==================== design 1
Fig. 1: design 1, signal wires on met1
Supply wires on this layer in grey.
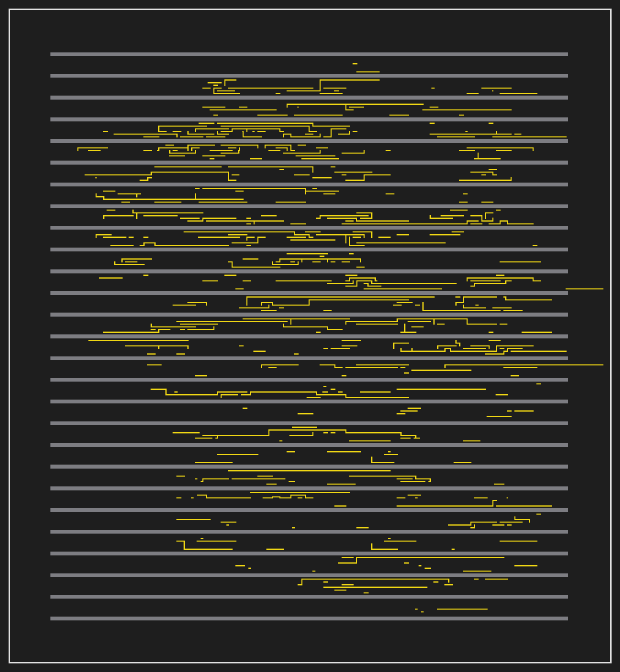
Fig. 2: design 1, cell classes on the final placement
Bar = 20 um. Fill, decap, tap and diode cells in grey.
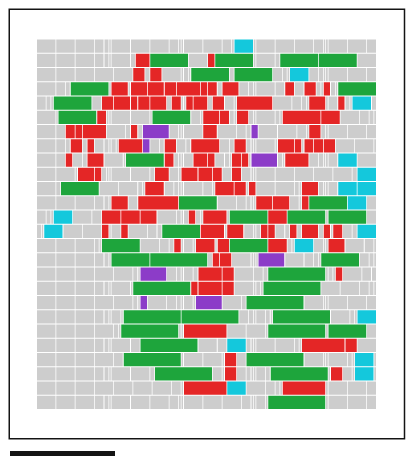
Fig. 3: design 1, placed standard cells
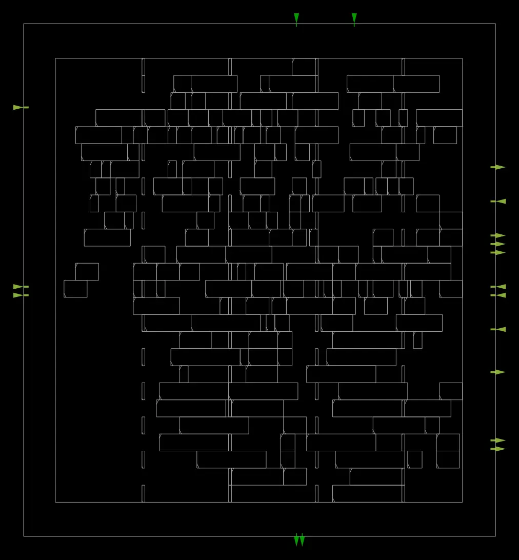
==> config.mk <==
export PLATFORM = sky130hd
export DESIGN_NAME = key_event_ctrl
export DESIGN_NICKNAME = d
export VERILOG_FILES = /design/src/rtl/keypad_pkg.sv /design/src/rtl/key_fifo.sv /design/src/rtl/key_event_ctrl.sv
export SDC_FILE = /design/constraint.sdc
export NUM_CORES = 1
export LEC_CHECK = 0
export CORE_ASPECT_RATIO = 1.1
export CORE_MARGIN = 5
export CORE_UTILIZATION = 40
export CTS_CLUSTER_DIAMETER = 40
export DETAILED_ROUTE_END_ITERATION = 8
export PLACE_DENSITY = 0.58
export SLEW_MARGIN = 10
export SYNTH_ARGS = -nofsm -noshare
export SYNTH_HDL_FRONTEND = slang
export SYNTH_SLANG_ARGS = --single-unit
==> constraint.sdc <==
create_clock -name clk -period 8.5 [get_ports clk]
set_input_delay 2.55 -clock clk [delete_from_list [all_inputs] [get_ports clk]]
set_output_delay 2.55 -clock clk [all_outputs]
set_load 0.01 [all_outputs]
==> src/rtl/keypad_pkg.sv <==
// Shared types for the keypad event controller: key-code width and type,
// plus the press-tracking FSM state encoding.
package keypad_pkg;

  localparam int KEY_W = 4;

  typedef logic [KEY_W-1:0] key_code_t;

  typedef enum logic [1:0] {
    IDLE,
    DEBOUNCE,
    HELD,
    RELEASE
  } key_state_t;

endpackage

==> src/rtl/key_fifo.sv <==
// Small power-of-two event FIFO with a combinational head output that reads
// zero while empty; a full FIFO still accepts a push if a pop happens that cycle.
module key_fifo #(
  parameter int DEPTH = 4,
  parameter int WIDTH = 4,
  localparam int AW = $clog2(DEPTH)
) (
  input  logic             clk,
  input  logic             rst,
  input  logic             push,
  input  logic             pop,
  input  logic [WIDTH-1:0] din,
  output logic [WIDTH-1:0] dout,
  output logic             full,
  output logic             empty,
  output logic [AW:0]      count
);

  logic [WIDTH-1:0] mem [DEPTH];
  logic [AW-1:0]    rd_ptr;
  logic [AW-1:0]    wr_ptr;
  logic             do_push;
  logic             do_pop;

  assign full    = (count == (AW + 1)'(DEPTH));
  assign empty   = (count == '0);
  assign do_pop  = pop && !empty;
  assign do_push = push && (!full || do_pop);
  assign dout    = empty ? '0 : mem[rd_ptr];

  always_ff @(posedge clk) begin
    if (do_push) begin
      mem[wr_ptr] <= din;
    end
  end

  // Pointers wrap naturally because DEPTH is a power of two.
  always_ff @(posedge clk) begin
    if (rst) begin
      rd_ptr <= '0;
      wr_ptr <= '0;
      count  <= '0;
    end else begin
      if (do_push) begin
        wr_ptr <= wr_ptr + 1'b1;
      end
      if (do_pop) begin
        rd_ptr <= rd_ptr + 1'b1;
      end
      if (do_push && !do_pop) begin
        count <= count + 1'b1;
      end else if (do_pop && !do_push) begin
        count <= count - 1'b1;
      end
    end
  end

endmodule

==> src/rtl/key_event_ctrl.sv <==
// Debounces raw keypad scanner samples into one event per press and queues
// the key codes for a consumer, flagging events dropped on a full queue.
module key_event_ctrl
  import keypad_pkg::*;
#(
  parameter int DEB_CYCLES = 4,
  parameter int DEPTH      = 4
) (
  input  logic                   clk,
  input  logic                   rst,
  input  logic                   key_valid,
  input  key_code_t              key_code,
  output logic                   ev_valid,
  output key_code_t              ev_code,
  input  logic                   ev_ready,
  output logic [$clog2(DEPTH):0] ev_count,
  output logic                   overflow,
  input  logic                   ovf_clr
);

  localparam logic [7:0] DEB_LAST = 8'(DEB_CYCLES - 1);

  key_state_t state;
  key_code_t  cap_code;
  logic [7:0] cnt;
  logic       match;
  logic       push;
  logic       pop;
  logic       full;
  logic       empty;
  logic       drop;

  assign match    = key_valid && (key_code == cap_code);
  assign push     = (state == DEBOUNCE) && match && (cnt == DEB_LAST);
  assign pop      = ev_ready && !empty;
  assign drop     = push && full && !pop;
  assign ev_valid = !empty;

  // The last matching debounce sample pushes on the same edge it moves to HELD.
  always_ff @(posedge clk) begin
    if (rst) begin
      state    <= IDLE;
      cnt      <= '0;
      cap_code <= '0;
    end else begin
      case (state)
        IDLE: begin
          if (key_valid) begin
            cap_code <= key_code;
            cnt      <= '0;
            state    <= DEBOUNCE;
          end
        end
        DEBOUNCE: begin
          if (!match) begin
            state <= IDLE;
          end else if (cnt == DEB_LAST) begin
            state <= HELD;
          end else begin
            cnt <= cnt + 8'd1;
          end
        end
        HELD: begin
          if (!key_valid) begin
            cnt   <= '0;
            state <= RELEASE;
          end
        end
        RELEASE: begin
          if (key_valid) begin
            state <= HELD;
          end else if (cnt == DEB_LAST) begin
            state <= IDLE;
          end else begin
            cnt <= cnt + 8'd1;
          end
        end
        default: state <= IDLE;
      endcase
    end
  end

  always_ff @(posedge clk) begin
    if (rst) begin
      overflow <= 1'b0;
    end else if (drop) begin
      overflow <= 1'b1;
    end else if (ovf_clr) begin
      overflow <= 1'b0;
    end
  end

  key_fifo #(
    .DEPTH (DEPTH),
    .WIDTH (KEY_W)
  ) u_fifo (
    .clk   (clk),
    .rst   (rst),
    .push  (push),
    .pop   (pop),
    .din   (cap_code),
    .dout  (ev_code),
    .full  (full),
    .empty (empty),
    .count (ev_count)
  );

endmodule

==> run summary <==
Run status: complete, no violations
DR pass1 iterations: 4
Largest cell class by area: registers
Most numerous logic cell after layout: dfxtp_1
Hold Path End: cnt[1]
Capturing point of the worst reg2reg path: u_fifo.count[2]
Minimum clock period: 5630 ps
Worst setup EP type: flip-flop
Placed cells: 225
Die height: 81.7 um
Netlist Area Pre-Place: 0.00187 sq mm
Pleak: 0.743 nW
Cell depth of the worst flop-to-flop path: 10
P_clk: 116 uW
Unrepaired setup endpoints after global routing: false
Comb. pwr: 123 uW
Max-area cell share: 25.7%
Setup TNS: 0 ps
Clock sinks: 40
Clock Pin Slew Worst Setup and Hold Paths: 70 ps
Log Warnings: 29
Yosys adder share: 5.09%
Top cell by count, worst path: xor2_1
Area occupied by multi-input gates: 851 sq um
Fin crit share: 66.2%
Syn Area/Cell: 11.8 sq um
Tot Pwr: 465 uW
Sequential group share of total power: 48.4%
## Picture notes: Fig. 1
nets with wire on the layer	168
longest straight run	23.5 um
share of all routed wire	44%
wire length on this layer	1470 um
DR vias: 1206
grt met1 use: 15.4%
routed wire length: 3320 um

## Picture notes: Fig. 2
colour	class	cells
red	all other logic	112
green	flops	40
purple	clock drivers and dummy loads	8
cyan	other buffers and delay cells	17
Core Area: 0.00459 sq mm
sequential share of cell area: 44.7%

## Picture notes: Fig. 3
FILL cells: 442
# Taps: 56

## tightest hold or removal path: stages, from the launching register on
cell and delay (ps):
dfxtp_1 320, nand2_1 50, a21oi_1 50
## how the worst max path moves through the flow
stage / end / slack [ps] / cells past startpoint
after detailed placement: u_fifo.count[2] / 2530 / 10
after global routing: u_fifo.count[2] / 2510 / 10
after global placement: u_fifo.count[2] / 2650 / 10
final: u_fifo.count[2] / 2870 / 10
after CTS: u_fifo.count[2] / 2840 / 10
after floorplan: u_fifo.count[2] / 3760 / 10

==================== design 2
Fig. 4: design 2, wiring by layer
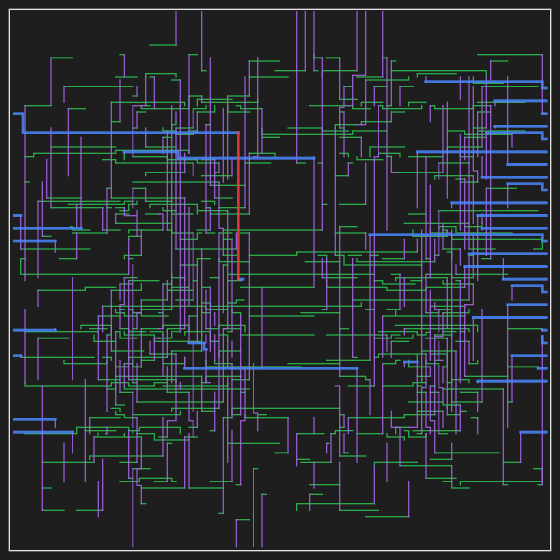
Fig. 5: design 2, signal wires on met1
Supply wires on this layer in grey.
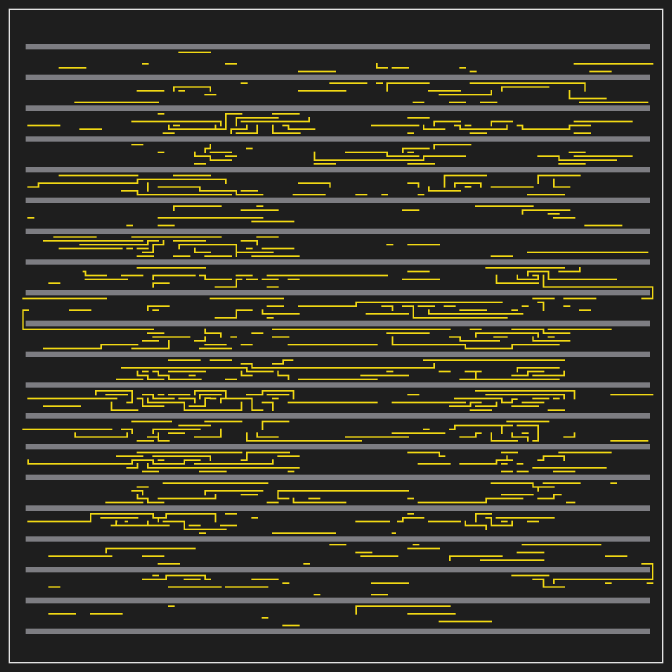
Fig. 6: design 2, wire density map
12 x 12 tiles, from black (low) to pale yellow (high), scaled to the fullest tile. Values are wire area over tile area, all layers added.
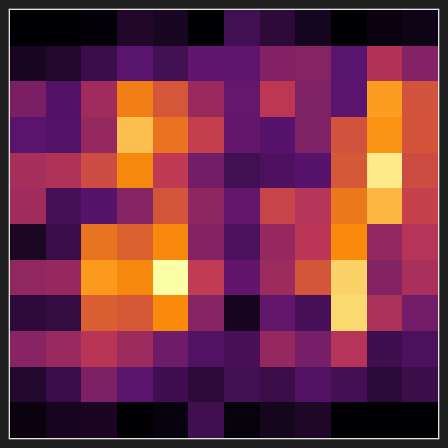
==> config.mk <==
export PLATFORM = sky130hd
export DESIGN_NAME = pipe_ctrl_flat
export DESIGN_NICKNAME = d
export VERILOG_FILES = /design/src/rtl/pipe_ctrl_if.sv /design/src/rtl/pipe_ctrl.sv /design/src/flat_wrapper.sv
export SDC_FILE = /design/constraint.sdc
export NUM_CORES = 1
export LEC_CHECK = 0
export CAP_MARGIN = 25
export CORE_UTILIZATION = 50
export CTS_CLUSTER_SIZE = 12
export DETAILED_ROUTE_END_ITERATION = 6
export PLACE_DENSITY = 0.81
export SYNTH_ARGS = -nofsm -noshare
export SYNTH_HDL_FRONTEND = slang
export SYNTH_SLANG_ARGS = --single-unit
==> constraint.sdc <==
create_clock -name clk -period 5.46 [get_ports clk]
set_input_delay 0.546 -clock clk [delete_from_list [all_inputs] [get_ports clk]]
set_output_delay 0.546 -clock clk [all_outputs]
set_load 0.02 [all_outputs]
==> src/rtl/pipe_ctrl_if.sv <==
// Handshake bundle between the pipeline sequencer and the ID stage / data memory.
interface pipe_ctrl_if #(
  parameter int unsigned REGAW = 4,
  parameter int unsigned CNTW  = 16
);
  // ID-stage instruction attributes and memory ack
  logic             id_valid_in;
  logic [REGAW-1:0] id_rn_in;
  logic [REGAW-1:0] id_rm_in;
  logic             id_uses_rn_in;
  logic             id_uses_rm_in;
  logic [REGAW-1:0] id_rd_in;
  logic             id_is_load_in;
  logic             id_mem_op_in;
  logic             id_ib_in;
  logic             mem_ack_in;
  // Pipeline control and monitoring outputs
  logic             pc_we_out;
  logic             pc_sel_br_out;
  logic             ifid_we_out;
  logic             ifid_flush_out;
  logic             idex_we_out;
  logic             idex_flush_out;
  logic             mem_req_out;
  logic             ispb_out;
  logic [CNTW-1:0]  stall_cnt_out;

  modport master (
    output id_valid_in, id_rn_in, id_rm_in, id_uses_rn_in, id_uses_rm_in, id_rd_in,
    output id_is_load_in, id_mem_op_in, id_ib_in, mem_ack_in,
    input  pc_we_out, pc_sel_br_out, ifid_we_out, ifid_flush_out, idex_we_out,
    input  idex_flush_out, mem_req_out, ispb_out, stall_cnt_out
  );

  modport slave (
    input  id_valid_in, id_rn_in, id_rm_in, id_uses_rn_in, id_uses_rm_in, id_rd_in,
    input  id_is_load_in, id_mem_op_in, id_ib_in, mem_ack_in,
    output pc_we_out, pc_sel_br_out, ifid_we_out, ifid_flush_out, idex_we_out,
    output idex_flush_out, mem_req_out, ispb_out, stall_cnt_out
  );
endinterface

==> src/rtl/pipe_ctrl.sv <==
// Pipeline sequencer for the IF/ID/EX/WB core: PC / pipeline-register enables and
// flushes for taken branches, load-use bubbles and multi-cycle memory freezes, plus a
// saturating stall-cycle counter.
module pipe_ctrl #(
  parameter int unsigned REGAW    = 4,
  parameter int unsigned BR_FLUSH = 1,
  parameter int unsigned CNTW     = 16
) (
  input  logic        clk,
  input  logic        rst_n,
  pipe_ctrl_if.slave  bus
);

  typedef enum logic [1:0] {StRun, StFlush, StMemWait} state_e;

  state_e           st_q, st_d;
  state_e           ret_q, ret_d;   // state to resume once the memory ack arrives
  state_e           eff;
  logic [1:0]       cnt_q, cnt_d;
  logic             ex_load_v_q;
  logic             ex_mem_v_q;
  logic [REGAW-1:0] ex_rd_q;
  logic             ispb_q;
  logic [CNTW-1:0]  stall_cnt_q;

  logic busy;
  logic lu;
  logic pc_we, pc_sel_br, ifid_we, ifid_flush, idex_we, idex_flush;

  // Load-use hazard against the load currently in EX
  always_comb begin
    lu = bus.id_valid_in & ex_load_v_q &
         ((bus.id_uses_rn_in & (bus.id_rn_in == ex_rd_q)) |
          (bus.id_uses_rm_in & (bus.id_rm_in == ex_rd_q)));
  end

  // Next-state and enable decode; MEM_WAIT behaves as its saved state once acked
  always_comb begin
    st_d       = st_q;
    ret_d      = ret_q;
    cnt_d      = cnt_q;
    pc_we      = 1'b0;
    pc_sel_br  = 1'b0;
    ifid_we    = 1'b0;
    ifid_flush = 1'b0;
    idex_we    = 1'b0;
    idex_flush = 1'b0;
    busy       = ex_mem_v_q & ~bus.mem_ack_in;
    eff        = (st_q == StMemWait) ? ret_q : st_q;

    if (busy) begin
      st_d  = StMemWait;
      ret_d = eff;
    end else if (eff == StFlush) begin
      pc_we      = 1'b1;
      ifid_we    = 1'b1;
      ifid_flush = 1'b1;
      idex_we    = 1'b1;
      cnt_d      = cnt_q - 2'd1;
      st_d       = (cnt_q == 2'd1) ? StRun : StFlush;
    end else begin
      st_d = StRun;
      if (bus.id_ib_in & bus.id_valid_in) begin
        pc_we      = 1'b1;
        pc_sel_br  = 1'b1;
        ifid_flush = 1'b1;
        idex_we    = 1'b1;
        if (BR_FLUSH > 1) begin
          st_d  = StFlush;
          cnt_d = 2'(BR_FLUSH - 1);
        end
      end else if (lu) begin
        idex_we    = 1'b1;
        idex_flush = 1'b1;
      end else begin
        pc_we   = 1'b1;
        ifid_we = 1'b1;
        idex_we = 1'b1;
      end
    end
  end

  // State, EX-slot tracking, wrong-path flag and stall counter
  always_ff @(posedge clk or negedge rst_n) begin
    if (!rst_n) begin
      st_q        <= StRun;
      ret_q       <= StRun;
      cnt_q       <= 2'd0;
      ex_load_v_q <= 1'b0;
      ex_mem_v_q  <= 1'b0;
      ex_rd_q     <= '0;
      ispb_q      <= 1'b0;
      stall_cnt_q <= '0;
    end else begin
      st_q  <= st_d;
      ret_q <= ret_d;
      cnt_q <= cnt_d;
      if (idex_we) begin
        ex_load_v_q <= bus.id_valid_in & bus.id_is_load_in & ~idex_flush;
        ex_mem_v_q  <= bus.id_valid_in & bus.id_mem_op_in & ~idex_flush;
        ex_rd_q     <= bus.id_rd_in;
      end
      // ID slot is wrong-path exactly when IF/ID was last loaded with a squash bubble
      if (ifid_we | ifid_flush) begin
        ispb_q <= ifid_flush;
      end
      if (!pc_we && (stall_cnt_q != '1)) begin
        stall_cnt_q <= stall_cnt_q + CNTW'(1);
      end
    end
  end

  // Combinational controls are forced low while reset is held
  always_comb begin
    bus.pc_we_out      = rst_n & pc_we;
    bus.pc_sel_br_out  = rst_n & pc_sel_br;
    bus.ifid_we_out    = rst_n & ifid_we;
    bus.ifid_flush_out = rst_n & ifid_flush;
    bus.idex_we_out    = rst_n & idex_we;
    bus.idex_flush_out = rst_n & idex_flush;
    bus.mem_req_out    = ex_mem_v_q;
    bus.ispb_out       = ispb_q;
    bus.stall_cnt_out  = stall_cnt_q;
  end

endmodule

==> src/flat_wrapper.sv <==
// flat-port wrapper written by rule: the top's interface ports become plain ports
module pipe_ctrl_flat 
#(
  parameter int unsigned REGAW    = 4,
  parameter int unsigned BR_FLUSH = 1,
  parameter int unsigned CNTW     = 16
)
  (clk, rst_n, bus_id_valid_in, bus_id_rn_in, bus_id_rm_in, bus_id_uses_rn_in, bus_id_uses_rm_in, bus_id_rd_in, bus_id_is_load_in, bus_id_mem_op_in, bus_id_ib_in, bus_mem_ack_in, bus_pc_we_out, bus_pc_sel_br_out, bus_ifid_we_out, bus_ifid_flush_out, bus_idex_we_out, bus_idex_flush_out, bus_mem_req_out, bus_ispb_out, bus_stall_cnt_out);
  pipe_ctrl_if #(.REGAW(REGAW), .CNTW(CNTW)) bus_i ();
  input  logic clk;
  input  logic rst_n;
  input wire logic [$bits(bus_i.id_valid_in)-1:0] bus_id_valid_in;
  input wire logic [$bits(bus_i.id_rn_in)-1:0] bus_id_rn_in;
  input wire logic [$bits(bus_i.id_rm_in)-1:0] bus_id_rm_in;
  input wire logic [$bits(bus_i.id_uses_rn_in)-1:0] bus_id_uses_rn_in;
  input wire logic [$bits(bus_i.id_uses_rm_in)-1:0] bus_id_uses_rm_in;
  input wire logic [$bits(bus_i.id_rd_in)-1:0] bus_id_rd_in;
  input wire logic [$bits(bus_i.id_is_load_in)-1:0] bus_id_is_load_in;
  input wire logic [$bits(bus_i.id_mem_op_in)-1:0] bus_id_mem_op_in;
  input wire logic [$bits(bus_i.id_ib_in)-1:0] bus_id_ib_in;
  input wire logic [$bits(bus_i.mem_ack_in)-1:0] bus_mem_ack_in;
  output wire logic [$bits(bus_i.pc_we_out)-1:0] bus_pc_we_out;
  output wire logic [$bits(bus_i.pc_sel_br_out)-1:0] bus_pc_sel_br_out;
  output wire logic [$bits(bus_i.ifid_we_out)-1:0] bus_ifid_we_out;
  output wire logic [$bits(bus_i.ifid_flush_out)-1:0] bus_ifid_flush_out;
  output wire logic [$bits(bus_i.idex_we_out)-1:0] bus_idex_we_out;
  output wire logic [$bits(bus_i.idex_flush_out)-1:0] bus_idex_flush_out;
  output wire logic [$bits(bus_i.mem_req_out)-1:0] bus_mem_req_out;
  output wire logic [$bits(bus_i.ispb_out)-1:0] bus_ispb_out;
  output wire logic [$bits(bus_i.stall_cnt_out)-1:0] bus_stall_cnt_out;
  assign bus_i.id_valid_in = bus_id_valid_in;
  assign bus_i.id_rn_in = bus_id_rn_in;
  assign bus_i.id_rm_in = bus_id_rm_in;
  assign bus_i.id_uses_rn_in = bus_id_uses_rn_in;
  assign bus_i.id_uses_rm_in = bus_id_uses_rm_in;
  assign bus_i.id_rd_in = bus_id_rd_in;
  assign bus_i.id_is_load_in = bus_id_is_load_in;
  assign bus_i.id_mem_op_in = bus_id_mem_op_in;
  assign bus_i.id_ib_in = bus_id_ib_in;
  assign bus_i.mem_ack_in = bus_mem_ack_in;
  assign bus_pc_we_out = bus_i.pc_we_out;
  assign bus_pc_sel_br_out = bus_i.pc_sel_br_out;
  assign bus_ifid_we_out = bus_i.ifid_we_out;
  assign bus_ifid_flush_out = bus_i.ifid_flush_out;
  assign bus_idex_we_out = bus_i.idex_we_out;
  assign bus_idex_flush_out = bus_i.idex_flush_out;
  assign bus_mem_req_out = bus_i.mem_req_out;
  assign bus_ispb_out = bus_i.ispb_out;
  assign bus_stall_cnt_out = bus_i.stall_cnt_out;
  pipe_ctrl #(.REGAW(REGAW), .BR_FLUSH(BR_FLUSH), .CNTW(CNTW)) u_core (.clk(clk), .rst_n(rst_n), .bus(bus_i));
endmodule
==> run summary <==
Worst setup path startpoint: bus_id_valid_in
Clock Pin Slew Worst Setup and Hold Paths: 90 ps
Sequential group share of total power: 45.6%
CP Buf/Inv Count: 2
Port Buffers: 44
# hold bufs at CTS: 0
#MultiIn Comb: 121
Sw Pwr: 189 uW
Most frequent cells in the layout: clkdlybuf4s50_1 (44), nand2_1 (34), dfrtp_1 (29)
Worst EP arrival: 2500 ps
Multi-input combinational area share: 37.7%
Req. time, crit path: 4910 ps
Sequential power: 268 uW
Run status: finished, violations left
Worst R2R Start: u_core.bus.stall_cnt_out[0]
P_clk: 147 uW
Top area cell types: dfrtp_1 (47%), nand2_1 (8.2%), xnor2_1 (5.7%)
Max Freq: 328 MHz
DR DRC count: 6
Slowest cell on the critical path: clkdlybuf4s50_1
Max-area cell share: 46.9%
Non-clk invs: 3
Vias per inst: 5.46
Syn Area/Cell: 9.86 sq um
Grt peak-use layer: met2
Hold Path End: u_core.cnt_q[0]
Max FFs per register: 16
Relative slew slack: 69.9%
Unrepaired setup endpoints after global routing: false
Layout cells sized above 1: 10.7%
Comb. pwr: 173 uW
Clk buf depth: 2
Ys async rst share: 100%
Register area share after synthesis: 46.9%
Crit path to: bus_idex_flush_out
Dpl ws: 2420 ps
Failing checks: DRC
First-pass GRT wire length: 5750 um
Minimum clock period: 3050 ps
Notes on Fig. 4 above:
colour	layer	wire length
blue	met3	256 um
green	met1	1390 um
purple	met2	1610 um
red	met4	15.6 um
DR vias: 1295
routed wire length: 3270 um
WL/cell: 13.8 um

Notes on Fig. 5 above:
nets with wire on the layer	194
share of all routed wire	42%
longest straight run	16.1 um
wire length on this layer	1390 um
grt met1 use: 26.7%

Notes on Fig. 6 above:
mean over tiles	0.16
fullest tile	0.46
densest ninth of the die	east
GRT Overall Usage: 22.9%

[cells by family (layout without fill, tap and decap cells)]
| group | after synthesis | after routing | share of synthesized area, % |
|---|---|---|---|
| fa+ha+maj | 2 | 2 | 1.62 |
| simple gates | 79 | 79 | 26.8 |
| mux | 6 | 6 | 4.28 |
| xor+xnor | 17 | 17 | 9.62 |
| flops | 29 | 29 | 46.9 |
| buf+inv | 7 | 56 | 2.42 |
| compound gates | 17 | 17 | 8.33 |

==================== design 3
Fig. 7: design 3, signal wires on met1
Supply wires on this layer in grey.
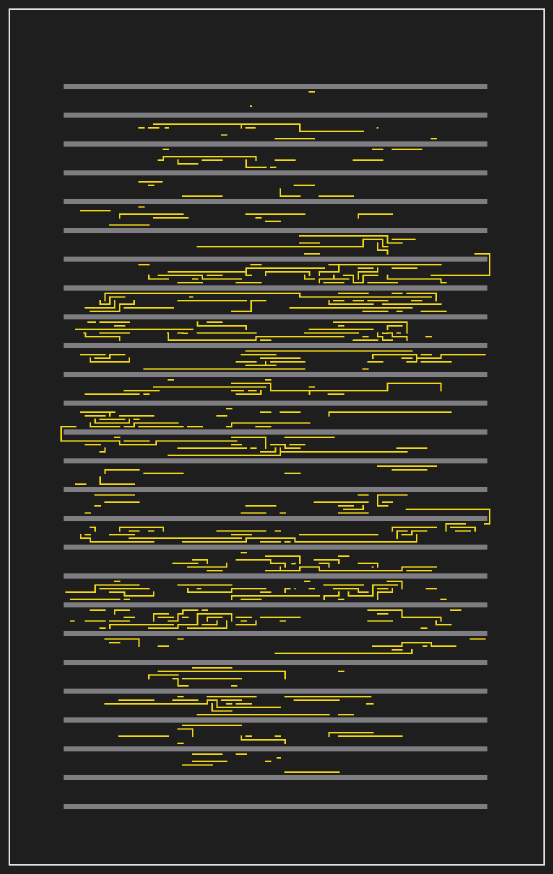
Fig. 8: design 3, wire density map
10 x 16 tiles, from black (low) to pale yellow (high), scaled to the fullest tile. Values are wire area over tile area, all layers added.
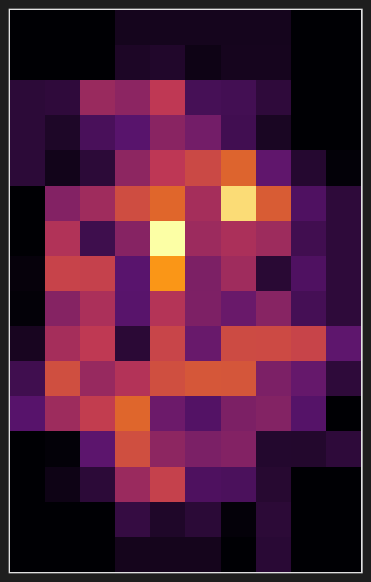
Fig. 9: design 3, placed standard cells
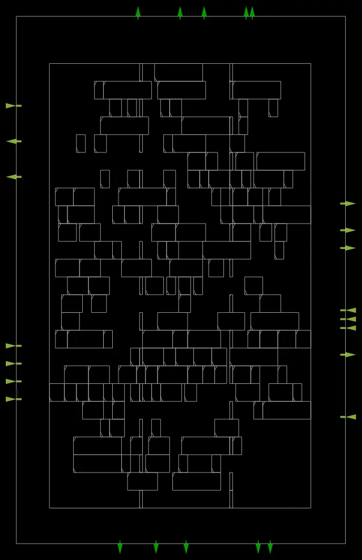
<file path="src/rtl/rps_match_engine.sv">
// Best-of-N stone/paper/scissors match controller: judges one round per start
// edge, tracks scores and counted rounds, and declares a match winner.
module rps_match_engine #(
    parameter int unsigned WIN_TARGET = 3,
    parameter int unsigned SCORE_W    = 3,
    parameter int unsigned MAX_ROUNDS = 9,
    parameter int unsigned RND_W      = 4
) (
    input  logic               clk,
    input  logic               rst_n,
    input  logic               ena,
    input  logic               start,
    input  logic               clear,
    input  logic [1:0]         p1_move,
    input  logic [1:0]         p2_move,
    output logic [1:0]         result,
    output logic               result_valid,
    output logic [SCORE_W-1:0] p1_score,
    output logic [SCORE_W-1:0] p2_score,
    output logic [RND_W-1:0]   round_cnt,
    output logic               match_over,
    output logic [1:0]         match_winner
);

    typedef enum logic {
        READY,
        DONE
    } state_t;

    localparam logic [1:0] RES_TIE     = 2'b00;
    localparam logic [1:0] RES_P1      = 2'b01;
    localparam logic [1:0] RES_P2      = 2'b10;
    localparam logic [1:0] RES_INVALID = 2'b11;

    localparam logic [1:0] MOVE_STONE    = 2'b00;
    localparam logic [1:0] MOVE_PAPER    = 2'b01;
    localparam logic [1:0] MOVE_SCISSORS = 2'b10;
    localparam logic [1:0] MOVE_INVALID  = 2'b11;

    localparam logic [SCORE_W-1:0] WIN_LIMIT = SCORE_W'(WIN_TARGET);
    localparam logic [RND_W-1:0]   RND_LIMIT = RND_W'(MAX_ROUNDS);

    state_t             state, state_nxt;
    logic               start_q;
    logic               trigger;
    logic [1:0]         outcome;
    logic [1:0]         result_nxt;
    logic               result_valid_nxt;
    logic [SCORE_W-1:0] p1_score_nxt, p2_score_nxt;
    logic [RND_W-1:0]   round_cnt_nxt;
    logic [1:0]         match_winner_nxt;

    // start_q tracks start even while disabled so a rising ena never fakes an edge.
    assign trigger    = start & ~start_q & ena;
    assign match_over = (state == DONE);

    always_comb begin
        outcome = RES_P2;
        if (p1_move == MOVE_INVALID || p2_move == MOVE_INVALID) begin
            outcome = RES_INVALID;
        end else if (p1_move == p2_move) begin
            outcome = RES_TIE;
        end else if ((p1_move == MOVE_STONE    && p2_move == MOVE_SCISSORS) ||
                     (p1_move == MOVE_PAPER    && p2_move == MOVE_STONE)    ||
                     (p1_move == MOVE_SCISSORS && p2_move == MOVE_PAPER)) begin
            outcome = RES_P1;
        end
    end

    always_ff @(posedge clk) begin
        if (!rst_n) begin
            state        <= READY;
            start_q      <= 1'b0;
            result       <= '0;
            result_valid <= 1'b0;
            p1_score     <= '0;
            p2_score     <= '0;
            round_cnt    <= '0;
            match_winner <= '0;
        end else begin
            state        <= state_nxt;
            start_q      <= start;
            result       <= result_nxt;
            result_valid <= result_valid_nxt;
            p1_score     <= p1_score_nxt;
            p2_score     <= p2_score_nxt;
            round_cnt    <= round_cnt_nxt;
            match_winner <= match_winner_nxt;
        end
    end

    always_comb begin
        state_nxt        = state;
        result_nxt       = result;
        result_valid_nxt = 1'b0;
        p1_score_nxt     = p1_score;
        p2_score_nxt     = p2_score;
        round_cnt_nxt    = round_cnt;
        match_winner_nxt = match_winner;

        if (ena) begin
            if (clear) begin
                state_nxt        = READY;
                result_nxt       = '0;
                p1_score_nxt     = '0;
                p2_score_nxt     = '0;
                round_cnt_nxt    = '0;
                match_winner_nxt = '0;
            end else if (trigger && state == READY) begin
                result_nxt       = outcome;
                result_valid_nxt = 1'b1;
                unique case (outcome)
                    RES_TIE: round_cnt_nxt = round_cnt + RND_W'(1);
                    RES_P1: begin
                        p1_score_nxt  = p1_score + SCORE_W'(1);
                        round_cnt_nxt = round_cnt + RND_W'(1);
                    end
                    RES_P2: begin
                        p2_score_nxt  = p2_score + SCORE_W'(1);
                        round_cnt_nxt = round_cnt + RND_W'(1);
                    end
                    default: ;
                endcase

                // End-of-match test uses the post-update counts.
                if (outcome != RES_INVALID) begin
                    if (p1_score_nxt == WIN_LIMIT) begin
                        state_nxt        = DONE;
                        match_winner_nxt = RES_P1;
                    end else if (p2_score_nxt == WIN_LIMIT) begin
                        state_nxt        = DONE;
                        match_winner_nxt = RES_P2;
                    end else if (round_cnt_nxt == RND_LIMIT) begin
                        state_nxt = DONE;
                        if (p1_score_nxt > p2_score_nxt) begin
                            match_winner_nxt = RES_P1;
                        end else if (p2_score_nxt > p1_score_nxt) begin
                            match_winner_nxt = RES_P2;
                        end else begin
                            match_winner_nxt = RES_TIE;
                        end
                    end
                end
            end
        end
    end

endmodule
</file>
<file path="config.mk">
export PLATFORM = sky130hd
export DESIGN_NAME = rps_match_engine
export DESIGN_NICKNAME = d
export VERILOG_FILES = /design/src/rtl/rps_match_engine.sv
export SDC_FILE = /design/constraint.sdc
export NUM_CORES = 1
export LEC_CHECK = 0
export CORE_ASPECT_RATIO = 1.75
export CORE_MARGIN = 5
export CORE_UTILIZATION = 40
export DETAILED_ROUTE_END_ITERATION = 12
export DONT_BUFFER_PORTS = 1
export PLACE_DENSITY_LB_ADDON = 0.1
export RECOVER_POWER = 50
export SYNTH_ARGS = -nofsm -noshare
export SYNTH_HDL_FRONTEND = slang
export SYNTH_SLANG_ARGS = --single-unit
</file>
<file path="constraint.sdc">
create_clock -name clk -period 2.8 [get_ports clk]
set_input_delay 0.42 -clock clk [delete_from_list [all_inputs] [get_ports clk]]
set_output_delay 0.42 -clock clk [all_outputs]
set_load 0.05 [all_outputs]
</file>
==> run summary <==
Most numerous logic cell after layout: dfxtp_1
Max-area cell share: 29.8%
Clkbuf count: 3
Root buffer cell: clkbuf_8
Run status: complete, no violations
Most frequent cells in the layout: dfxtp_1 (17), nor2_1 (15), a21oi_1 (14)
Total die area: 0.00406 sq mm
R2r setup slk: 380 ps
Worst EP arrival: 2550 ps
Internal power: 377 uW
Hold Crit Depth: 1
Core Area: 0.00272 sq mm
DR pass1 iterations: 4
Worst-Skew Late Latency: 250 ps
Pwr/cell area: 427 mW/mm^2
Max-cap viol count: 0
Multi-input combinational area share: 61.2%
Gate power share: 15.1%
Hold Path End: p1_score[2]
Clock Pin Slew Worst Setup and Hold Paths: 70 ps
# Cells Yosys: 140
Dpl ws: 365 ps
CTS tree: built
Sequential group share of total power: 49.1%
Clock buf/inv share: 3.80%
Largest cell class by area: logic gates
Notes on Fig. 7 above:
share of all routed wire	42%
main direction	horizontal
wire length on this layer	1140 um
longest straight run	18.4 um
nets with wire on the layer	153
grt met1 use: 14.8%
routed wire length: 2740 um

Notes on Fig. 8 above:
emptiest ninth of the die	north-east
mean over tiles	0.11
densest ninth of the die	centre
fullest tile	0.46
nearly empty tiles	23%
tiles over half the peak	15%
WL/cell: 15.9 um
GRT Overall Usage: 14.0%
DR vias: 1055

Notes on Fig. 9 above:
row count: 25
sequential share of cell area: 27.9%
FILL cells: 283
Final Non-Filler Cells: 173

-- cells by family after synthesis --
| logic type | count (synthesis) | share of synthesized area [%] |
|---|---|---|
| xor gates and xnor gates | 5 | 3.84 |
| AOI/OAI and AO/OA | 41 | 23.8 |
| adders and majority gates | 6 | 6.58 |
| muxes | 3 | 2.74 |
| DFF | 17 | 29.8 |
| and+or+nand+nor | 57 | 28.4 |
| buffers and inverters | 11 | 4.82 |
-- stage by stage --
step | area, sq um | power, mW
finish | 1220 | 0.521
global route | 1220 | 0.547
CTS | 1250 | 0.529
detailed placement | 1210 | 0.342
global placement | 1210 | 0.341
floorplan | 1140 | 0.334

==================== design 4
Fig. 10: design 4, placed standard cells
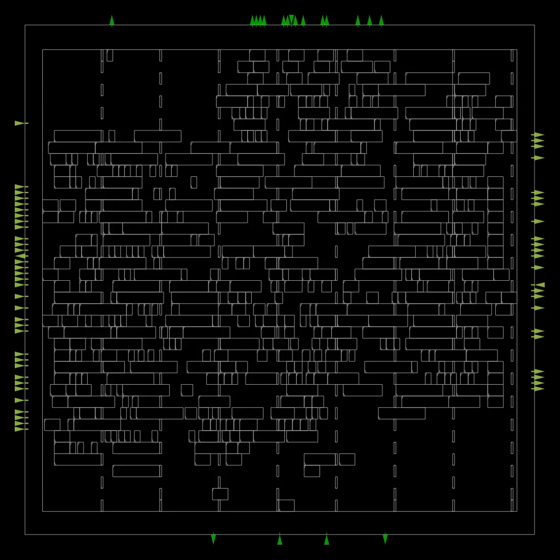
Fig. 11: design 4, wire density map
24 x 24 tiles, from black (low) to pale yellow (high), scaled to the fullest tile. Values are wire area over tile area, all layers added.
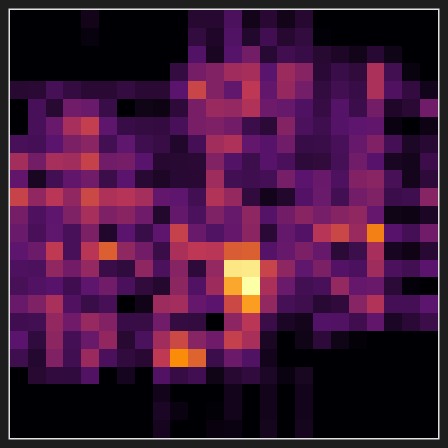
$ cat config.mk
export PLATFORM = sky130hd
export DESIGN_NAME = spi_xfer_ctrl
export DESIGN_NICKNAME = d
export VERILOG_FILES = /design/src/rtl/spi_xfer_ctrl.sv
export SDC_FILE = /design/constraint.sdc
export NUM_CORES = 1
export LEC_CHECK = 0
export CAP_MARGIN = 0
export CORE_MARGIN = 4
export CORE_UTILIZATION = 35
export DETAILED_ROUTE_END_ITERATION = 8
export SYNTH_ARGS = -nofsm -noshare
export SYNTH_HDL_FRONTEND = slang
export SYNTH_SLANG_ARGS = --single-unit
$ cat constraint.sdc
create_clock -name clk -period 3.95 [get_ports clk]
set_input_delay 0.9875 -clock clk [delete_from_list [all_inputs] [get_ports clk]]
set_output_delay 0.9875 -clock clk [all_outputs]
set_load 0.02 [all_outputs]
$ cat src/rtl/spi_xfer_ctrl.sv
// spi_xfer_ctrl: SPI mode-0 master transfer sequencer.
// Shifts one W_DATA-bit word out on MOSI (MSB first) while capturing MISO,
// framed by chip-select setup/hold windows, and reports completion with a
// one-cycle done pulse and a valid flag on the received word.
// Optional build macro SPI_XFER_IRQ_EN adds a sticky completion interrupt;
// without it irq is tied low.
module spi_xfer_ctrl #(
  parameter int W_DATA   = 32,
  parameter int CLK_DIV  = 4,
  parameter int CS_SETUP = 2
) (
  input  logic              clk,
  input  logic              rst,
  input  logic              start,
  input  logic              abort,
  input  logic [W_DATA-1:0] tx_data,
  output logic              busy,
  output logic              done,
  output logic [W_DATA-1:0] rx_data,
  output logic              rx_valid,
  output logic              spi_clk,
  output logic              spi_cs_n,
  output logic              spi_mosi,
  input  logic              spi_miso,
  output logic              irq
);

  localparam int BIT_W = (W_DATA > 1) ? $clog2(W_DATA) : 1;
  localparam int CNT_W = $clog2(CLK_DIV + CS_SETUP + 1);

  localparam logic [BIT_W-1:0] BIT_INIT  = BIT_W'(W_DATA - 1);
  // SETUP is entered on the acceptance edge and chip-select drops one edge
  // later, so the counter spans CS_SETUP+1 cycles to give CS_SETUP cycles of
  // cs_n low ahead of the first rising SPI clock edge.
  localparam logic [CNT_W-1:0] CNT_SETUP = CNT_W'(CS_SETUP);
  localparam logic [CNT_W-1:0] CNT_PHASE = CNT_W'(CLK_DIV - 1);
  // HOLD first completes the final low half-period of the SPI clock, then
  // keeps chip-select asserted for CS_SETUP cycles after it.
  localparam logic [CNT_W-1:0] CNT_HOLD  = CNT_W'(CLK_DIV + CS_SETUP - 1);
  localparam logic [CNT_W-1:0] CNT_ONE   = CNT_W'(1);
  localparam logic [BIT_W-1:0] BIT_ONE   = BIT_W'(1);

  typedef enum logic [2:0] {
    IDLE,
    SETUP,
    SCK_LO,
    SCK_HI,
    HOLD
  } state_t;

  state_t              state_q, state_d;
  logic [CNT_W-1:0]    cnt_q, cnt_d;
  logic [BIT_W-1:0]    bit_q, bit_d;
  logic                busy_q, busy_d;
  logic                done_q, done_d;
  logic                cs_n_q, cs_n_d;
  logic                sclk_q, sclk_d;
  logic                mosi_q, mosi_d;
  logic                rx_valid_q, rx_valid_d;
  logic [W_DATA-1:0]   rx_data_q, rx_data_d;
  logic [W_DATA-1:0]   tx_q, tx_d;
  logic [W_DATA-1:0]   rx_q, rx_d;
  logic [W_DATA-1:0]   tx_shift;
  logic [W_DATA-1:0]   rx_shift;

  assign tx_shift = tx_q << 1;
  assign rx_shift = (rx_q << 1) | W_DATA'(spi_miso);

  // Next-state and registered-output logic for the transfer sequencer.
  always_comb begin
    state_d    = state_q;
    cnt_d      = cnt_q;
    bit_d      = bit_q;
    busy_d     = busy_q;
    done_d     = 1'b0;
    cs_n_d     = cs_n_q;
    sclk_d     = sclk_q;
    mosi_d     = mosi_q;
    rx_valid_d = rx_valid_q;
    rx_data_d  = rx_data_q;
    tx_d       = tx_q;
    rx_d       = rx_q;

    case (state_q)
      IDLE: begin
        // abort is meaningless here, so a coincident start always wins
        if (start) begin
          state_d    = SETUP;
          cnt_d      = CNT_SETUP;
          bit_d      = BIT_INIT;
          tx_d       = tx_data;
          rx_valid_d = 1'b0;
        end
      end

      SETUP: begin
        busy_d = 1'b1;
        cs_n_d = 1'b0;
        mosi_d = tx_q[W_DATA-1];
        if (cnt_q == '0) begin
          state_d = SCK_HI;
          sclk_d  = 1'b1;
          cnt_d   = CNT_PHASE;
          rx_d    = rx_shift;
        end else begin
          cnt_d = cnt_q - CNT_ONE;
        end
      end

      SCK_HI: begin
        if (cnt_q == '0) begin
          sclk_d = 1'b0;
          if (bit_q != '0) begin
            state_d = SCK_LO;
            cnt_d   = CNT_PHASE;
            tx_d    = tx_shift;
            mosi_d  = tx_shift[W_DATA-1];
            bit_d   = bit_q - BIT_ONE;
          end else begin
            state_d = HOLD;
            cnt_d   = CNT_HOLD;
          end
        end else begin
          cnt_d = cnt_q - CNT_ONE;
        end
      end

      SCK_LO: begin
        if (cnt_q == '0) begin
          state_d = SCK_HI;
          sclk_d  = 1'b1;
          cnt_d   = CNT_PHASE;
          rx_d    = rx_shift;
        end else begin
          cnt_d = cnt_q - CNT_ONE;
        end
      end

      HOLD: begin
        if (cnt_q == '0) begin
          state_d    = IDLE;
          cs_n_d     = 1'b1;
          busy_d     = 1'b0;
          mosi_d     = 1'b0;
          rx_data_d  = rx_q;
          rx_valid_d = 1'b1;
          done_d     = 1'b1;
        end else begin
          cnt_d = cnt_q - CNT_ONE;
        end
      end

      default: begin
        state_d = IDLE;
      end
    endcase

    // Abort drops the transfer from any active state, discarding the word.
    if ((state_q != IDLE) && abort) begin
      state_d    = IDLE;
      cs_n_d     = 1'b1;
      sclk_d     = 1'b0;
      busy_d     = 1'b0;
      mosi_d     = 1'b0;
      done_d     = 1'b0;
      rx_valid_d = rx_valid_q;
      rx_data_d  = rx_data_q;
    end
  end

  // Control and output registers, returned to idle by the active-low reset.
  always_ff @(posedge clk) begin
    if (!rst) begin
      state_q    <= IDLE;
      cnt_q      <= '0;
      bit_q      <= '0;
      busy_q     <= 1'b0;
      done_q     <= 1'b0;
      cs_n_q     <= 1'b1;
      sclk_q     <= 1'b0;
      mosi_q     <= 1'b0;
      rx_valid_q <= 1'b0;
      rx_data_q  <= '0;
    end else begin
      state_q    <= state_d;
      cnt_q      <= cnt_d;
      bit_q      <= bit_d;
      busy_q     <= busy_d;
      done_q     <= done_d;
      cs_n_q     <= cs_n_d;
      sclk_q     <= sclk_d;
      mosi_q     <= mosi_d;
      rx_valid_q <= rx_valid_d;
      rx_data_q  <= rx_data_d;
    end
  end

  // Shift registers carry data only and are always reloaded before use.
  always_ff @(posedge clk) begin
    tx_q <= tx_d;
    rx_q <= rx_d;
  end

`ifdef SPI_XFER_IRQ_EN
  logic irq_q, irq_d;

  // Sticky interrupt: set with done, cleared on the edge after acceptance
  // (first SETUP cycle, before busy rises); set takes priority.
  always_comb begin
    irq_d = irq_q;
    if ((state_q == SETUP) && !busy_q) begin
      irq_d = 1'b0;
    end
    if (done_d) begin
      irq_d = 1'b1;
    end
  end

  // Interrupt flag register.
  always_ff @(posedge clk) begin
    if (!rst) begin
      irq_q <= 1'b0;
    end else begin
      irq_q <= irq_d;
    end
  end

  assign irq = irq_q;
`else
  assign irq = 1'b0;
`endif

  assign busy     = busy_q;
  assign done     = done_q;
  assign rx_data  = rx_data_q;
  assign rx_valid = rx_valid_q;
  assign spi_clk  = sclk_q;
  assign spi_cs_n = cs_n_q;
  assign spi_mosi = mosi_q;

endmodule

==> run summary <==
Number of synthesized flops with an enable pin: 64
# Cells Yosys: 425
Non-clk invs: 7
Measured slew at the worst slew-check pin: 1020 ps
Clock sinks: 113
Final hold violations: 0
Ys flops: 113
Run status: complete, no violations
Post-cts gate resize count: 0
Row count: 40
Clk buf depth: 2
Clock buf/inv share: 10.2%
Comb. pwr: 313 uW
Root buffer cell: clkbuf_16
Top area cell types: edfxtp_1 (44%), dfxtp_1 (22%), nand2_1 (14%)
Worst-Skew Late Latency: 400 ps
Clock Pin Slew Worst Setup and Hold Paths: 50 ps
Total die area: 0.0144 sq mm
Peak supply drop: 0.373 mV
About Fig. 10:
seq_cells: 113
Final Non-Filler Cells: 680
Core Area: 0.0122 sq mm
FILL cells: 1122
sequential share of cell area: 49.4%

About Fig. 11:
mean over tiles	0.096
emptiest ninth of the die	south-east
nearly empty tiles	25%
fullest tile	0.52
tiles over half the peak	4.3%
routed wire length: 8720 um
WL/cell: 12.8 um
GRT Overall Usage: 12.6%
DR vias: 3156

-- cells in the mapped netlist, types with 6 or more instances --
library cell	n
a21oi_1	44
buf_2	7
clkbuf_1	13
dfxtp_1	49
edfxtp_1	64
inv_1	6
nand2_1	162
nor2_1	12
nor3_1	7
o21ai_0	11
-- layer usage --
metal	track usage [%]	routed length, um
met2	19.4	3970
met4	4.80	81
met5	0	0
met1	15.8	4130
met3	5.23	539

==================== design 5
`src/rtl/unidade_funcional_cdb.sv`:
```
// Tomasulo execution unit: takes one issued op from a reservation station, runs it
// for a per-opcode latency, then requests the CDB and holds the result until granted.
module unidade_funcional_cdb #(
    parameter int DATA_W  = 16,
    parameter int TAG_W   = 3,
    parameter int OPC_W   = 4,
    parameter int LAT_ADD = 1,
    parameter int LAT_MUL = 2
) (
    input  logic              clock,
    input  logic              reset_n,
    input  logic              issue_valid,
    output logic              issue_ready,
    input  logic [OPC_W-1:0]  issue_op,
    input  logic [TAG_W-1:0]  issue_tag,
    input  logic [DATA_W-1:0] issue_a,
    input  logic [DATA_W-1:0] issue_b,
    input  logic              flush,
    output logic              busy,
    output logic              cdb_req,
    input  logic              cdb_grant,
    output logic [TAG_W-1:0]  cdb_tag,
    output logic [DATA_W-1:0] cdb_data,
    output logic              cdb_err
);
    localparam int LAT_MAX = (LAT_MUL > LAT_ADD) ? LAT_MUL : LAT_ADD;
    localparam int CNT_W   = $clog2(LAT_MAX) + 1;

    localparam logic [OPC_W-1:0] OP_ADD = OPC_W'(0);
    localparam logic [OPC_W-1:0] OP_SUB = OPC_W'(1);
    localparam logic [OPC_W-1:0] OP_AND = OPC_W'(2);
    localparam logic [OPC_W-1:0] OP_OR  = OPC_W'(3);
    localparam logic [OPC_W-1:0] OP_MUL = OPC_W'(4);

    typedef enum logic [1:0] {IDLE, EXEC, DONE} state_t;

    state_t            state, state_nxt;
    logic [OPC_W-1:0]  op_q;
    logic [TAG_W-1:0]  tag_q;
    logic [DATA_W-1:0] a_q, b_q;
    logic [CNT_W-1:0]  counter;
    logic              accept;
    int                lat_sel;
    logic [DATA_W:0]   res_issue, res_held;

    // {err, data}; unsupported opcodes yield zero data with the error flag set
    function automatic logic [DATA_W:0] alu(input logic [OPC_W-1:0] op,
                                            input logic [DATA_W-1:0] a,
                                            input logic [DATA_W-1:0] b);
        logic [DATA_W-1:0] r;
        logic              e;
        r = '0;
        e = 1'b0;
        case (op)
            OP_ADD:  r = b + a;
            OP_SUB:  r = b - a;
            OP_AND:  r = b & a;
            OP_OR:   r = b | a;
            OP_MUL:  r = b * a;
            default: e = 1'b1;
        endcase
        return {e, r};
    endfunction

    assign issue_ready = (state == IDLE) && !flush;
    assign accept      = issue_valid && issue_ready;
    assign busy        = (state != IDLE);
    assign cdb_req     = (state == DONE);
    assign res_issue   = alu(issue_op, issue_a, issue_b);
    assign res_held    = alu(op_q, a_q, b_q);

    always_comb begin
        lat_sel = 1;
        if (issue_op == OP_MUL)
            lat_sel = LAT_MUL;
        else if (issue_op == OP_ADD || issue_op == OP_SUB ||
                 issue_op == OP_AND || issue_op == OP_OR)
            lat_sel = LAT_ADD;
    end

    always_ff @(posedge clock or negedge reset_n) begin
        if (!reset_n) state <= IDLE;
        else          state <= state_nxt;
    end

    // Leaving EXEC on the edge that brings the counter to zero keeps the
    // request visible LAT-1 edges after the accept edge.
    always_comb begin
        state_nxt = state;
        case (state)
            IDLE:    if (accept) state_nxt = (lat_sel == 1) ? DONE : EXEC;
            EXEC:    if (counter <= CNT_W'(1)) state_nxt = DONE;
            DONE:    if (cdb_grant) state_nxt = IDLE;
            default: state_nxt = IDLE;
        endcase
        if (flush) state_nxt = IDLE;
    end

    always_ff @(posedge clock or negedge reset_n) begin
        if (!reset_n) begin
            op_q     <= '0;
            tag_q    <= '0;
            a_q      <= '0;
            b_q      <= '0;
            counter  <= '0;
            cdb_tag  <= '0;
            cdb_data <= '0;
            cdb_err  <= 1'b0;
        end else if (flush) begin
            counter <= '0;
        end else begin
            case (state)
                IDLE: if (accept) begin
                    op_q    <= issue_op;
                    tag_q   <= issue_tag;
                    a_q     <= issue_a;
                    b_q     <= issue_b;
                    counter <= CNT_W'(lat_sel - 1);
                    if (lat_sel == 1) begin
                        cdb_tag  <= issue_tag;
                        cdb_data <= res_issue[DATA_W-1:0];
                        cdb_err  <= res_issue[DATA_W];
                    end
                end
                EXEC: if (counter <= CNT_W'(1)) begin
                    counter  <= '0;
                    cdb_tag  <= tag_q;
                    cdb_data <= res_held[DATA_W-1:0];
                    cdb_err  <= res_held[DATA_W];
                end else begin
                    counter <= counter - CNT_W'(1);
                end
                default: ;
            endcase
        end
    end
endmodule

```
`config.mk`:
```
export PLATFORM = sky130hd
export DESIGN_NAME = unidade_funcional_cdb
export DESIGN_NICKNAME = d
export VERILOG_FILES = /design/src/rtl/unidade_funcional_cdb.sv
export SDC_FILE = /design/constraint.sdc
export NUM_CORES = 1
export LEC_CHECK = 0
export CELL_PAD_IN_SITES_DETAIL_PLACEMENT = 0
export CELL_PAD_IN_SITES_GLOBAL_PLACEMENT = 1
export CORE_MARGIN = 1.5
export CORE_UTILIZATION = 40
export DETAILED_ROUTE_END_ITERATION = 7
export GPL_TIMING_DRIVEN = 0
export PLACE_DENSITY = 0.75
export SETUP_SLACK_MARGIN = 0.05
export SYNTH_ARGS = -nofsm -noshare
export SYNTH_HDL_FRONTEND = slang
export SYNTH_SLANG_ARGS = --single-unit
```
`constraint.sdc`:
```
create_clock -name clock -period 7.6 [get_ports clock]
set_input_delay 2.28 -clock clock [delete_from_list [all_inputs] [get_ports clock]]
set_output_delay 2.28 -clock clock [all_outputs]
set_load 0.05 [all_outputs]
```
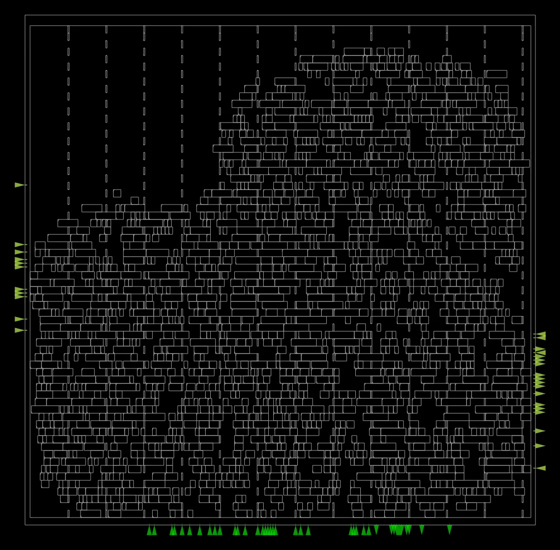
Fig. 12. Placed standard cells (design 5).
sequential share of cell area: 10.2%
seq_cells: 63

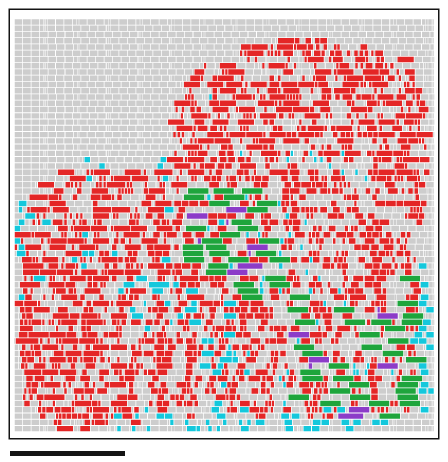
Fig. 13. Cell classes on the final placement (design 5).
Bar = 50 um. Fill, decap, tap and diode cells in grey.
colour	class	cells
cyan	other buffers and delay cells	166
purple	clock drivers and dummy loads	16
green	flops	63
red	all other logic	1430
Layout Utilization: 47.0%
Core Area: 0.0328 sq mm

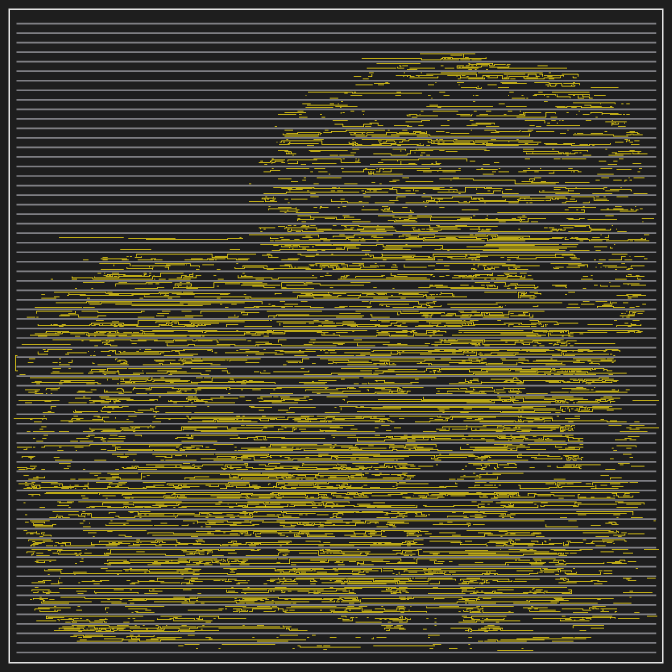
Fig. 14. Signal wires on met1 (design 5).
Supply wires on this layer in grey.
wire length on this layer	19000 um
main direction	horizontal
nets with wire on the layer	1856
longest straight run	86.5 um
share of all routed wire	46%
DR vias: 11300
grt met1 use: 34.9%
routed wire length: 41400 um

-- stage by stage --
stage                     cell area [sq um]  setup slack (ps)  utilization (%)  setup TNS, ps
after floorplan                       13400               120                -              0
after global placement                14600             -1200             44.4          -7120
after detailed placement              14600             -1220             44.4          -7480
after CTS                             15200              22.0             46.5              0
after global routing                  15400              52.7             47.0              0
final                                 15400               129             47.0              0
==> run summary <==
Nonclk buf count: 166
Die X: 186 um
Diodes inserted: 1
FILL cells: 3268
Clock sinks: 63
Gr ovfl total: 0
CP Buf/Inv Count: 2
Run status: complete, no violations
Syn-to-layout area delta: 14.9%
Simple-gate share of the synthesized area: 17.8%
Req. time, crit path: 7800 ps
Most numerous cell in the Yosys netlist: inv_1
Measured slew at the worst slew-check pin: 1110 ps
Port Buffers: 60
R2r setup slk: 1110 ps
Worst setup path startpoint: issue_a[14]
Worst EP arrival: 7670 ps
CTS tree: built
# Taps: 442
Vias per inst: 5.34
Clkbuf count: 12
Primary FF master, synth: dfrtp_1
Critical Path Stages: 18
GRT Overall Usage: 25.3%
FP Util: 40.9%
Relative slew slack: 25.7%
CP Class: in -> reg
Unrepaired setup endpoints after global routing: false
Grt peak-use layer: met2
Area occupied by multi-input gates: 0.0108 sq mm
Seq. cell area: 0.00158 sq mm
Post-cts gate resize count: 130
HP Class: reg -> reg
Most frequent cells in the layout: inv_1 (235), nand2_1 (198), fa_1 (157)
Top comb family, area: adder cells
Synth area leader: fa_1
Max-area cell share: 24.2%
XOR/XNOR Area Share: 8.54%
Regs by FF count: a_q: 16 flops, b_q: 16 flops, cdb_data: 16 flops
Mapped Cells: 1575

==================== design 6
File: config.mk
export PLATFORM = sky130hd
export DESIGN_NAME = sync_debounce
export DESIGN_NICKNAME = d
export VERILOG_FILES = /design/src/rtl/sync_debounce.sv
export SDC_FILE = /design/constraint.sdc
export NUM_CORES = 1
export LEC_CHECK = 0
export ABC_CLOCK_PERIOD_IN_PS = 1300
export CAP_MARGIN = 25
export CORE_UTILIZATION = 40
export DETAILED_ROUTE_END_ITERATION = 6
export PLACE_DENSITY = 0.68
export SYNTH_ARGS = -nofsm -noshare
export SYNTH_HDL_FRONTEND = slang
export SYNTH_SLANG_ARGS = --single-unit
File: constraint.sdc
create_clock -name clk -period 1.3 [get_ports clk]
set_input_delay 0.195 -clock clk [delete_from_list [all_inputs] [get_ports clk]]
set_output_delay 0.195 -clock clk [all_outputs]
set_load 0.02 [all_outputs]
File: src/rtl/sync_debounce.sv
// Purpose: synchronize a raw asynchronous input and debounce it into a clean level plus edge pulses.
// Latency: a settled input change reaches level_o STABLE_CYCLES+2 rising edges after it is first sampled.
// Backpressure: none; the block free-runs on every clock and never stalls its input.
module sync_debounce #(
    parameter int STABLE_CYCLES = 4,
    parameter int CNT_W         = $clog2(STABLE_CYCLES + 1)
) (
    input  logic       clk,
    input  logic       reset,
    input  logic       d_i,
    output logic       level_o,
    output logic       rise_o,
    output logic       fall_o,
    output logic [7:0] rise_cnt_o
);

    // Terminal count: a mismatch seen on this many consecutive cycles is accepted.
    localparam logic [CNT_W-1:0] CNT_MAX = CNT_W'(STABLE_CYCLES - 1);

    logic             s1_q;
    logic             s2_q;
    logic [CNT_W-1:0] cnt_q;
    logic [CNT_W-1:0] cnt_d;
    logic             level_q;
    logic             level_d;
    logic             rise_q;
    logic             rise_d;
    logic             fall_q;
    logic             fall_d;
    logic [7:0]       rise_cnt_q;
    logic [7:0]       rise_cnt_d;
    logic             accept;

    // Two-flop synchronizer; s1_q is the only flop that ever looks at d_i.
    always_ff @(posedge clk or negedge reset) begin
        if (!reset) begin
            s1_q <= 1'b0;
            s2_q <= 1'b0;
        end else begin
            s1_q <= d_i;
            s2_q <= s1_q;
        end
    end

    // Stability qualification: count consecutive mismatches, accept on terminal count.
    always_comb begin
        accept     = 1'b0;
        cnt_d      = cnt_q;
        level_d    = level_q;
        rise_d     = 1'b0;
        fall_d     = 1'b0;
        rise_cnt_d = rise_cnt_q;
        if (s2_q == level_q) begin
            // Any agreement, however brief, restarts qualification from zero.
            cnt_d = '0;
        end else if (cnt_q == CNT_MAX) begin
            accept  = 1'b1;
            cnt_d   = '0;
            level_d = s2_q;
        end else begin
            cnt_d = cnt_q + CNT_W'(1);
        end
        if (accept) begin
            // The new level and its pulse land on the same edge, so the pulse marks
            // exactly the first cycle in which level_o shows the accepted value.
            rise_d = s2_q;
            fall_d = ~s2_q;
            if (s2_q) begin
                rise_cnt_d = rise_cnt_q + 8'd1;
            end
        end
    end

    // Qualification state, level and pulse registers.
    always_ff @(posedge clk or negedge reset) begin
        if (!reset) begin
            cnt_q      <= '0;
            level_q    <= 1'b0;
            rise_q     <= 1'b0;
            fall_q     <= 1'b0;
            rise_cnt_q <= 8'd0;
        end else begin
            cnt_q      <= cnt_d;
            level_q    <= level_d;
            rise_q     <= rise_d;
            fall_q     <= fall_d;
            rise_cnt_q <= rise_cnt_d;
        end
    end

    assign level_o    = level_q;
    assign rise_o     = rise_q;
    assign fall_o     = fall_q;
    assign rise_cnt_o = rise_cnt_q;

endmodule

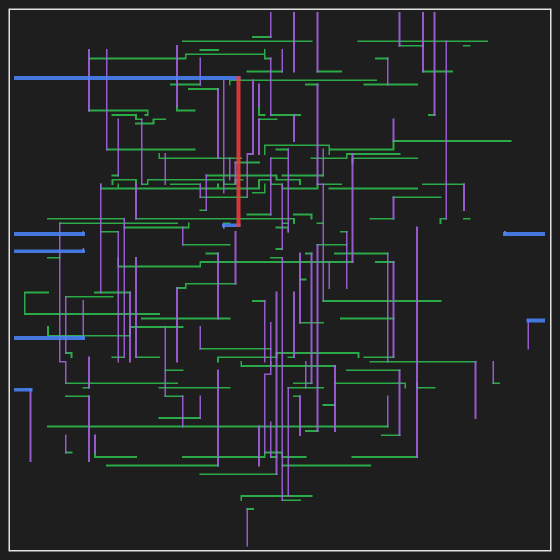
Fig. 15. Wiring by layer (design 6).
colour	layer	wire length
purple	met2	452 um
blue	met3	39.8 um
red	met4	11.6 um
green	met1	504 um
WL/cell: 12.0 um
DR vias: 401
GRT Overall Usage: 13.7%
routed wire length: 1010 um

==> run summary <==
CTS buffer count: 3
# Taps: 16
Nets@finish: 74
Most numerous logic cell after layout: dfrtp_1
Vias per inst: 4.77
Ys flops: 16
Max-slew violation count: 0
Startpoint Class: flip-flop
Final Non-Filler Cells: 84
Detailed-placement wirelength estimate: 772 um
Run status: complete, no violations
Non-clock buffer share: 19.5%
Post-cts gate resize count: 15
Synth cell count leaders: dfrtp_1 (16), xnor2_1 (6), nand3_1 (3)
Measured slew at the worst slew-check pin: 282 ps
Unrepaired setup endpoints after global routing: true
Clock Pin Slew Worst Setup and Hold Paths: 90 ps
Largest net degree at the start of global routing: 17
Primary FF master, synth: dfrtp_1
DP Area: 856 sq um
Fin crit share: 96.9%
Gr ovfl total: 0
FP Util: 42.9%
MUX share of area: 4.02%
Critical Path Stages: 3
HP Class: in -> async
Cell Chain, Critical Path: ha_2 -> and4bb_4 -> mux2_4
Netlist Area Pre-Place: 653 sq um
Starting DRC count in detailed routing: 4
Number of global-route vias before repair: 391
Clkbuf count: 4
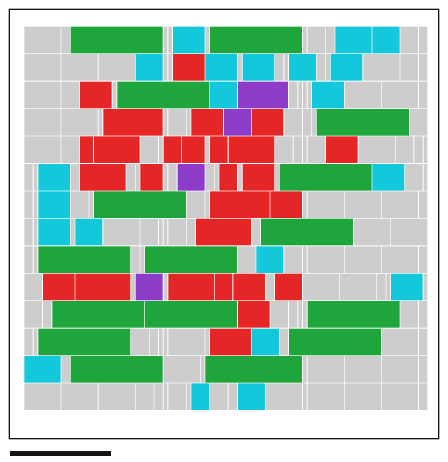
Fig. 16. Cell classes on the final placement (design 6).
Bar = 10 um. Fill, decap, tap and diode cells in grey.
colour	class	cells
purple	clock drivers and dummy loads	4
cyan	other buffers and delay cells	21
red	all other logic	27
green	flops	16
Core Area: 0.00152 sq mm
Final Instance Area: 886 sq um
Layout Utilization: 58.1%
row count: 14
sequential share of cell area: 45.3%

power by group:
group          switching, mW  leakage (nW)  internal (mW)  total (mW)
combinational          0.200         0.245          0.207       0.407
sequential            0.0577         0.211          0.580       0.637
clock                  0.149        0.0210          0.170       0.319
routing by layer:
metal	GRT usage, %	part of all wire [%]
met5	0	0
met2	17.8	45
met4	7.50	1.1
met3	5.17	3.9
met1	19.4	50
state kept, by name, indices dropped and copies added (netlist names):
name	cells
rise_cnt_o	8
level_o	1
fall_o	1
s1_q	1
rise_o	1
cnt_q	3
s2_q	1

==================== design 7
[src/rtl/venera_acc_pkg.sv]
// Shared definitions for the venera accumulator bank: flag bit positions,
// stack entry sizing and a constant-friendly ceiling log2.
package venera_acc_pkg;

  localparam int FLAG_Z    = 0;
  localparam int FLAG_N    = 1;
  localparam int FLAG_C    = 2;
  localparam int NUM_FLAGS = 3;

  // Where the active accumulator's next value comes from this cycle
  typedef enum logic [1:0] {
    SRC_NONE,
    SRC_ALU,
    SRC_MEM,
    SRC_POP
  } wr_src_e;

  // A saved entry is {C, N, Z, data}
  function automatic int entry_w(input int data_w);
    return data_w + NUM_FLAGS;
  endfunction

  function automatic int clog2(input int n);
    int r;
    r = 0;
    for (int i = 0; i < 31; i++) begin
      if ((1 << i) < n) r = i + 1;
    end
    return r;
  endfunction

endpackage

[src/rtl/accumulator_bank_if.sv]
// Bus between the sequencer/datapath and the accumulator bank: write sources,
// stack controls, the selected accumulator read-out and status.
interface accumulator_bank_if #(
  parameter int DATA_W  = 8,
  parameter int NUM_ACC = 4
);
  import venera_acc_pkg::*;

  localparam int SEL_W = clog2(NUM_ACC);

  logic [SEL_W-1:0]  i_sel;
  logic              i_alu_valid;
  logic [DATA_W-1:0] i_alu_data;
  logic              i_alu_carry;
  logic              i_mem_valid;
  logic [DATA_W-1:0] i_mem_data;
  logic              i_push;
  logic              i_pop;
  logic [DATA_W-1:0] o_dout;
  logic              o_zero;
  logic              o_neg;
  logic              o_carry;
  logic              o_full;
  logic              o_empty;
  logic              o_stack_err;

  modport master (
    output i_sel, i_alu_valid, i_alu_data, i_alu_carry,
           i_mem_valid, i_mem_data, i_push, i_pop,
    input  o_dout, o_zero, o_neg, o_carry, o_full, o_empty, o_stack_err
  );

  modport slave (
    input  i_sel, i_alu_valid, i_alu_data, i_alu_carry,
           i_mem_valid, i_mem_data, i_push, i_pop,
    output o_dout, o_zero, o_neg, o_carry, o_full, o_empty, o_stack_err
  );

endinterface

[src/rtl/acc_stack.sv]
// LIFO save stack for accumulator+flag entries, with a sticky error flag for
// pushes into a full stack and pops from an empty one.
module acc_stack
  import venera_acc_pkg::*;
#(
  parameter int ENTRY_W = 11,
  parameter int DEPTH   = 4
) (
  input  logic               i_clk,
  input  logic               i_reset,
  input  logic               i_push,
  input  logic               i_pop,
  input  logic [ENTRY_W-1:0] i_entry,
  output logic [ENTRY_W-1:0] o_top,
  output logic               o_pop_ok,
  output logic               o_full,
  output logic               o_empty,
  output logic               o_err
);

  localparam int PTR_W  = clog2(DEPTH + 1);
  localparam int ADDR_W = (DEPTH > 1) ? clog2(DEPTH) : 1;

  logic [ENTRY_W-1:0] r_mem [DEPTH];
  logic [PTR_W-1:0]   r_ptr;
  logic               r_err;

  logic               w_push_ok;
  logic               w_err_set;
  logic [ADDR_W-1:0]  w_wr_idx;
  logic [ADDR_W-1:0]  w_rd_idx;

  assign o_full  = (r_ptr == PTR_W'(DEPTH));
  assign o_empty = (r_ptr == '0);
  assign o_err   = r_err;

  // Simultaneous push and pop cancel each other without raising an error
  assign w_push_ok = i_push & ~i_pop & ~o_full;
  assign o_pop_ok  = i_pop & ~i_push & ~o_empty;
  assign w_err_set = (i_push & ~i_pop & o_full) | (i_pop & ~i_push & o_empty);

  assign w_wr_idx = r_ptr[ADDR_W-1:0];
  assign w_rd_idx = w_wr_idx - ADDR_W'(1);
  assign o_top    = r_mem[w_rd_idx];

  always_ff @(posedge i_clk or posedge i_reset) begin
    if (i_reset) begin
      r_ptr <= '0;
      r_err <= 1'b0;
    end else begin
      if (w_push_ok) r_ptr <= r_ptr + PTR_W'(1);
      else if (o_pop_ok) r_ptr <= r_ptr - PTR_W'(1);
      if (w_err_set) r_err <= 1'b1;
    end
  end

  // Storage needs no reset: the pointer alone decides what is valid
  always_ff @(posedge i_clk) begin
    if (w_push_ok) r_mem[w_wr_idx] <= i_entry;
  end

endmodule

[src/rtl/accumulator_bank.sv]
// Bank of selectable accumulators with a shared Z/N/C flag register and a
// save/restore stack; ALU writes beat memory writes, which beat pops.
module accumulator_bank
  import venera_acc_pkg::*;
#(
  parameter int DATA_W      = 8,
  parameter int NUM_ACC     = 4,
  parameter int STACK_DEPTH = 4
) (
  input  logic               i_clk,
  input  logic               i_reset,
  accumulator_bank_if.slave  bus
);

  localparam int ENTRY_W = entry_w(DATA_W);

  logic [DATA_W-1:0]    r_acc [NUM_ACC];
  logic [NUM_FLAGS-1:0] r_flags;

  logic                 w_sel_ok;
  logic [DATA_W-1:0]    w_cur;
  logic [ENTRY_W-1:0]   w_entry;
  logic [ENTRY_W-1:0]   w_top;
  logic                 w_pop_ok;
  wr_src_e              w_src;
  logic [DATA_W-1:0]    w_wdata;
  logic [NUM_FLAGS-1:0] w_wflags;

  // Unused select codes read as zero and never write
  assign w_sel_ok = (32'(bus.i_sel) < NUM_ACC);
  assign w_cur    = w_sel_ok ? r_acc[bus.i_sel] : '0;
  assign w_entry  = {r_flags, w_cur};

  assign bus.o_dout  = w_cur;
  assign bus.o_zero  = r_flags[FLAG_Z];
  assign bus.o_neg   = r_flags[FLAG_N];
  assign bus.o_carry = r_flags[FLAG_C];

  acc_stack #(
    .ENTRY_W (ENTRY_W),
    .DEPTH   (STACK_DEPTH)
  ) u_stack (
    .i_clk    (i_clk),
    .i_reset  (i_reset),
    .i_push   (bus.i_push),
    .i_pop    (bus.i_pop),
    .i_entry  (w_entry),
    .o_top    (w_top),
    .o_pop_ok (w_pop_ok),
    .o_full   (bus.o_full),
    .o_empty  (bus.o_empty),
    .o_err    (bus.o_stack_err)
  );

  // A pop that loses to a data write still consumes its stack entry
  always_comb begin
    w_src    = SRC_NONE;
    w_wdata  = w_cur;
    w_wflags = r_flags;
    if (bus.i_alu_valid) begin
      w_src            = SRC_ALU;
      w_wdata          = bus.i_alu_data;
      w_wflags[FLAG_Z] = (bus.i_alu_data == '0);
      w_wflags[FLAG_N] = bus.i_alu_data[DATA_W-1];
      w_wflags[FLAG_C] = bus.i_alu_carry;
    end else if (bus.i_mem_valid) begin
      w_src            = SRC_MEM;
      w_wdata          = bus.i_mem_data;
      w_wflags[FLAG_Z] = (bus.i_mem_data == '0);
      w_wflags[FLAG_N] = bus.i_mem_data[DATA_W-1];
    end else if (w_pop_ok) begin
      w_src    = SRC_POP;
      w_wdata  = w_top[DATA_W-1:0];
      w_wflags = w_top[ENTRY_W-1:DATA_W];
    end
    if (!w_sel_ok) w_src = SRC_NONE;
  end

  always_ff @(posedge i_clk or posedge i_reset) begin
    if (i_reset) begin
      for (int i = 0; i < NUM_ACC; i++) r_acc[i] <= '0;
      r_flags <= NUM_FLAGS'(1 << FLAG_Z);
    end else if (w_src != SRC_NONE) begin
      r_acc[bus.i_sel] <= w_wdata;
      r_flags          <= w_wflags;
    end
  end

endmodule

[src/flat_wrapper.sv]
// flat-port wrapper written by rule: the top's interface ports become plain ports
module accumulator_bank_flat import venera_acc_pkg::*;
#(
  parameter int DATA_W      = 8,
  parameter int NUM_ACC     = 4,
  parameter int STACK_DEPTH = 4
)
  (i_clk, i_reset, bus_i_sel, bus_i_alu_valid, bus_i_alu_data, bus_i_alu_carry, bus_i_mem_valid, bus_i_mem_data, bus_i_push, bus_i_pop, bus_o_dout, bus_o_zero, bus_o_neg, bus_o_carry, bus_o_full, bus_o_empty, bus_o_stack_err);
  accumulator_bank_if #(.DATA_W(DATA_W), .NUM_ACC(NUM_ACC)) bus_i ();
  input  logic i_clk;
  input  logic i_reset;
  input wire logic [$bits(bus_i.i_sel)-1:0] bus_i_sel;
  input wire logic [$bits(bus_i.i_alu_valid)-1:0] bus_i_alu_valid;
  input wire logic [$bits(bus_i.i_alu_data)-1:0] bus_i_alu_data;
  input wire logic [$bits(bus_i.i_alu_carry)-1:0] bus_i_alu_carry;
  input wire logic [$bits(bus_i.i_mem_valid)-1:0] bus_i_mem_valid;
  input wire logic [$bits(bus_i.i_mem_data)-1:0] bus_i_mem_data;
  input wire logic [$bits(bus_i.i_push)-1:0] bus_i_push;
  input wire logic [$bits(bus_i.i_pop)-1:0] bus_i_pop;
  output wire logic [$bits(bus_i.o_dout)-1:0] bus_o_dout;
  output wire logic [$bits(bus_i.o_zero)-1:0] bus_o_zero;
  output wire logic [$bits(bus_i.o_neg)-1:0] bus_o_neg;
  output wire logic [$bits(bus_i.o_carry)-1:0] bus_o_carry;
  output wire logic [$bits(bus_i.o_full)-1:0] bus_o_full;
  output wire logic [$bits(bus_i.o_empty)-1:0] bus_o_empty;
  output wire logic [$bits(bus_i.o_stack_err)-1:0] bus_o_stack_err;
  assign bus_i.i_sel = bus_i_sel;
  assign bus_i.i_alu_valid = bus_i_alu_valid;
  assign bus_i.i_alu_data = bus_i_alu_data;
  assign bus_i.i_alu_carry = bus_i_alu_carry;
  assign bus_i.i_mem_valid = bus_i_mem_valid;
  assign bus_i.i_mem_data = bus_i_mem_data;
  assign bus_i.i_push = bus_i_push;
  assign bus_i.i_pop = bus_i_pop;
  assign bus_o_dout = bus_i.o_dout;
  assign bus_o_zero = bus_i.o_zero;
  assign bus_o_neg = bus_i.o_neg;
  assign bus_o_carry = bus_i.o_carry;
  assign bus_o_full = bus_i.o_full;
  assign bus_o_empty = bus_i.o_empty;
  assign bus_o_stack_err = bus_i.o_stack_err;
  accumulator_bank #(.DATA_W(DATA_W), .NUM_ACC(NUM_ACC), .STACK_DEPTH(STACK_DEPTH)) u_core (.i_clk(i_clk), .i_reset(i_reset), .bus(bus_i));
endmodule
[config.mk]
export PLATFORM = sky130hd
export DESIGN_NAME = accumulator_bank_flat
export DESIGN_NICKNAME = d
export VERILOG_FILES = /design/src/rtl/venera_acc_pkg.sv /design/src/rtl/accumulator_bank_if.sv /design/src/rtl/acc_stack.sv /design/src/rtl/accumulator_bank.sv /design/src/flat_wrapper.sv
export SDC_FILE = /design/constraint.sdc
export NUM_CORES = 1
export LEC_CHECK = 0
export CAP_MARGIN = 20
export CORE_MARGIN = 4
export CORE_UTILIZATION = 45
export DETAILED_ROUTE_END_ITERATION = 8
export PLACE_DENSITY_LB_ADDON = 0.05
export SLEW_MARGIN = 0
export SYNTH_ARGS = -nofsm -noshare
export SYNTH_HDL_FRONTEND = slang
export SYNTH_SLANG_ARGS = --single-unit
export TNS_END_PERCENT = 30
[constraint.sdc]
create_clock -name i_clk -period 3.63 [get_ports i_clk]
set_input_delay 0.9075 -clock i_clk [delete_from_list [all_inputs] [get_ports i_clk]]
set_output_delay 0.9075 -clock i_clk [all_outputs]
set_load 0.05 [all_outputs]
==> run summary <==
Synth area leader: edfxtp_1
Max-cap viol count: 0
Nonclk buf count: 47
DP Area: 0.00421 sq mm
Root buffer cell: clkbuf_8
Yosys warnings: 0
Clock sinks: 83
Max-area cell share: 35.7%
MUX share of area: 22.1%
Worst EP arrival: 2410 ps
Log Warnings: 29
Largest cell class by area: registers
GP Congestion: 0.773
Multi-input combinational area share: 30.0%
Worst R2R Start: u_core.u_stack.r_ptr[1]
Die X: 98.7 um
Syn Area/Cell: 16.2 sq um
Fin crit share: 91.4%
Diodes inserted: 0
Max layer used: met4
First-pass GRT wire length: 12100 um
Largest net degree at the start of global routing: 40
Syn-to-layout area delta: 20.6%
Setup Fix Bufs, Post-CTS: 0
Gate power share: 32.4%
Most numerous logic cell after layout: edfxtp_1
Run status: complete, no violations
Gr ovfl total: 0
Number of synthesized flops with an enable pin: 44
Nets@finish: 307
Register area share after synthesis: 62.1%
## worst min path at each step
stage                               startpoint              endpoint  slack (ps)  cells after the start
final                     u_core.u_stack.o_err  u_core.u_stack.o_err         470                      1
after global routing      u_core.u_stack.o_err  u_core.u_stack.o_err         500                      1
after detailed placement  u_core.u_stack.o_err  u_core.u_stack.o_err         460                      1
after CTS                 u_core.u_stack.o_err  u_core.u_stack.o_err         480                      1
after global placement    u_core.u_stack.o_err  u_core.u_stack.o_err         450                      1
after floorplan               u_core.r_acc[10]      u_core.r_acc[10]         470                      1
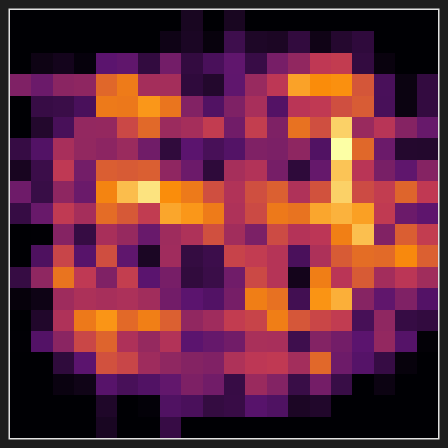
Fig. 17. Wire density map (design 7).
20 x 20 tiles, from black (low) to pale yellow (high), scaled to the fullest tile. Values are wire area over tile area, all layers added.
emptiest ninth of the die	south-east
nearly empty tiles	20%
fullest tile	0.38
tiles over half the peak	25%
mean over tiles	0.12
WL/cell: 19.2 um
GRT Overall Usage: 16.2%
routed wire length: 7390 um
DR vias: 2102

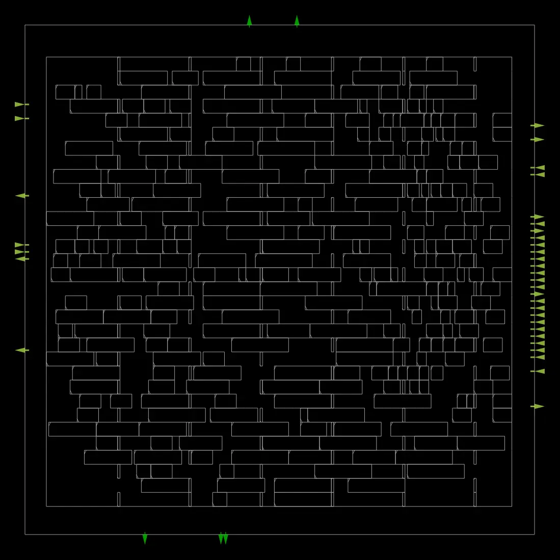
Fig. 18. Placed standard cells (design 7).
Final Non-Filler Cells: 384
Layout Utilization: 56.9%
Core Area: 0.00785 sq mm
seq_cells: 83


==================== design 8
Fig. 19: design 8, cell classes on the final placement
Bar = 50 um. Fill, decap, tap and diode cells in grey.
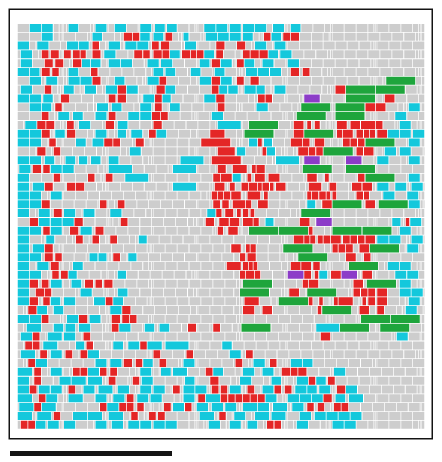
Fig. 20: design 8, placed standard cells
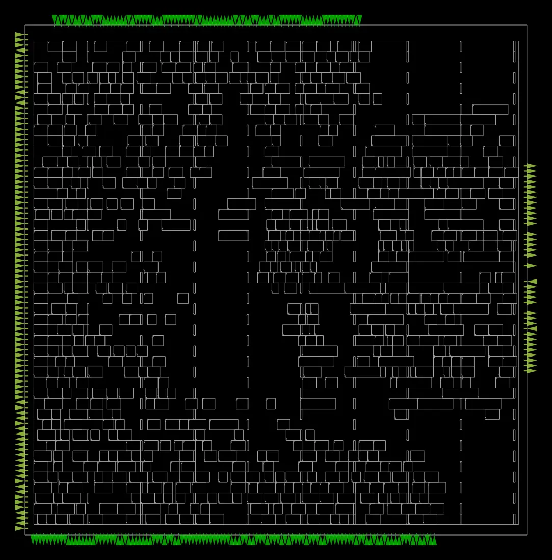
Fig. 21: design 8, wiring by layer
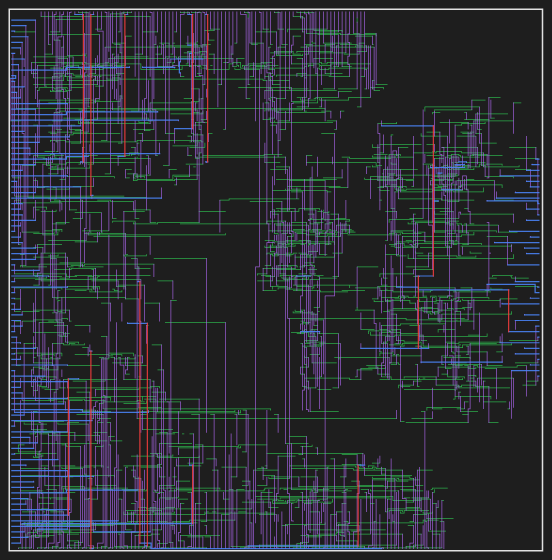
## config.mk

```make
export PLATFORM = sky130hd
export DESIGN_NAME = mbus_arbiter
export DESIGN_NICKNAME = d
export VERILOG_FILES = /design/src/rtl/mbus_arbiter_pkg.sv /design/src/rtl/mbus_arbiter.sv
export SDC_FILE = /design/constraint.sdc
export NUM_CORES = 1
export LEC_CHECK = 0
export ABC_CLOCK_PERIOD_IN_PS = 3100
export CAP_MARGIN = 30
export CORE_AREA = 2 2 128 130
export CTS_BUF_LIST = sky130_fd_sc_hd__clkbuf_8
export DETAILED_ROUTE_END_ITERATION = 10
export DIE_AREA = 0 0 130 132
export PLACE_DENSITY = 0.59
export SYNTH_ARGS = -nofsm -noshare
export SYNTH_HDL_FRONTEND = slang
export SYNTH_SLANG_ARGS = --single-unit
export TNS_END_PERCENT = 100
```

## constraint.sdc

```tcl
create_clock -name CLK -period 3.1 [get_ports CLK]
set_input_delay 0.93 -clock CLK [delete_from_list [all_inputs] [get_ports CLK]]
set_output_delay 0.93 -clock CLK [all_outputs]
set_load 0.02 [all_outputs]
```

## src/rtl/mbus_arbiter_pkg.sv

```systemverilog
// Shared encodings for the two-master memory bus arbiter: owner codes and FSM states.
// The state codes equal the owner codes so the owner output is a direct view of the state.
package mbus_arbiter_pkg;

  localparam logic [1:0] OWNER_NONE = 2'b00;
  localparam logic [1:0] OWNER_M0   = 2'b01;
  localparam logic [1:0] OWNER_M1   = 2'b10;

  localparam logic [1:0] ST_IDLE = 2'b00;
  localparam logic [1:0] ST_OWN0 = 2'b01;
  localparam logic [1:0] ST_OWN1 = 2'b10;

endpackage

```

## src/rtl/mbus_arbiter.sv

```systemverilog
// Two-master memory bus arbiter (CPU = master 0, debug/DMA = master 1) with registered grants and burst-limited ownership.
// Define ARB_ROUND_ROBIN_EN to let simultaneous requests from IDLE alternate instead of always favouring master 0.
module mbus_arbiter
  import mbus_arbiter_pkg::*;
#(
  parameter int WIDTH     = 32,
  parameter int MAX_BURST = 8
) (
  input  logic             CLK,
  input  logic             RESET,
  input  logic             m0_req,
  input  logic [WIDTH-1:0] m0_addr,
  input  logic [WIDTH-1:0] m0_dout,
  input  logic             m0_wen,
  output logic [WIDTH-1:0] m0_din,
  output logic             m0_gnt,
  input  logic             m1_req,
  input  logic [WIDTH-1:0] m1_addr,
  input  logic [WIDTH-1:0] m1_dout,
  input  logic             m1_wen,
  output logic [WIDTH-1:0] m1_din,
  output logic             m1_gnt,
  output logic [WIDTH-1:0] s_addr,
  output logic [WIDTH-1:0] s_dout,
  output logic             s_wen,
  input  logic [WIDTH-1:0] s_din,
  output logic [1:0]       owner,
  output logic [WIDTH-1:0] xfer_cnt
);

  localparam int BCW = (MAX_BURST > 0) ? $clog2(MAX_BURST + 1) : 1;

  logic [1:0]       r_state;
  logic [1:0]       w_next;
  logic [1:0]       w_contendWinner;
  logic [BCW-1:0]   r_burst;
  logic [WIDTH-1:0] r_xferCnt;
  logic             w_preempt;
  logic             w_enterOwn;

  // The owner is forced off once it has held the bus for MAX_BURST cycles while the other master waits.
  assign w_preempt  = (MAX_BURST != 0) && (r_burst == BCW'(MAX_BURST - 1));
  assign w_enterOwn = (w_next != r_state) && (w_next != ST_IDLE);

`ifdef ARB_ROUND_ROBIN_EN
  logic r_lastServed;

  always_ff @(posedge CLK or posedge RESET) begin
    if (RESET)
      r_lastServed <= 1'b1;
    else if (w_enterOwn)
      r_lastServed <= (w_next == ST_OWN1);
  end

  assign w_contendWinner = r_lastServed ? ST_OWN0 : ST_OWN1;
`else
  assign w_contendWinner = ST_OWN0;
`endif

  always_comb begin
    w_next = r_state;
    case (r_state)
      ST_IDLE: begin
        if (m0_req && m1_req)
          w_next = w_contendWinner;
        else if (m0_req)
          w_next = ST_OWN0;
        else if (m1_req)
          w_next = ST_OWN1;
      end
      ST_OWN0: begin
        if (!m0_req)
          w_next = m1_req ? ST_OWN1 : ST_IDLE;
        else if (m1_req && w_preempt)
          w_next = ST_OWN1;
      end
      ST_OWN1: begin
        if (!m1_req)
          w_next = m0_req ? ST_OWN0 : ST_IDLE;
        else if (m0_req && w_preempt)
          w_next = ST_OWN0;
      end
      default: w_next = ST_IDLE;
    endcase
  end

  always_ff @(posedge CLK or posedge RESET) begin
    if (RESET) begin
      r_state   <= ST_IDLE;
      r_burst   <= '0;
      r_xferCnt <= '0;
    end else begin
      r_state <= w_next;
      if ((w_next != r_state) || (r_state == ST_IDLE))
        r_burst <= '0;
      else if (r_burst != BCW'(MAX_BURST))
        r_burst <= r_burst + BCW'(1);
      if (w_enterOwn)
        r_xferCnt <= r_xferCnt + WIDTH'(1);
    end
  end

  assign xfer_cnt = r_xferCnt;

  // Slave mux and read return are purely combinational from the registered state: no added data latency.
  always_comb begin
    owner  = OWNER_NONE;
    m0_gnt = 1'b0;
    m1_gnt = 1'b0;
    s_addr = '0;
    s_dout = '0;
    s_wen  = 1'b0;
    m0_din = '0;
    m1_din = '0;
    case (r_state)
      ST_OWN0: begin
        owner  = OWNER_M0;
        m0_gnt = 1'b1;
        s_addr = m0_addr;
        s_dout = m0_dout;
        s_wen  = m0_wen & m0_req;
        m0_din = s_din;
      end
      ST_OWN1: begin
        owner  = OWNER_M1;
        m1_gnt = 1'b1;
        s_addr = m1_addr;
        s_dout = m1_dout;
        s_wen  = m1_wen & m1_req;
        m1_din = s_din;
      end
      default: owner = OWNER_NONE;
    endcase
  end

endmodule

```

==> run summary <==
Worst-Skew Late Latency: 290 ps
Mapped Cells: 422
Sw frac: 48.0%
Peak supply drop: 0.360 mV
Final ANT Viol Nets: 0
Placed cells: 951
Run status: complete, no violations
# H-tree levels: 2
Capturing point of the worst reg2reg path: xfer_cnt[12]
P_clk: 333 uW
Most numerous logic cell after layout: clkdlybuf4s50_1
Minimum clock period: 3080 ps
Grt peak-use layer: met2
Max layer used: met4
First-pass GRT wire length: 24400 um
Max-slew violation count: 0
Final Non-Filler Cells: 960
Grt met1 use: 21.2%
Primary FF master, synth: dfrtp_1
Crit path to: m1_din[23]
Notes on Fig. 19 above:
colour	class	cells
purple	clock drivers and dummy loads	6
red	all other logic	346
green	flops	38
cyan	other buffers and delay cells	353
sequential share of cell area: 13.1%
Layout Utilization: 46.1%

Notes on Fig. 20 above:
FILL cells: 1502
row count: 46

Notes on Fig. 21 above:
colour	layer	wire length
blue	met3	1250 um
purple	met2	8650 um
red	met4	477 um
green	met1	6360 um
routed wire length: 16700 um
GRT Overall Usage: 18.2%

## worst max-delay path, delay by kind of cell
kind          cells  cell delay, ps
buf+inv           2            1090
simple gates      1             130
## metrics by stage
step	setup WS [ps]	instance area [sq um]	power (mW)	utilization [%]
2_1_floorplan	65.8	3490	2.96	-
5_1_grt	-26.1	7240	5.38	46.1
4_1_cts	1.90	7180	5.15	45.7
6_report	16.6	7240	5.06	46.1
3_5_place_dp	-268	7160	4.99	45.6
3_3_place_gp	-308	7160	4.94	45.6
## what timing repair did
item                       4_1_cts  5_1_grt
setup buffers                    2        0
setup endpoints to repair       81       29
pin swaps                        2        0
gates resized                   65       30

==================== design 9
## src/rtl/display_pkg.sv

```systemverilog
// Shared constants for the multiplexed BCD display scanner: segment patterns
// ({g,f,e,d,c,b,a}, active-low) and FSM state encodings.
package display_pkg;

  localparam logic [6:0] SEG_0    = 7'h40;
  localparam logic [6:0] SEG_1    = 7'h79;
  localparam logic [6:0] SEG_2    = 7'h24;
  localparam logic [6:0] SEG_3    = 7'h30;
  localparam logic [6:0] SEG_4    = 7'h19;
  localparam logic [6:0] SEG_5    = 7'h12;
  localparam logic [6:0] SEG_6    = 7'h02;
  localparam logic [6:0] SEG_7    = 7'h78;
  localparam logic [6:0] SEG_8    = 7'h00;
  localparam logic [6:0] SEG_9    = 7'h10;
  localparam logic [6:0] SEG_DASH = 7'h3F;
  localparam logic [6:0] SEG_OFF  = 7'h7F;

  typedef enum logic {
    ST_GAP  = 1'b0,
    ST_SHOW = 1'b1
  } state_t;

endpackage

```

## src/rtl/bcd_to_seg7.sv

```systemverilog
// Combinational BCD to active-low 7-segment decoder; codes 10..15 show a dash.
module bcd_to_seg7
  import display_pkg::*;
(
  input  logic [3:0] bcd,
  output logic [6:0] seg_n
);

  always_comb begin
    seg_n = SEG_DASH;
    case (bcd)
      4'd0: seg_n = SEG_0;
      4'd1: seg_n = SEG_1;
      4'd2: seg_n = SEG_2;
      4'd3: seg_n = SEG_3;
      4'd4: seg_n = SEG_4;
      4'd5: seg_n = SEG_5;
      4'd6: seg_n = SEG_6;
      4'd7: seg_n = SEG_7;
      4'd8: seg_n = SEG_8;
      4'd9: seg_n = SEG_9;
      default: seg_n = SEG_DASH;
    endcase
  end

endmodule

```

## src/rtl/bcd_display_scanner.sv

```systemverilog
// Multiplexed 7-segment scanner for the timer's BCD digits, with snapshot register.
// Optional macro LEADING_ZERO_BLANK_EN blanks leading zero digits (digit 0 always shown).
//
//   state   | meaning
//   ST_GAP  | one dead cycle at slot start, display dark (anti-ghosting)
//   ST_SHOW | digit idx driven until the prescaler tick
module bcd_display_scanner
  import display_pkg::*;
#(
  parameter int NUM_DIGITS  = 2,
  parameter int REFRESH_DIV = 50000
) (
  input  logic                    clk,
  input  logic                    clear_n,
  input  logic [4*NUM_DIGITS-1:0] digits_bcd,
  input  logic                    snap_en,
  output logic [6:0]              seg_n,
  output logic [NUM_DIGITS-1:0]   an_n,
  output logic                    bcd_err
);

  localparam int IDX_W = (NUM_DIGITS > 1) ? $clog2(NUM_DIGITS) : 1;
  localparam int DIV_W = $clog2(REFRESH_DIV);

  logic [DIV_W-1:0]      div_cnt;
  logic                  tick;
  state_t                state, state_nxt;
  logic [IDX_W-1:0]      idx, idx_nxt;
  logic [3:0]            snap_q [NUM_DIGITS];
  logic [3:0]            cur_digit;
  logic [6:0]            seg_dec;
  logic                  blank;
  logic                  any_err;
  logic [NUM_DIGITS-1:0] an_dec;

  assign tick = (div_cnt == DIV_W'(REFRESH_DIV - 1));

  always_ff @(posedge clk) begin
    if (!clear_n)  div_cnt <= '0;
    else if (tick) div_cnt <= '0;
    else           div_cnt <= div_cnt + DIV_W'(1);
  end

  always_ff @(posedge clk) begin
    if (!clear_n) begin
      state <= ST_GAP;
      idx   <= '0;
    end else begin
      state <= state_nxt;
      idx   <= idx_nxt;
    end
  end

  always_comb begin
    state_nxt = state;
    idx_nxt   = idx;
    case (state)
      ST_GAP: state_nxt = ST_SHOW;
      ST_SHOW: begin
        if (tick) begin
          state_nxt = ST_GAP;
          idx_nxt   = (idx == IDX_W'(NUM_DIGITS - 1)) ? '0 : idx + IDX_W'(1);
        end
      end
      default: state_nxt = ST_GAP;
    endcase
  end

  always_ff @(posedge clk) begin
    if (!clear_n) begin
      for (int j = 0; j < NUM_DIGITS; j++) snap_q[j] <= '0;
    end else if (snap_en) begin
      for (int j = 0; j < NUM_DIGITS; j++) snap_q[j] <= digits_bcd[4*j +: 4];
    end
  end

  assign cur_digit = snap_q[idx];

  bcd_to_seg7 u_dec (
    .bcd   (cur_digit),
    .seg_n (seg_dec)
  );

  always_comb begin
    any_err = 1'b0;
    for (int j = 0; j < NUM_DIGITS; j++)
      if (snap_q[j] > 4'd9) any_err = 1'b1;
  end

  always_comb begin
    blank = 1'b0;
`ifdef LEADING_ZERO_BLANK_EN
    blank = (idx != '0);
    for (int j = 0; j < NUM_DIGITS; j++)
      if (j >= int'(idx) && snap_q[j] != 4'd0) blank = 1'b0;
`endif
  end

  always_comb begin
    an_dec      = '1;
    an_dec[idx] = 1'b0;
  end

  // idx only changes on the SHOW->GAP edge, so the current idx is the one shown next.
  always_ff @(posedge clk) begin
    if (!clear_n) begin
      seg_n   <= SEG_OFF;
      an_n    <= '1;
      bcd_err <= 1'b0;
    end else begin
      bcd_err <= any_err;
      if (state_nxt == ST_SHOW && !blank) begin
        seg_n <= seg_dec;
        an_n  <= an_dec;
      end else begin
        seg_n <= SEG_OFF;
        an_n  <= '1;
      end
    end
  end

endmodule

```

## config.mk

```make
export PLATFORM = sky130hd
export DESIGN_NAME = bcd_display_scanner
export DESIGN_NICKNAME = d
export VERILOG_FILES = /design/src/rtl/display_pkg.sv /design/src/rtl/bcd_to_seg7.sv /design/src/rtl/bcd_display_scanner.sv
export SDC_FILE = /design/constraint.sdc
export NUM_CORES = 1
export LEC_CHECK = 0
export CORE_MARGIN = 1.5
export CORE_UTILIZATION = 57
export CTS_CLUSTER_DIAMETER = 50
export CTS_CLUSTER_SIZE = 12
export DETAILED_ROUTE_END_ITERATION = 7
export PLACE_DENSITY = 0.92
export SLEW_MARGIN = 10
export SYNTH_ARGS = -nofsm -noshare
export SYNTH_HDL_FRONTEND = slang
export SYNTH_SLANG_ARGS = --single-unit
```

## constraint.sdc

```tcl
create_clock -name clk -period 5 [get_ports clk]
set_input_delay 0.75 -clock clk [delete_from_list [all_inputs] [get_ports clk]]
set_output_delay 0.75 -clock clk [all_outputs]
set_load 0.01 [all_outputs]
```

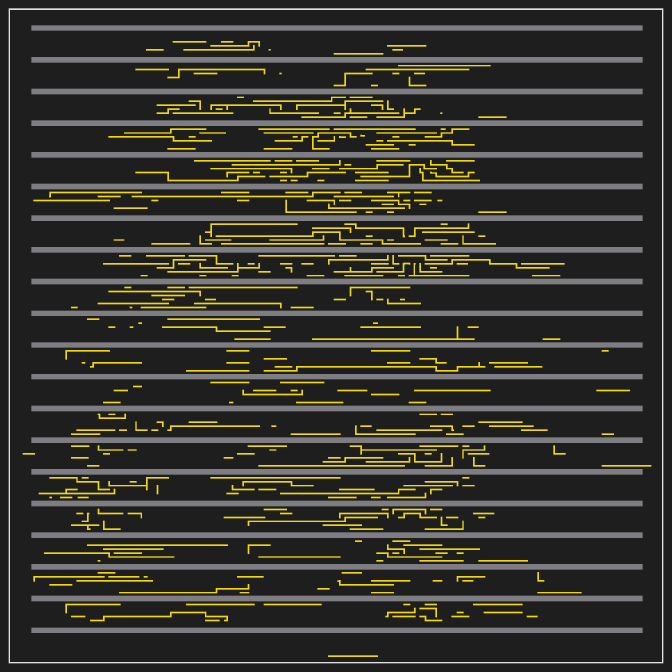
Fig. 22. Signal wires on met1 (design 9).
Supply wires on this layer in grey.
wire length on this layer	1190 um
share of all routed wire	41%
main direction	horizontal
longest straight run	15.5 um
DR vias: 1239
routed wire length: 2920 um

==> run summary <==
Ys async rst share: 0%
Largest net degree at the start of global routing: 17
Worst R2R Start: div_cnt[0]
Capturing point of the worst reg2reg path: div_cnt[12]
Internal power: 422 uW
Netlist Area Pre-Place: 0.00160 sq mm
Startpoint Class: flip-flop
Sw frac: 23.5%
Nets@finish: 196
Max-slew violation count: 0
# hold bufs at CTS: 0
Fin crit share: 39.1%
Metal-1 WL: 1190 um
GRT Overall Usage: 20.8%
R2r setup slk: 3190 ps
Crit-path max FO: 1
Number of synthesized flops with an enable pin: 8
Sw Pwr: 129 uW
Die height: 55.9 um
Critical Path Stages: 1
Setup Fix Bufs, Post-CTS: 0
Gr ovfl total: 0
Met3 wire len: 162 um
Most numerous logic cell after layout: dfxtp_1
Num ports: 21
Final WS setup: 3040 ps
Post-cts gate resize count: 0
Log Warnings: 30
Worst EP arrival: 1210 ps
P_clk: 163 uW
HP Class: reg -> reg
Cell Chain, Critical Path: clkdlybuf4s50_1
Minimum clock period: 1960 ps
Top comb family, area: simple AND/OR/NAND/NOR gates
Worst min-delay path startpoint: idx
Gate power share: 11.2%
Crit path to: bcd_err
# H-tree levels: 2
Hold Crit Depth: 1
Root buffer cell: clkbuf_4
Clock Pin Slew Worst Setup and Hold Paths: 100 ps
Tot Pwr: 551 uW
Run status: complete, no violations
Max power group: sequential cells
MUX share of area: 3.99%
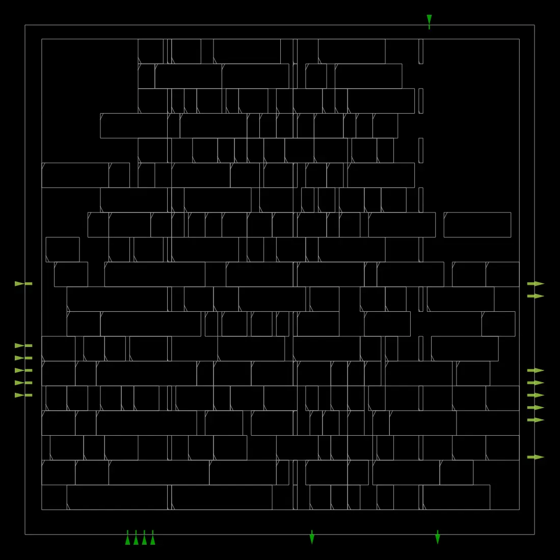
Fig. 23. Placed standard cells (design 9).
row count: 19
Core Area: 0.00271 sq mm

[sequential cells by signal, summed over array words and instances (netlist names), named ones only]
register,flops
div_cnt,16
snap_q,8
seg_n,7
an_n,2
bcd_err,1
idx,1
state,1
[layout make-up]
| class | count | share of cell area, % |
|---|---|---|
| clock buffer | 8 | 3.13 |
| inverter | 3 | 0.599 |
| multi-input combinational | 112 | 39.9 |
| sequential | 37 | 43.7 |
| tap | 31 | 2.06 |
| timing repair buffer | 20 | 10.7 |

==================== design 10
## config.mk

```make
export PLATFORM = sky130hd
export DESIGN_NAME = irq_pending_ctrl
export DESIGN_NICKNAME = d
export VERILOG_FILES = /design/src/rtl/irq_pkg.sv /design/src/rtl/irq_prio_pick.sv /design/src/rtl/irq_pending_ctrl.sv
export SDC_FILE = /design/constraint.sdc
export NUM_CORES = 1
export LEC_CHECK = 0
export CAP_MARGIN = 20
export CORE_MARGIN = 2
export CORE_UTILIZATION = 30
export DETAILED_ROUTE_END_ITERATION = 12
export MAX_ROUTING_LAYER = met4
export PLACE_DENSITY = 0.64
export REMOVE_ABC_BUFFERS = 1
export SLEW_MARGIN = 20
export SYNTH_ARGS = -nofsm -noshare
export SYNTH_HDL_FRONTEND = slang
export SYNTH_SLANG_ARGS = --single-unit
export TNS_END_PERCENT = 100
```

## constraint.sdc

```tcl
create_clock -name clk -period 3.75 [get_ports clk]
set_input_delay 0.75 -clock clk [delete_from_list [all_inputs] [get_ports clk]]
set_output_delay 0.75 -clock clk [all_outputs]
set_load 0.01 [all_outputs]
```

## src/rtl/irq_pkg.sv

```systemverilog
// Shared definitions for the interrupt pending/priority stage.
package irq_pkg;

  localparam int IRQ_N = 16;

  typedef enum logic {
    IDLE = 1'b0,
    HOLD = 1'b1
  } irq_state_t;

  // Edge-detect history is preset high so lines already asserted at reset
  // release are not mistaken for fresh edges.
  localparam logic [IRQ_N-1:0] IRQ_ALL_ONES = '1;

endpackage

```

## src/rtl/irq_prio_pick.sv

```systemverilog
// Lowest-set-bit picker: turns an eligible vector into a one-hot grant,
// with bit 0 as the highest priority. Purely combinational.
module irq_prio_pick #(
  parameter int N = 16
) (
  input  logic [N-1:0] eligible,
  output logic [N-1:0] onehot
);

  // Two's-complement trick isolates the lowest set bit.
  assign onehot = eligible & (~eligible + N'(1));

endmodule

```

## src/rtl/irq_pending_ctrl.sv

```systemverilog
// Interrupt pending/priority stage: rising-edge capture into pending bits,
// enable masking, and a held one-hot request under a valid/ack handshake.
module irq_pending_ctrl
  import irq_pkg::*;
#(
  parameter int N = IRQ_N
) (
  input  logic         clk,
  input  logic         rst_n,
  input  logic [N-1:0] irq_in,
  input  logic         mask_we,
  input  logic [N-1:0] mask_wdata,
  output logic [N-1:0] mask_q,
  output logic [N-1:0] pending_q,
  output logic         req_valid,
  output logic [N-1:0] req_onehot,
  input  logic         req_ack
);

  irq_state_t   state_q;
  irq_state_t   state_d;
  logic [N-1:0] irq_prev;
  logic [N-1:0] rise;
  logic [N-1:0] eligible;
  logic [N-1:0] selection;
  logic [N-1:0] clr;
  logic [N-1:0] pending_d;
  logic [N-1:0] onehot_d;
  logic         valid_d;

  assign rise     = irq_in & ~irq_prev;
  assign eligible = pending_q & mask_q;

  irq_prio_pick #(.N(N)) u_pick (
    .eligible (eligible),
    .onehot   (selection)
  );

  // Next state and request outputs; the presented request is frozen in HOLD.
  always_comb begin
    state_d  = state_q;
    onehot_d = req_onehot;
    valid_d  = req_valid;
    clr      = '0;
    case (state_q)
      IDLE: begin
        if (eligible != '0) begin
          state_d  = HOLD;
          onehot_d = selection;
          valid_d  = 1'b1;
        end else begin
          onehot_d = '0;
          valid_d  = 1'b0;
        end
      end
      HOLD: begin
        if (req_ack) begin
          clr      = req_onehot;
          state_d  = IDLE;
          onehot_d = '0;
          valid_d  = 1'b0;
        end
      end
      default: begin
        state_d  = IDLE;
        onehot_d = '0;
        valid_d  = 1'b0;
      end
    endcase
  end

  // A new rise on the bit being acked keeps it pending (set beats clear).
  assign pending_d = rise | (pending_q & ~clr);

  // FSM state register with the registered request outputs.
  always_ff @(posedge clk) begin
    if (!rst_n) begin
      state_q    <= IDLE;
      req_onehot <= '0;
      req_valid  <= 1'b0;
    end else begin
      state_q    <= state_d;
      req_onehot <= onehot_d;
      req_valid  <= valid_d;
    end
  end

  // Edge history, pending latch and enable mask.
  always_ff @(posedge clk) begin
    if (!rst_n) begin
      irq_prev  <= IRQ_ALL_ONES;
      pending_q <= '0;
      mask_q    <= '0;
    end else begin
      irq_prev  <= irq_in;
      pending_q <= pending_d;
      if (mask_we) begin
        mask_q <= mask_wdata;
      end
    end
  end

endmodule

```

==> run summary <==
Run status: complete, no violations
Worst setup EP type: flip-flop
Syn Area/Cell: 9.67 sq um
Root buffer cell: clkbuf_8
# hold bufs at CTS: 0
Startpoint Class: input port
Sequential group share of total power: 51.4%
Number of synthesized flops with an enable pin: 0
FILL cells: 804
Clock network power share: 36.5%
Clock buf/inv share: 5.08%
Relative slew slack: 56.7%
Crit-path max FO: 23
CTS buffer count: 9
Final Instance Area: 0.00360 sq mm
Netlist Area Pre-Place: 0.00246 sq mm
Largest cell class by area: registers
Setup Fix Bufs, Post-CTS: 0
Max-cap viol count: 0
[path summary, 6_finish.rpt]
check / endpoint / start
hold reg to reg: req_valid / req_valid
setup reg to reg: req_onehot[13] / pending_q[5]
setup / recovery: req_onehot[13] / rst_n
hold / removal: req_valid / req_valid
[critical path, delay by kind of cell]
family | cells | cell delay [ps]
buffers and inverters | 2 | 710
and+or+nand+nor | 3 | 920
AOI/OAI and AO/OA | 1 | 160
[flip-flops by register name, indices dropped and copies added (netlist names)]
name / cells
irq_prev: 16
mask_q: 16
req_valid: 1
req_onehot: 16
state_q: 1
pending_q: 16
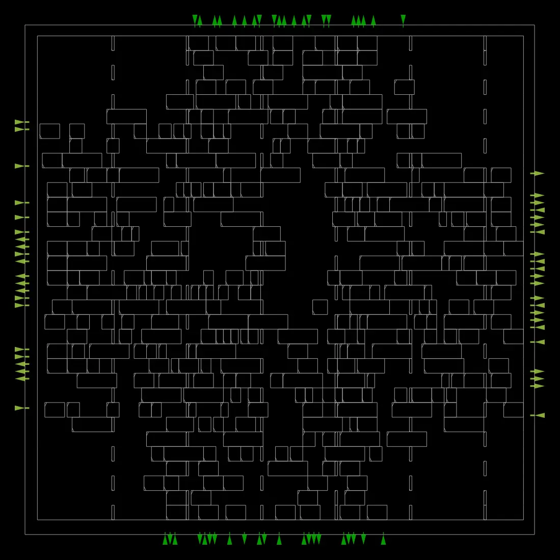
Fig. 24. Placed standard cells (design 10).
# Taps: 105
seq_cells: 66
Layout Utilization: 44.4%

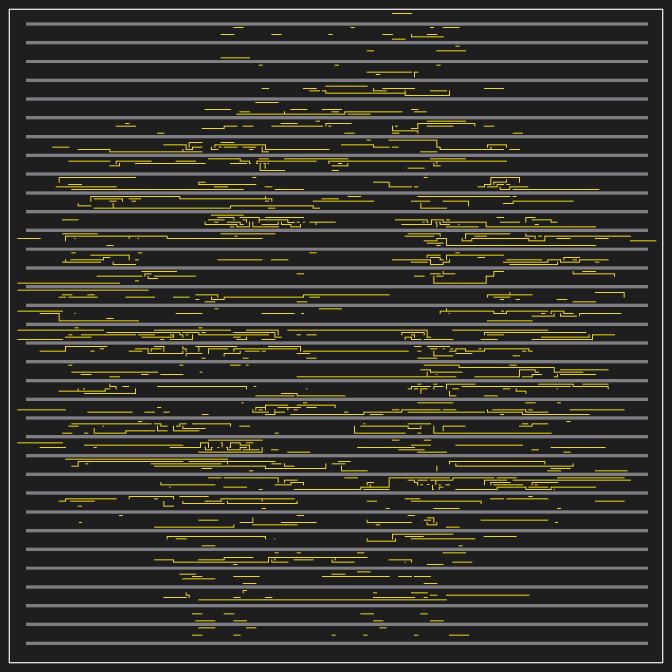
Fig. 25. Signal wires on met1 (design 10).
Supply wires on this layer in grey.
nets with wire on the layer	323
wire length on this layer	2630 um
grt met1 use: 17.6%
DR vias: 2047


==================== design 11
`config.mk`:
```
export PLATFORM = sky130hd
export DESIGN_NAME = pcm_fp_frontend
export DESIGN_NICKNAME = d
export VERILOG_FILES = /design/src/rtl/pcm_fp_frontend_pkg.sv /design/src/rtl/pcm_fp_frontend_cvt.sv /design/src/rtl/pcm_fp_frontend.sv
export SDC_FILE = /design/constraint.sdc
export NUM_CORES = 1
export LEC_CHECK = 0
export ABC_AREA = 1
export CAP_MARGIN = 15
export CORE_MARGIN = 2
export CORE_UTILIZATION = 60
export DETAILED_ROUTE_END_ITERATION = 12
export GPL_TIMING_DRIVEN = 0
export HOLD_SLACK_MARGIN = 0.12
export PLACE_DENSITY_LB_ADDON = 0.1
export SLEW_MARGIN = 0
export SYNTH_ARGS = -nofsm -noshare
export SYNTH_HDL_FRONTEND = slang
export SYNTH_HIERARCHICAL = 1
export SYNTH_SLANG_ARGS = --single-unit
```
`constraint.sdc`:
```
create_clock -name clk -period 12.3 [get_ports clk]
set_input_delay 2.46 -clock clk [delete_from_list [all_inputs] [get_ports clk]]
set_output_delay 2.46 -clock clk [all_outputs]
set_load 0.01 [all_outputs]
```
`src/rtl/pcm_fp_frontend_pkg.sv`:
```
// Shared definitions for the PCM-to-double front end and the NLMS adapter it feeds.
package pcm_fp_frontend_pkg;

    localparam logic [63:0] FP64_ZERO = 64'h0;
    localparam int unsigned EXP_BIAS  = 1023;

    // FPU op-codes, common to the adapter datapath
    localparam logic [2:0] FPU_OP_ADD = 3'b000;
    localparam logic [2:0] FPU_OP_SUB = 3'b001;
    localparam logic [2:0] FPU_OP_MUL = 3'b010;
    localparam logic [2:0] FPU_OP_DIV = 3'b011;

    typedef enum logic [2:0] {
        StIdle,
        StCvtFar,
        StCvtNear,
        StPush,
        StIssue,
        StWait
    } state_t;

endpackage

```
`src/rtl/pcm_fp_frontend_cvt.sv`:
```
// Exact signed PCM_W-bit integer to IEEE-754 double conversion (combinational).
module int_to_fp64
    import pcm_fp_frontend_pkg::*;
#(
    parameter int unsigned PCM_W = 16
) (
    input  logic [PCM_W-1:0] value,
    output logic [63:0]      result
);

    logic [PCM_W:0]  mag;
    logic [51:0]     mantissa;
    logic [10:0]     exponent;
    int unsigned     lead;

    // Magnitude at PCM_W+1 bits so the most negative input has a representable |x|
    always_comb begin
        mag  = value[PCM_W-1] ? (~{value[PCM_W-1], value} + 1'b1) : {1'b0, value};
        lead = 0;
        for (int unsigned i = 0; i <= PCM_W; i++) begin
            if (mag[i]) lead = i;
        end
        // Left-justify so the leading one lands on bit 52 and falls off the mantissa
        mantissa = 52'(64'(mag) << (52 - lead));
        exponent = 11'(EXP_BIAS + lead);
        if (value == '0) result = FP64_ZERO;
        else             result = {value[PCM_W-1], exponent, mantissa};
    end

endmodule

```
`src/rtl/pcm_fp_frontend.sv`:
```
// Front end for the NLMS echo adapter: converts PCM pairs to doubles, delays the
// near-end stream, and sequences enable_sampling / enable against adapt_ready.
module pcm_fp_frontend
    import pcm_fp_frontend_pkg::*;
#(
    parameter int unsigned PCM_W     = 16,
    parameter int unsigned LAG_DEPTH = 2,
    parameter int unsigned PRIME_N   = 4
) (
    input  logic             clk,
    input  logic             rst_n,
    input  logic             pcm_valid,
    input  logic [PCM_W-1:0] pcm_far,
    input  logic [PCM_W-1:0] pcm_near,
    input  logic             adapt_ready,
    output logic [63:0]      signal,
    output logic [63:0]      signal_lag,
    output logic             enable_sampling,
    output logic             enable,
    output logic             busy,
    output logic             overrun,
    output logic [7:0]       drop_cnt
);

    state_t           state_q;
    logic             skid_valid_q;
    logic [PCM_W-1:0] skid_far_q, skid_near_q;
    logic [PCM_W-1:0] cur_far_q, cur_near_q;
    logic [63:0]      far_q;
    logic [63:0]      dl_q    [LAG_DEPTH+1];
    logic [63:0]      dl_next [LAG_DEPTH+1];
    logic [7:0]       prime_cnt_q;
    logic             ready_q;

    logic             idle, take_skid, take_new, load_skid, drop, ready_rise;
    logic [PCM_W-1:0] cvt_in;
    logic [63:0]      cvt_out;

    // Pending-pair arbitration: the buffered pair always wins over a fresh one
    always_comb begin
        idle       = (state_q == StIdle);
        take_skid  = idle & skid_valid_q;
        take_new   = idle & ~skid_valid_q & pcm_valid;
        load_skid  = ~idle & ~skid_valid_q & pcm_valid;
        drop       = pcm_valid & skid_valid_q;
        ready_rise = adapt_ready & ~ready_q;
        cvt_in     = (state_q == StCvtNear) ? cur_near_q : cur_far_q;
    end

    // Single converter shared between the far and near samples
    int_to_fp64 #(
        .PCM_W (PCM_W)
    ) u_cvt (
        .value  (cvt_in),
        .result (cvt_out)
    );

    // Delay line as it will look after this sample is shifted in; tap 0 is the current sample
    always_comb begin
        dl_next[0] = cvt_out;
        for (int unsigned i = 1; i <= LAG_DEPTH; i++) begin
            dl_next[i] = dl_q[i-1];
        end
    end

    // Skid buffer, drop accounting and adapt_ready edge history
    always_ff @(posedge clk or negedge rst_n) begin
        if (!rst_n) begin
            skid_valid_q <= 1'b0;
            skid_far_q   <= '0;
            skid_near_q  <= '0;
            overrun      <= 1'b0;
            drop_cnt     <= '0;
            ready_q      <= 1'b0;
        end else begin
            ready_q <= adapt_ready;
            if (take_skid) begin
                skid_valid_q <= 1'b0;
            end else if (load_skid) begin
                skid_valid_q <= 1'b1;
                skid_far_q   <= pcm_far;
                skid_near_q  <= pcm_near;
            end
            if (drop) begin
                overrun <= 1'b1;
                if (drop_cnt != 8'hFF) drop_cnt <= drop_cnt + 8'd1;
            end
        end
    end

    // Sequencer; outputs are loaded on the edge into PUSH/ISSUE so they are visible in that state
    always_ff @(posedge clk or negedge rst_n) begin
        if (!rst_n) begin
            state_q         <= StIdle;
            cur_far_q       <= '0;
            cur_near_q      <= '0;
            far_q           <= FP64_ZERO;
            dl_q            <= '{default: FP64_ZERO};
            prime_cnt_q     <= '0;
            signal          <= FP64_ZERO;
            signal_lag      <= FP64_ZERO;
            enable_sampling <= 1'b0;
            enable          <= 1'b0;
            busy            <= 1'b0;
        end else begin
            enable_sampling <= 1'b0;
            enable          <= 1'b0;
            unique case (state_q)
                StIdle: begin
                    if (take_skid) begin
                        cur_far_q  <= skid_far_q;
                        cur_near_q <= skid_near_q;
                        state_q    <= StCvtFar;
                    end else if (take_new) begin
                        cur_far_q  <= pcm_far;
                        cur_near_q <= pcm_near;
                        state_q    <= StCvtFar;
                    end
                end
                StCvtFar: begin
                    far_q   <= cvt_out;
                    state_q <= StCvtNear;
                end
                StCvtNear: begin
                    dl_q            <= dl_next;
                    signal          <= far_q;
                    signal_lag      <= dl_next[LAG_DEPTH];
                    enable_sampling <= 1'b1;
                    if (prime_cnt_q < 8'(PRIME_N)) prime_cnt_q <= prime_cnt_q + 8'd1;
                    state_q <= StPush;
                end
                StPush: begin
                    if (prime_cnt_q < 8'(PRIME_N)) begin
                        state_q <= StIdle;
                    end else begin
                        enable  <= 1'b1;
                        busy    <= 1'b1;
                        state_q <= StIssue;
                    end
                end
                StIssue: begin
                    state_q <= StWait;
                end
                StWait: begin
                    // Only a fresh 0->1 transition ends the wait, never a stale high level
                    if (ready_rise) begin
                        busy    <= 1'b0;
                        state_q <= StIdle;
                    end
                end
                default: state_q <= StIdle;
            endcase
        end
    end

endmodule

```
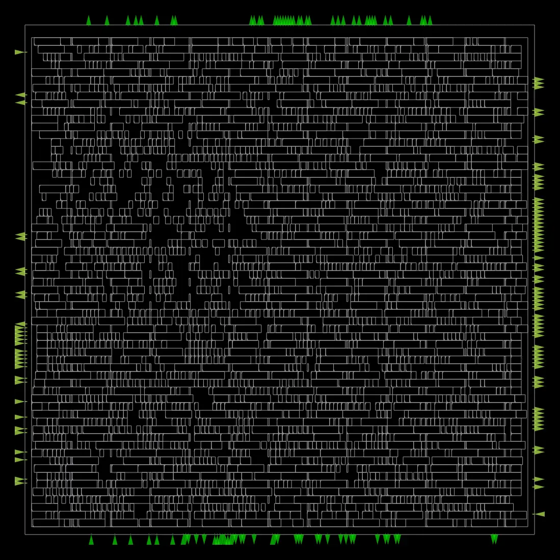
Fig. 26. Placed standard cells (design 11).
sequential share of cell area: 46.6%
Core Area: 0.0298 sq mm
# Taps: 390
Final Non-Filler Cells: 2926

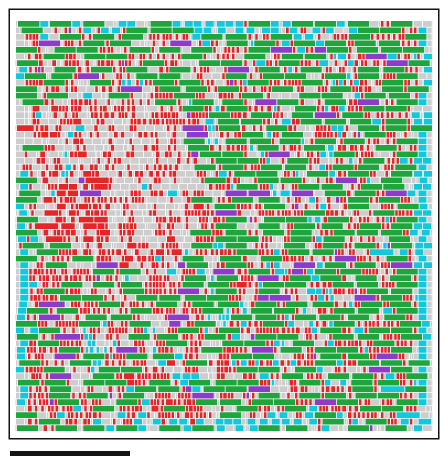
Fig. 27. Cell classes on the final placement (design 11).
Bar = 50 um. Fill, decap, tap and diode cells in grey.
colour	class	cells
red	all other logic	1735
cyan	other buffers and delay cells	322
purple	clock drivers and dummy loads	70
green	flops	409
Layout Utilization: 73.7%
row count: 63

==> cell usage after synthesis, drive strengths merged <==
cell type	n	share of area, %
conb	2	0.041
buf	110	4.1
ha	5	0.34
nor2	132	3.0
inv	167	3.4
nand2	1094	23
o21ai	173	4.8
or3	1	0.034
clkbuf	34	0.72
nand4	5	0.24
a21oi	18	0.62
nor4	2	0.068
nand3	85	2.6
or2	2	0.069
dfrtp	409	56
o211ai	2	0.082
xor2	10	0.85
nand3b	2	0.15
nor3	3	0.082
xnor2	1	0.048
==> run summary <==
Run status: complete, no violations
Num ports: 176
Grt peak-use layer: met2
Max FFs per register: 128
Minimum clock period: 5070 ps
Netlist Area Pre-Place: 0.0183 sq mm
Crit path to: far_q[48]
Metal2 WL: 21100 um
Relative slew slack: 38.8%
Clk buf depth: 3
Seq. cell area: 0.0102 sq mm
Req. time, crit path: 12740 ps
Max-slew violation count: 0
CTS tree: built
Distinct lib cells: 40
# hold bufs at CTS: 0
Placed cells: 2856
Met3 wire len: 2230 um
DR vias: 15100
Port Buffers: 175
Largest cell class by area: registers
Final Instance Area: 0.0220 sq mm
Mapped Cells: 2257
Measured slew at the worst slew-check pin: 910 ps
Number of global-route vias before repair: 14800
Register area share after synthesis: 56.0%
First-pass GRT wire length: 73300 um
DR pass1 iterations: 5
CP Class: reg -> reg
# Cells Yosys: 2257


==> notes/layouts.md <==
Pictures saved along the way, in no particular order.

Cell classes on the final placement.
Bar = 20 um. Fill, decap, tap and diode cells in grey.
Plate I
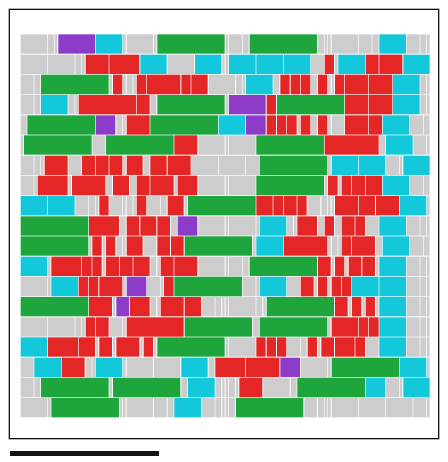
Plate II
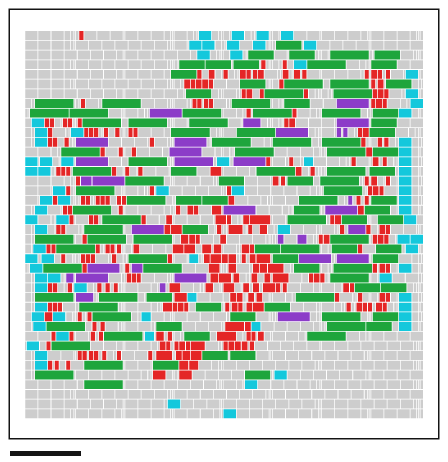
Plate III
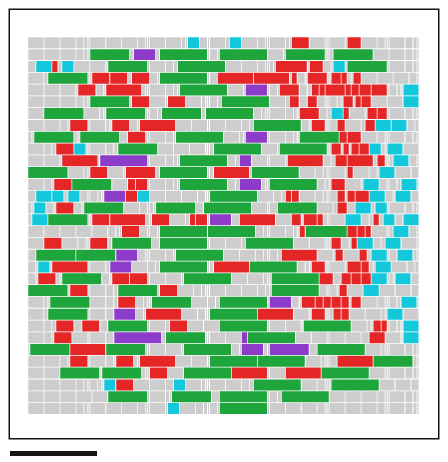
Plate IV
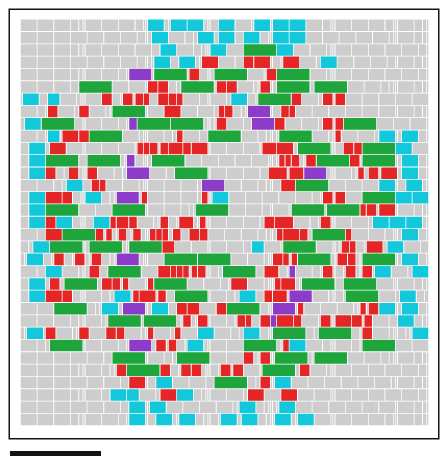
Plate V
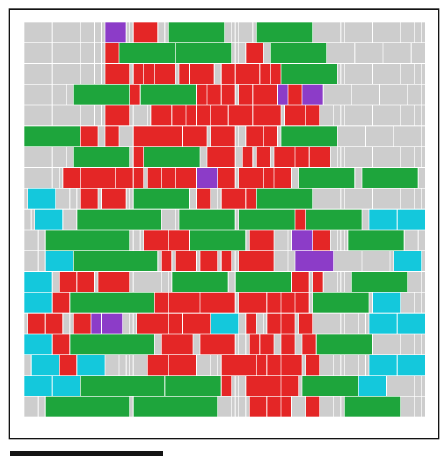
Plate VI
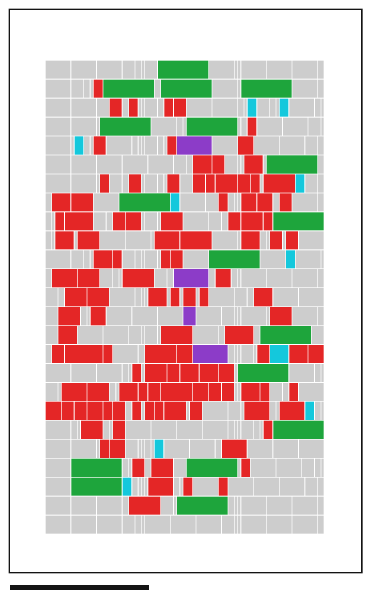
Plate III: design 7
Plate VI: design 3
Plate V: design 9
Plate IV: design 10
Plate I: design 2
Plate II: design 4
The one with the fewest sequential cells is Plate VI.
The one with the most sequential cells is Plate II.


==> notes/layouts.md <==
Pictures saved along the way, in no particular order.

Signal wires on met1.
Supply wires on this layer in grey.
panel A
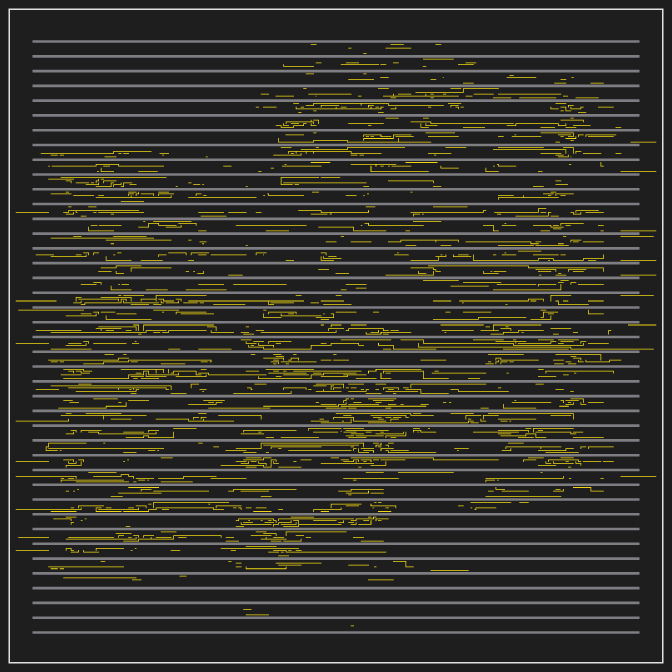
panel B
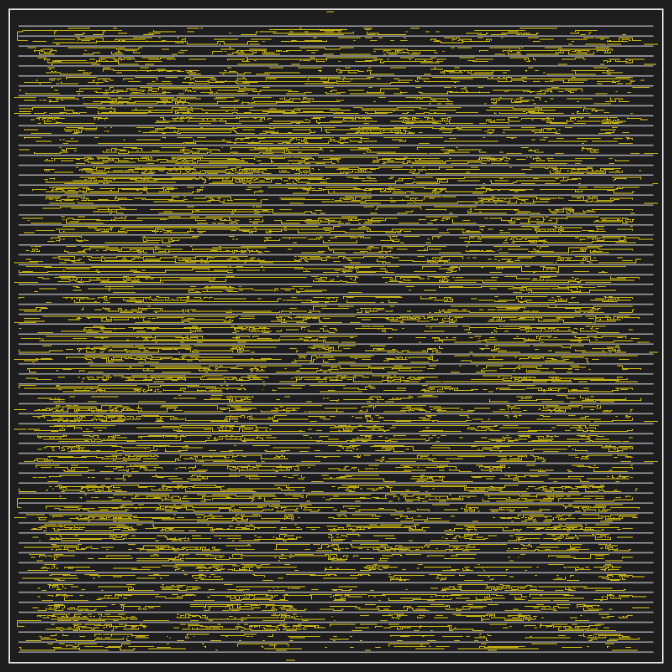
panel C
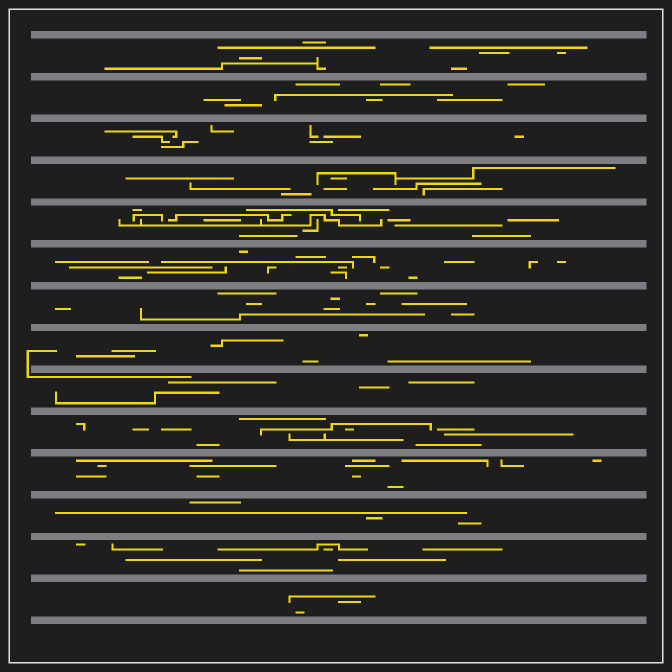
panel D
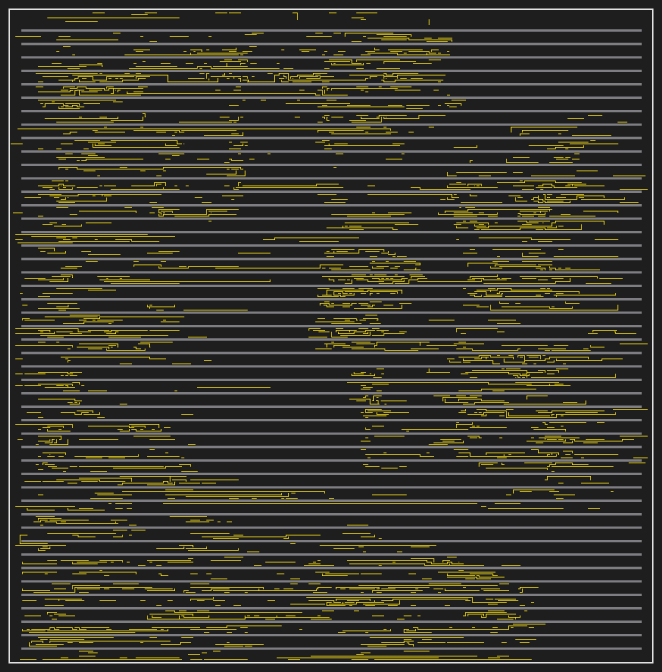
panel E
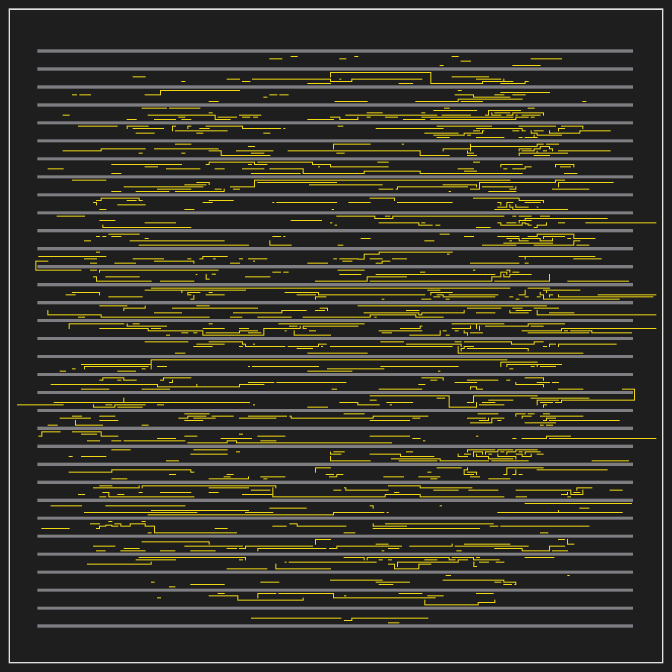
panel D: design 8
panel E: design 7
panel C: design 6
panel B: design 11
panel A: design 4

No activity file was given, so power comes from the tool's default toggle rates.
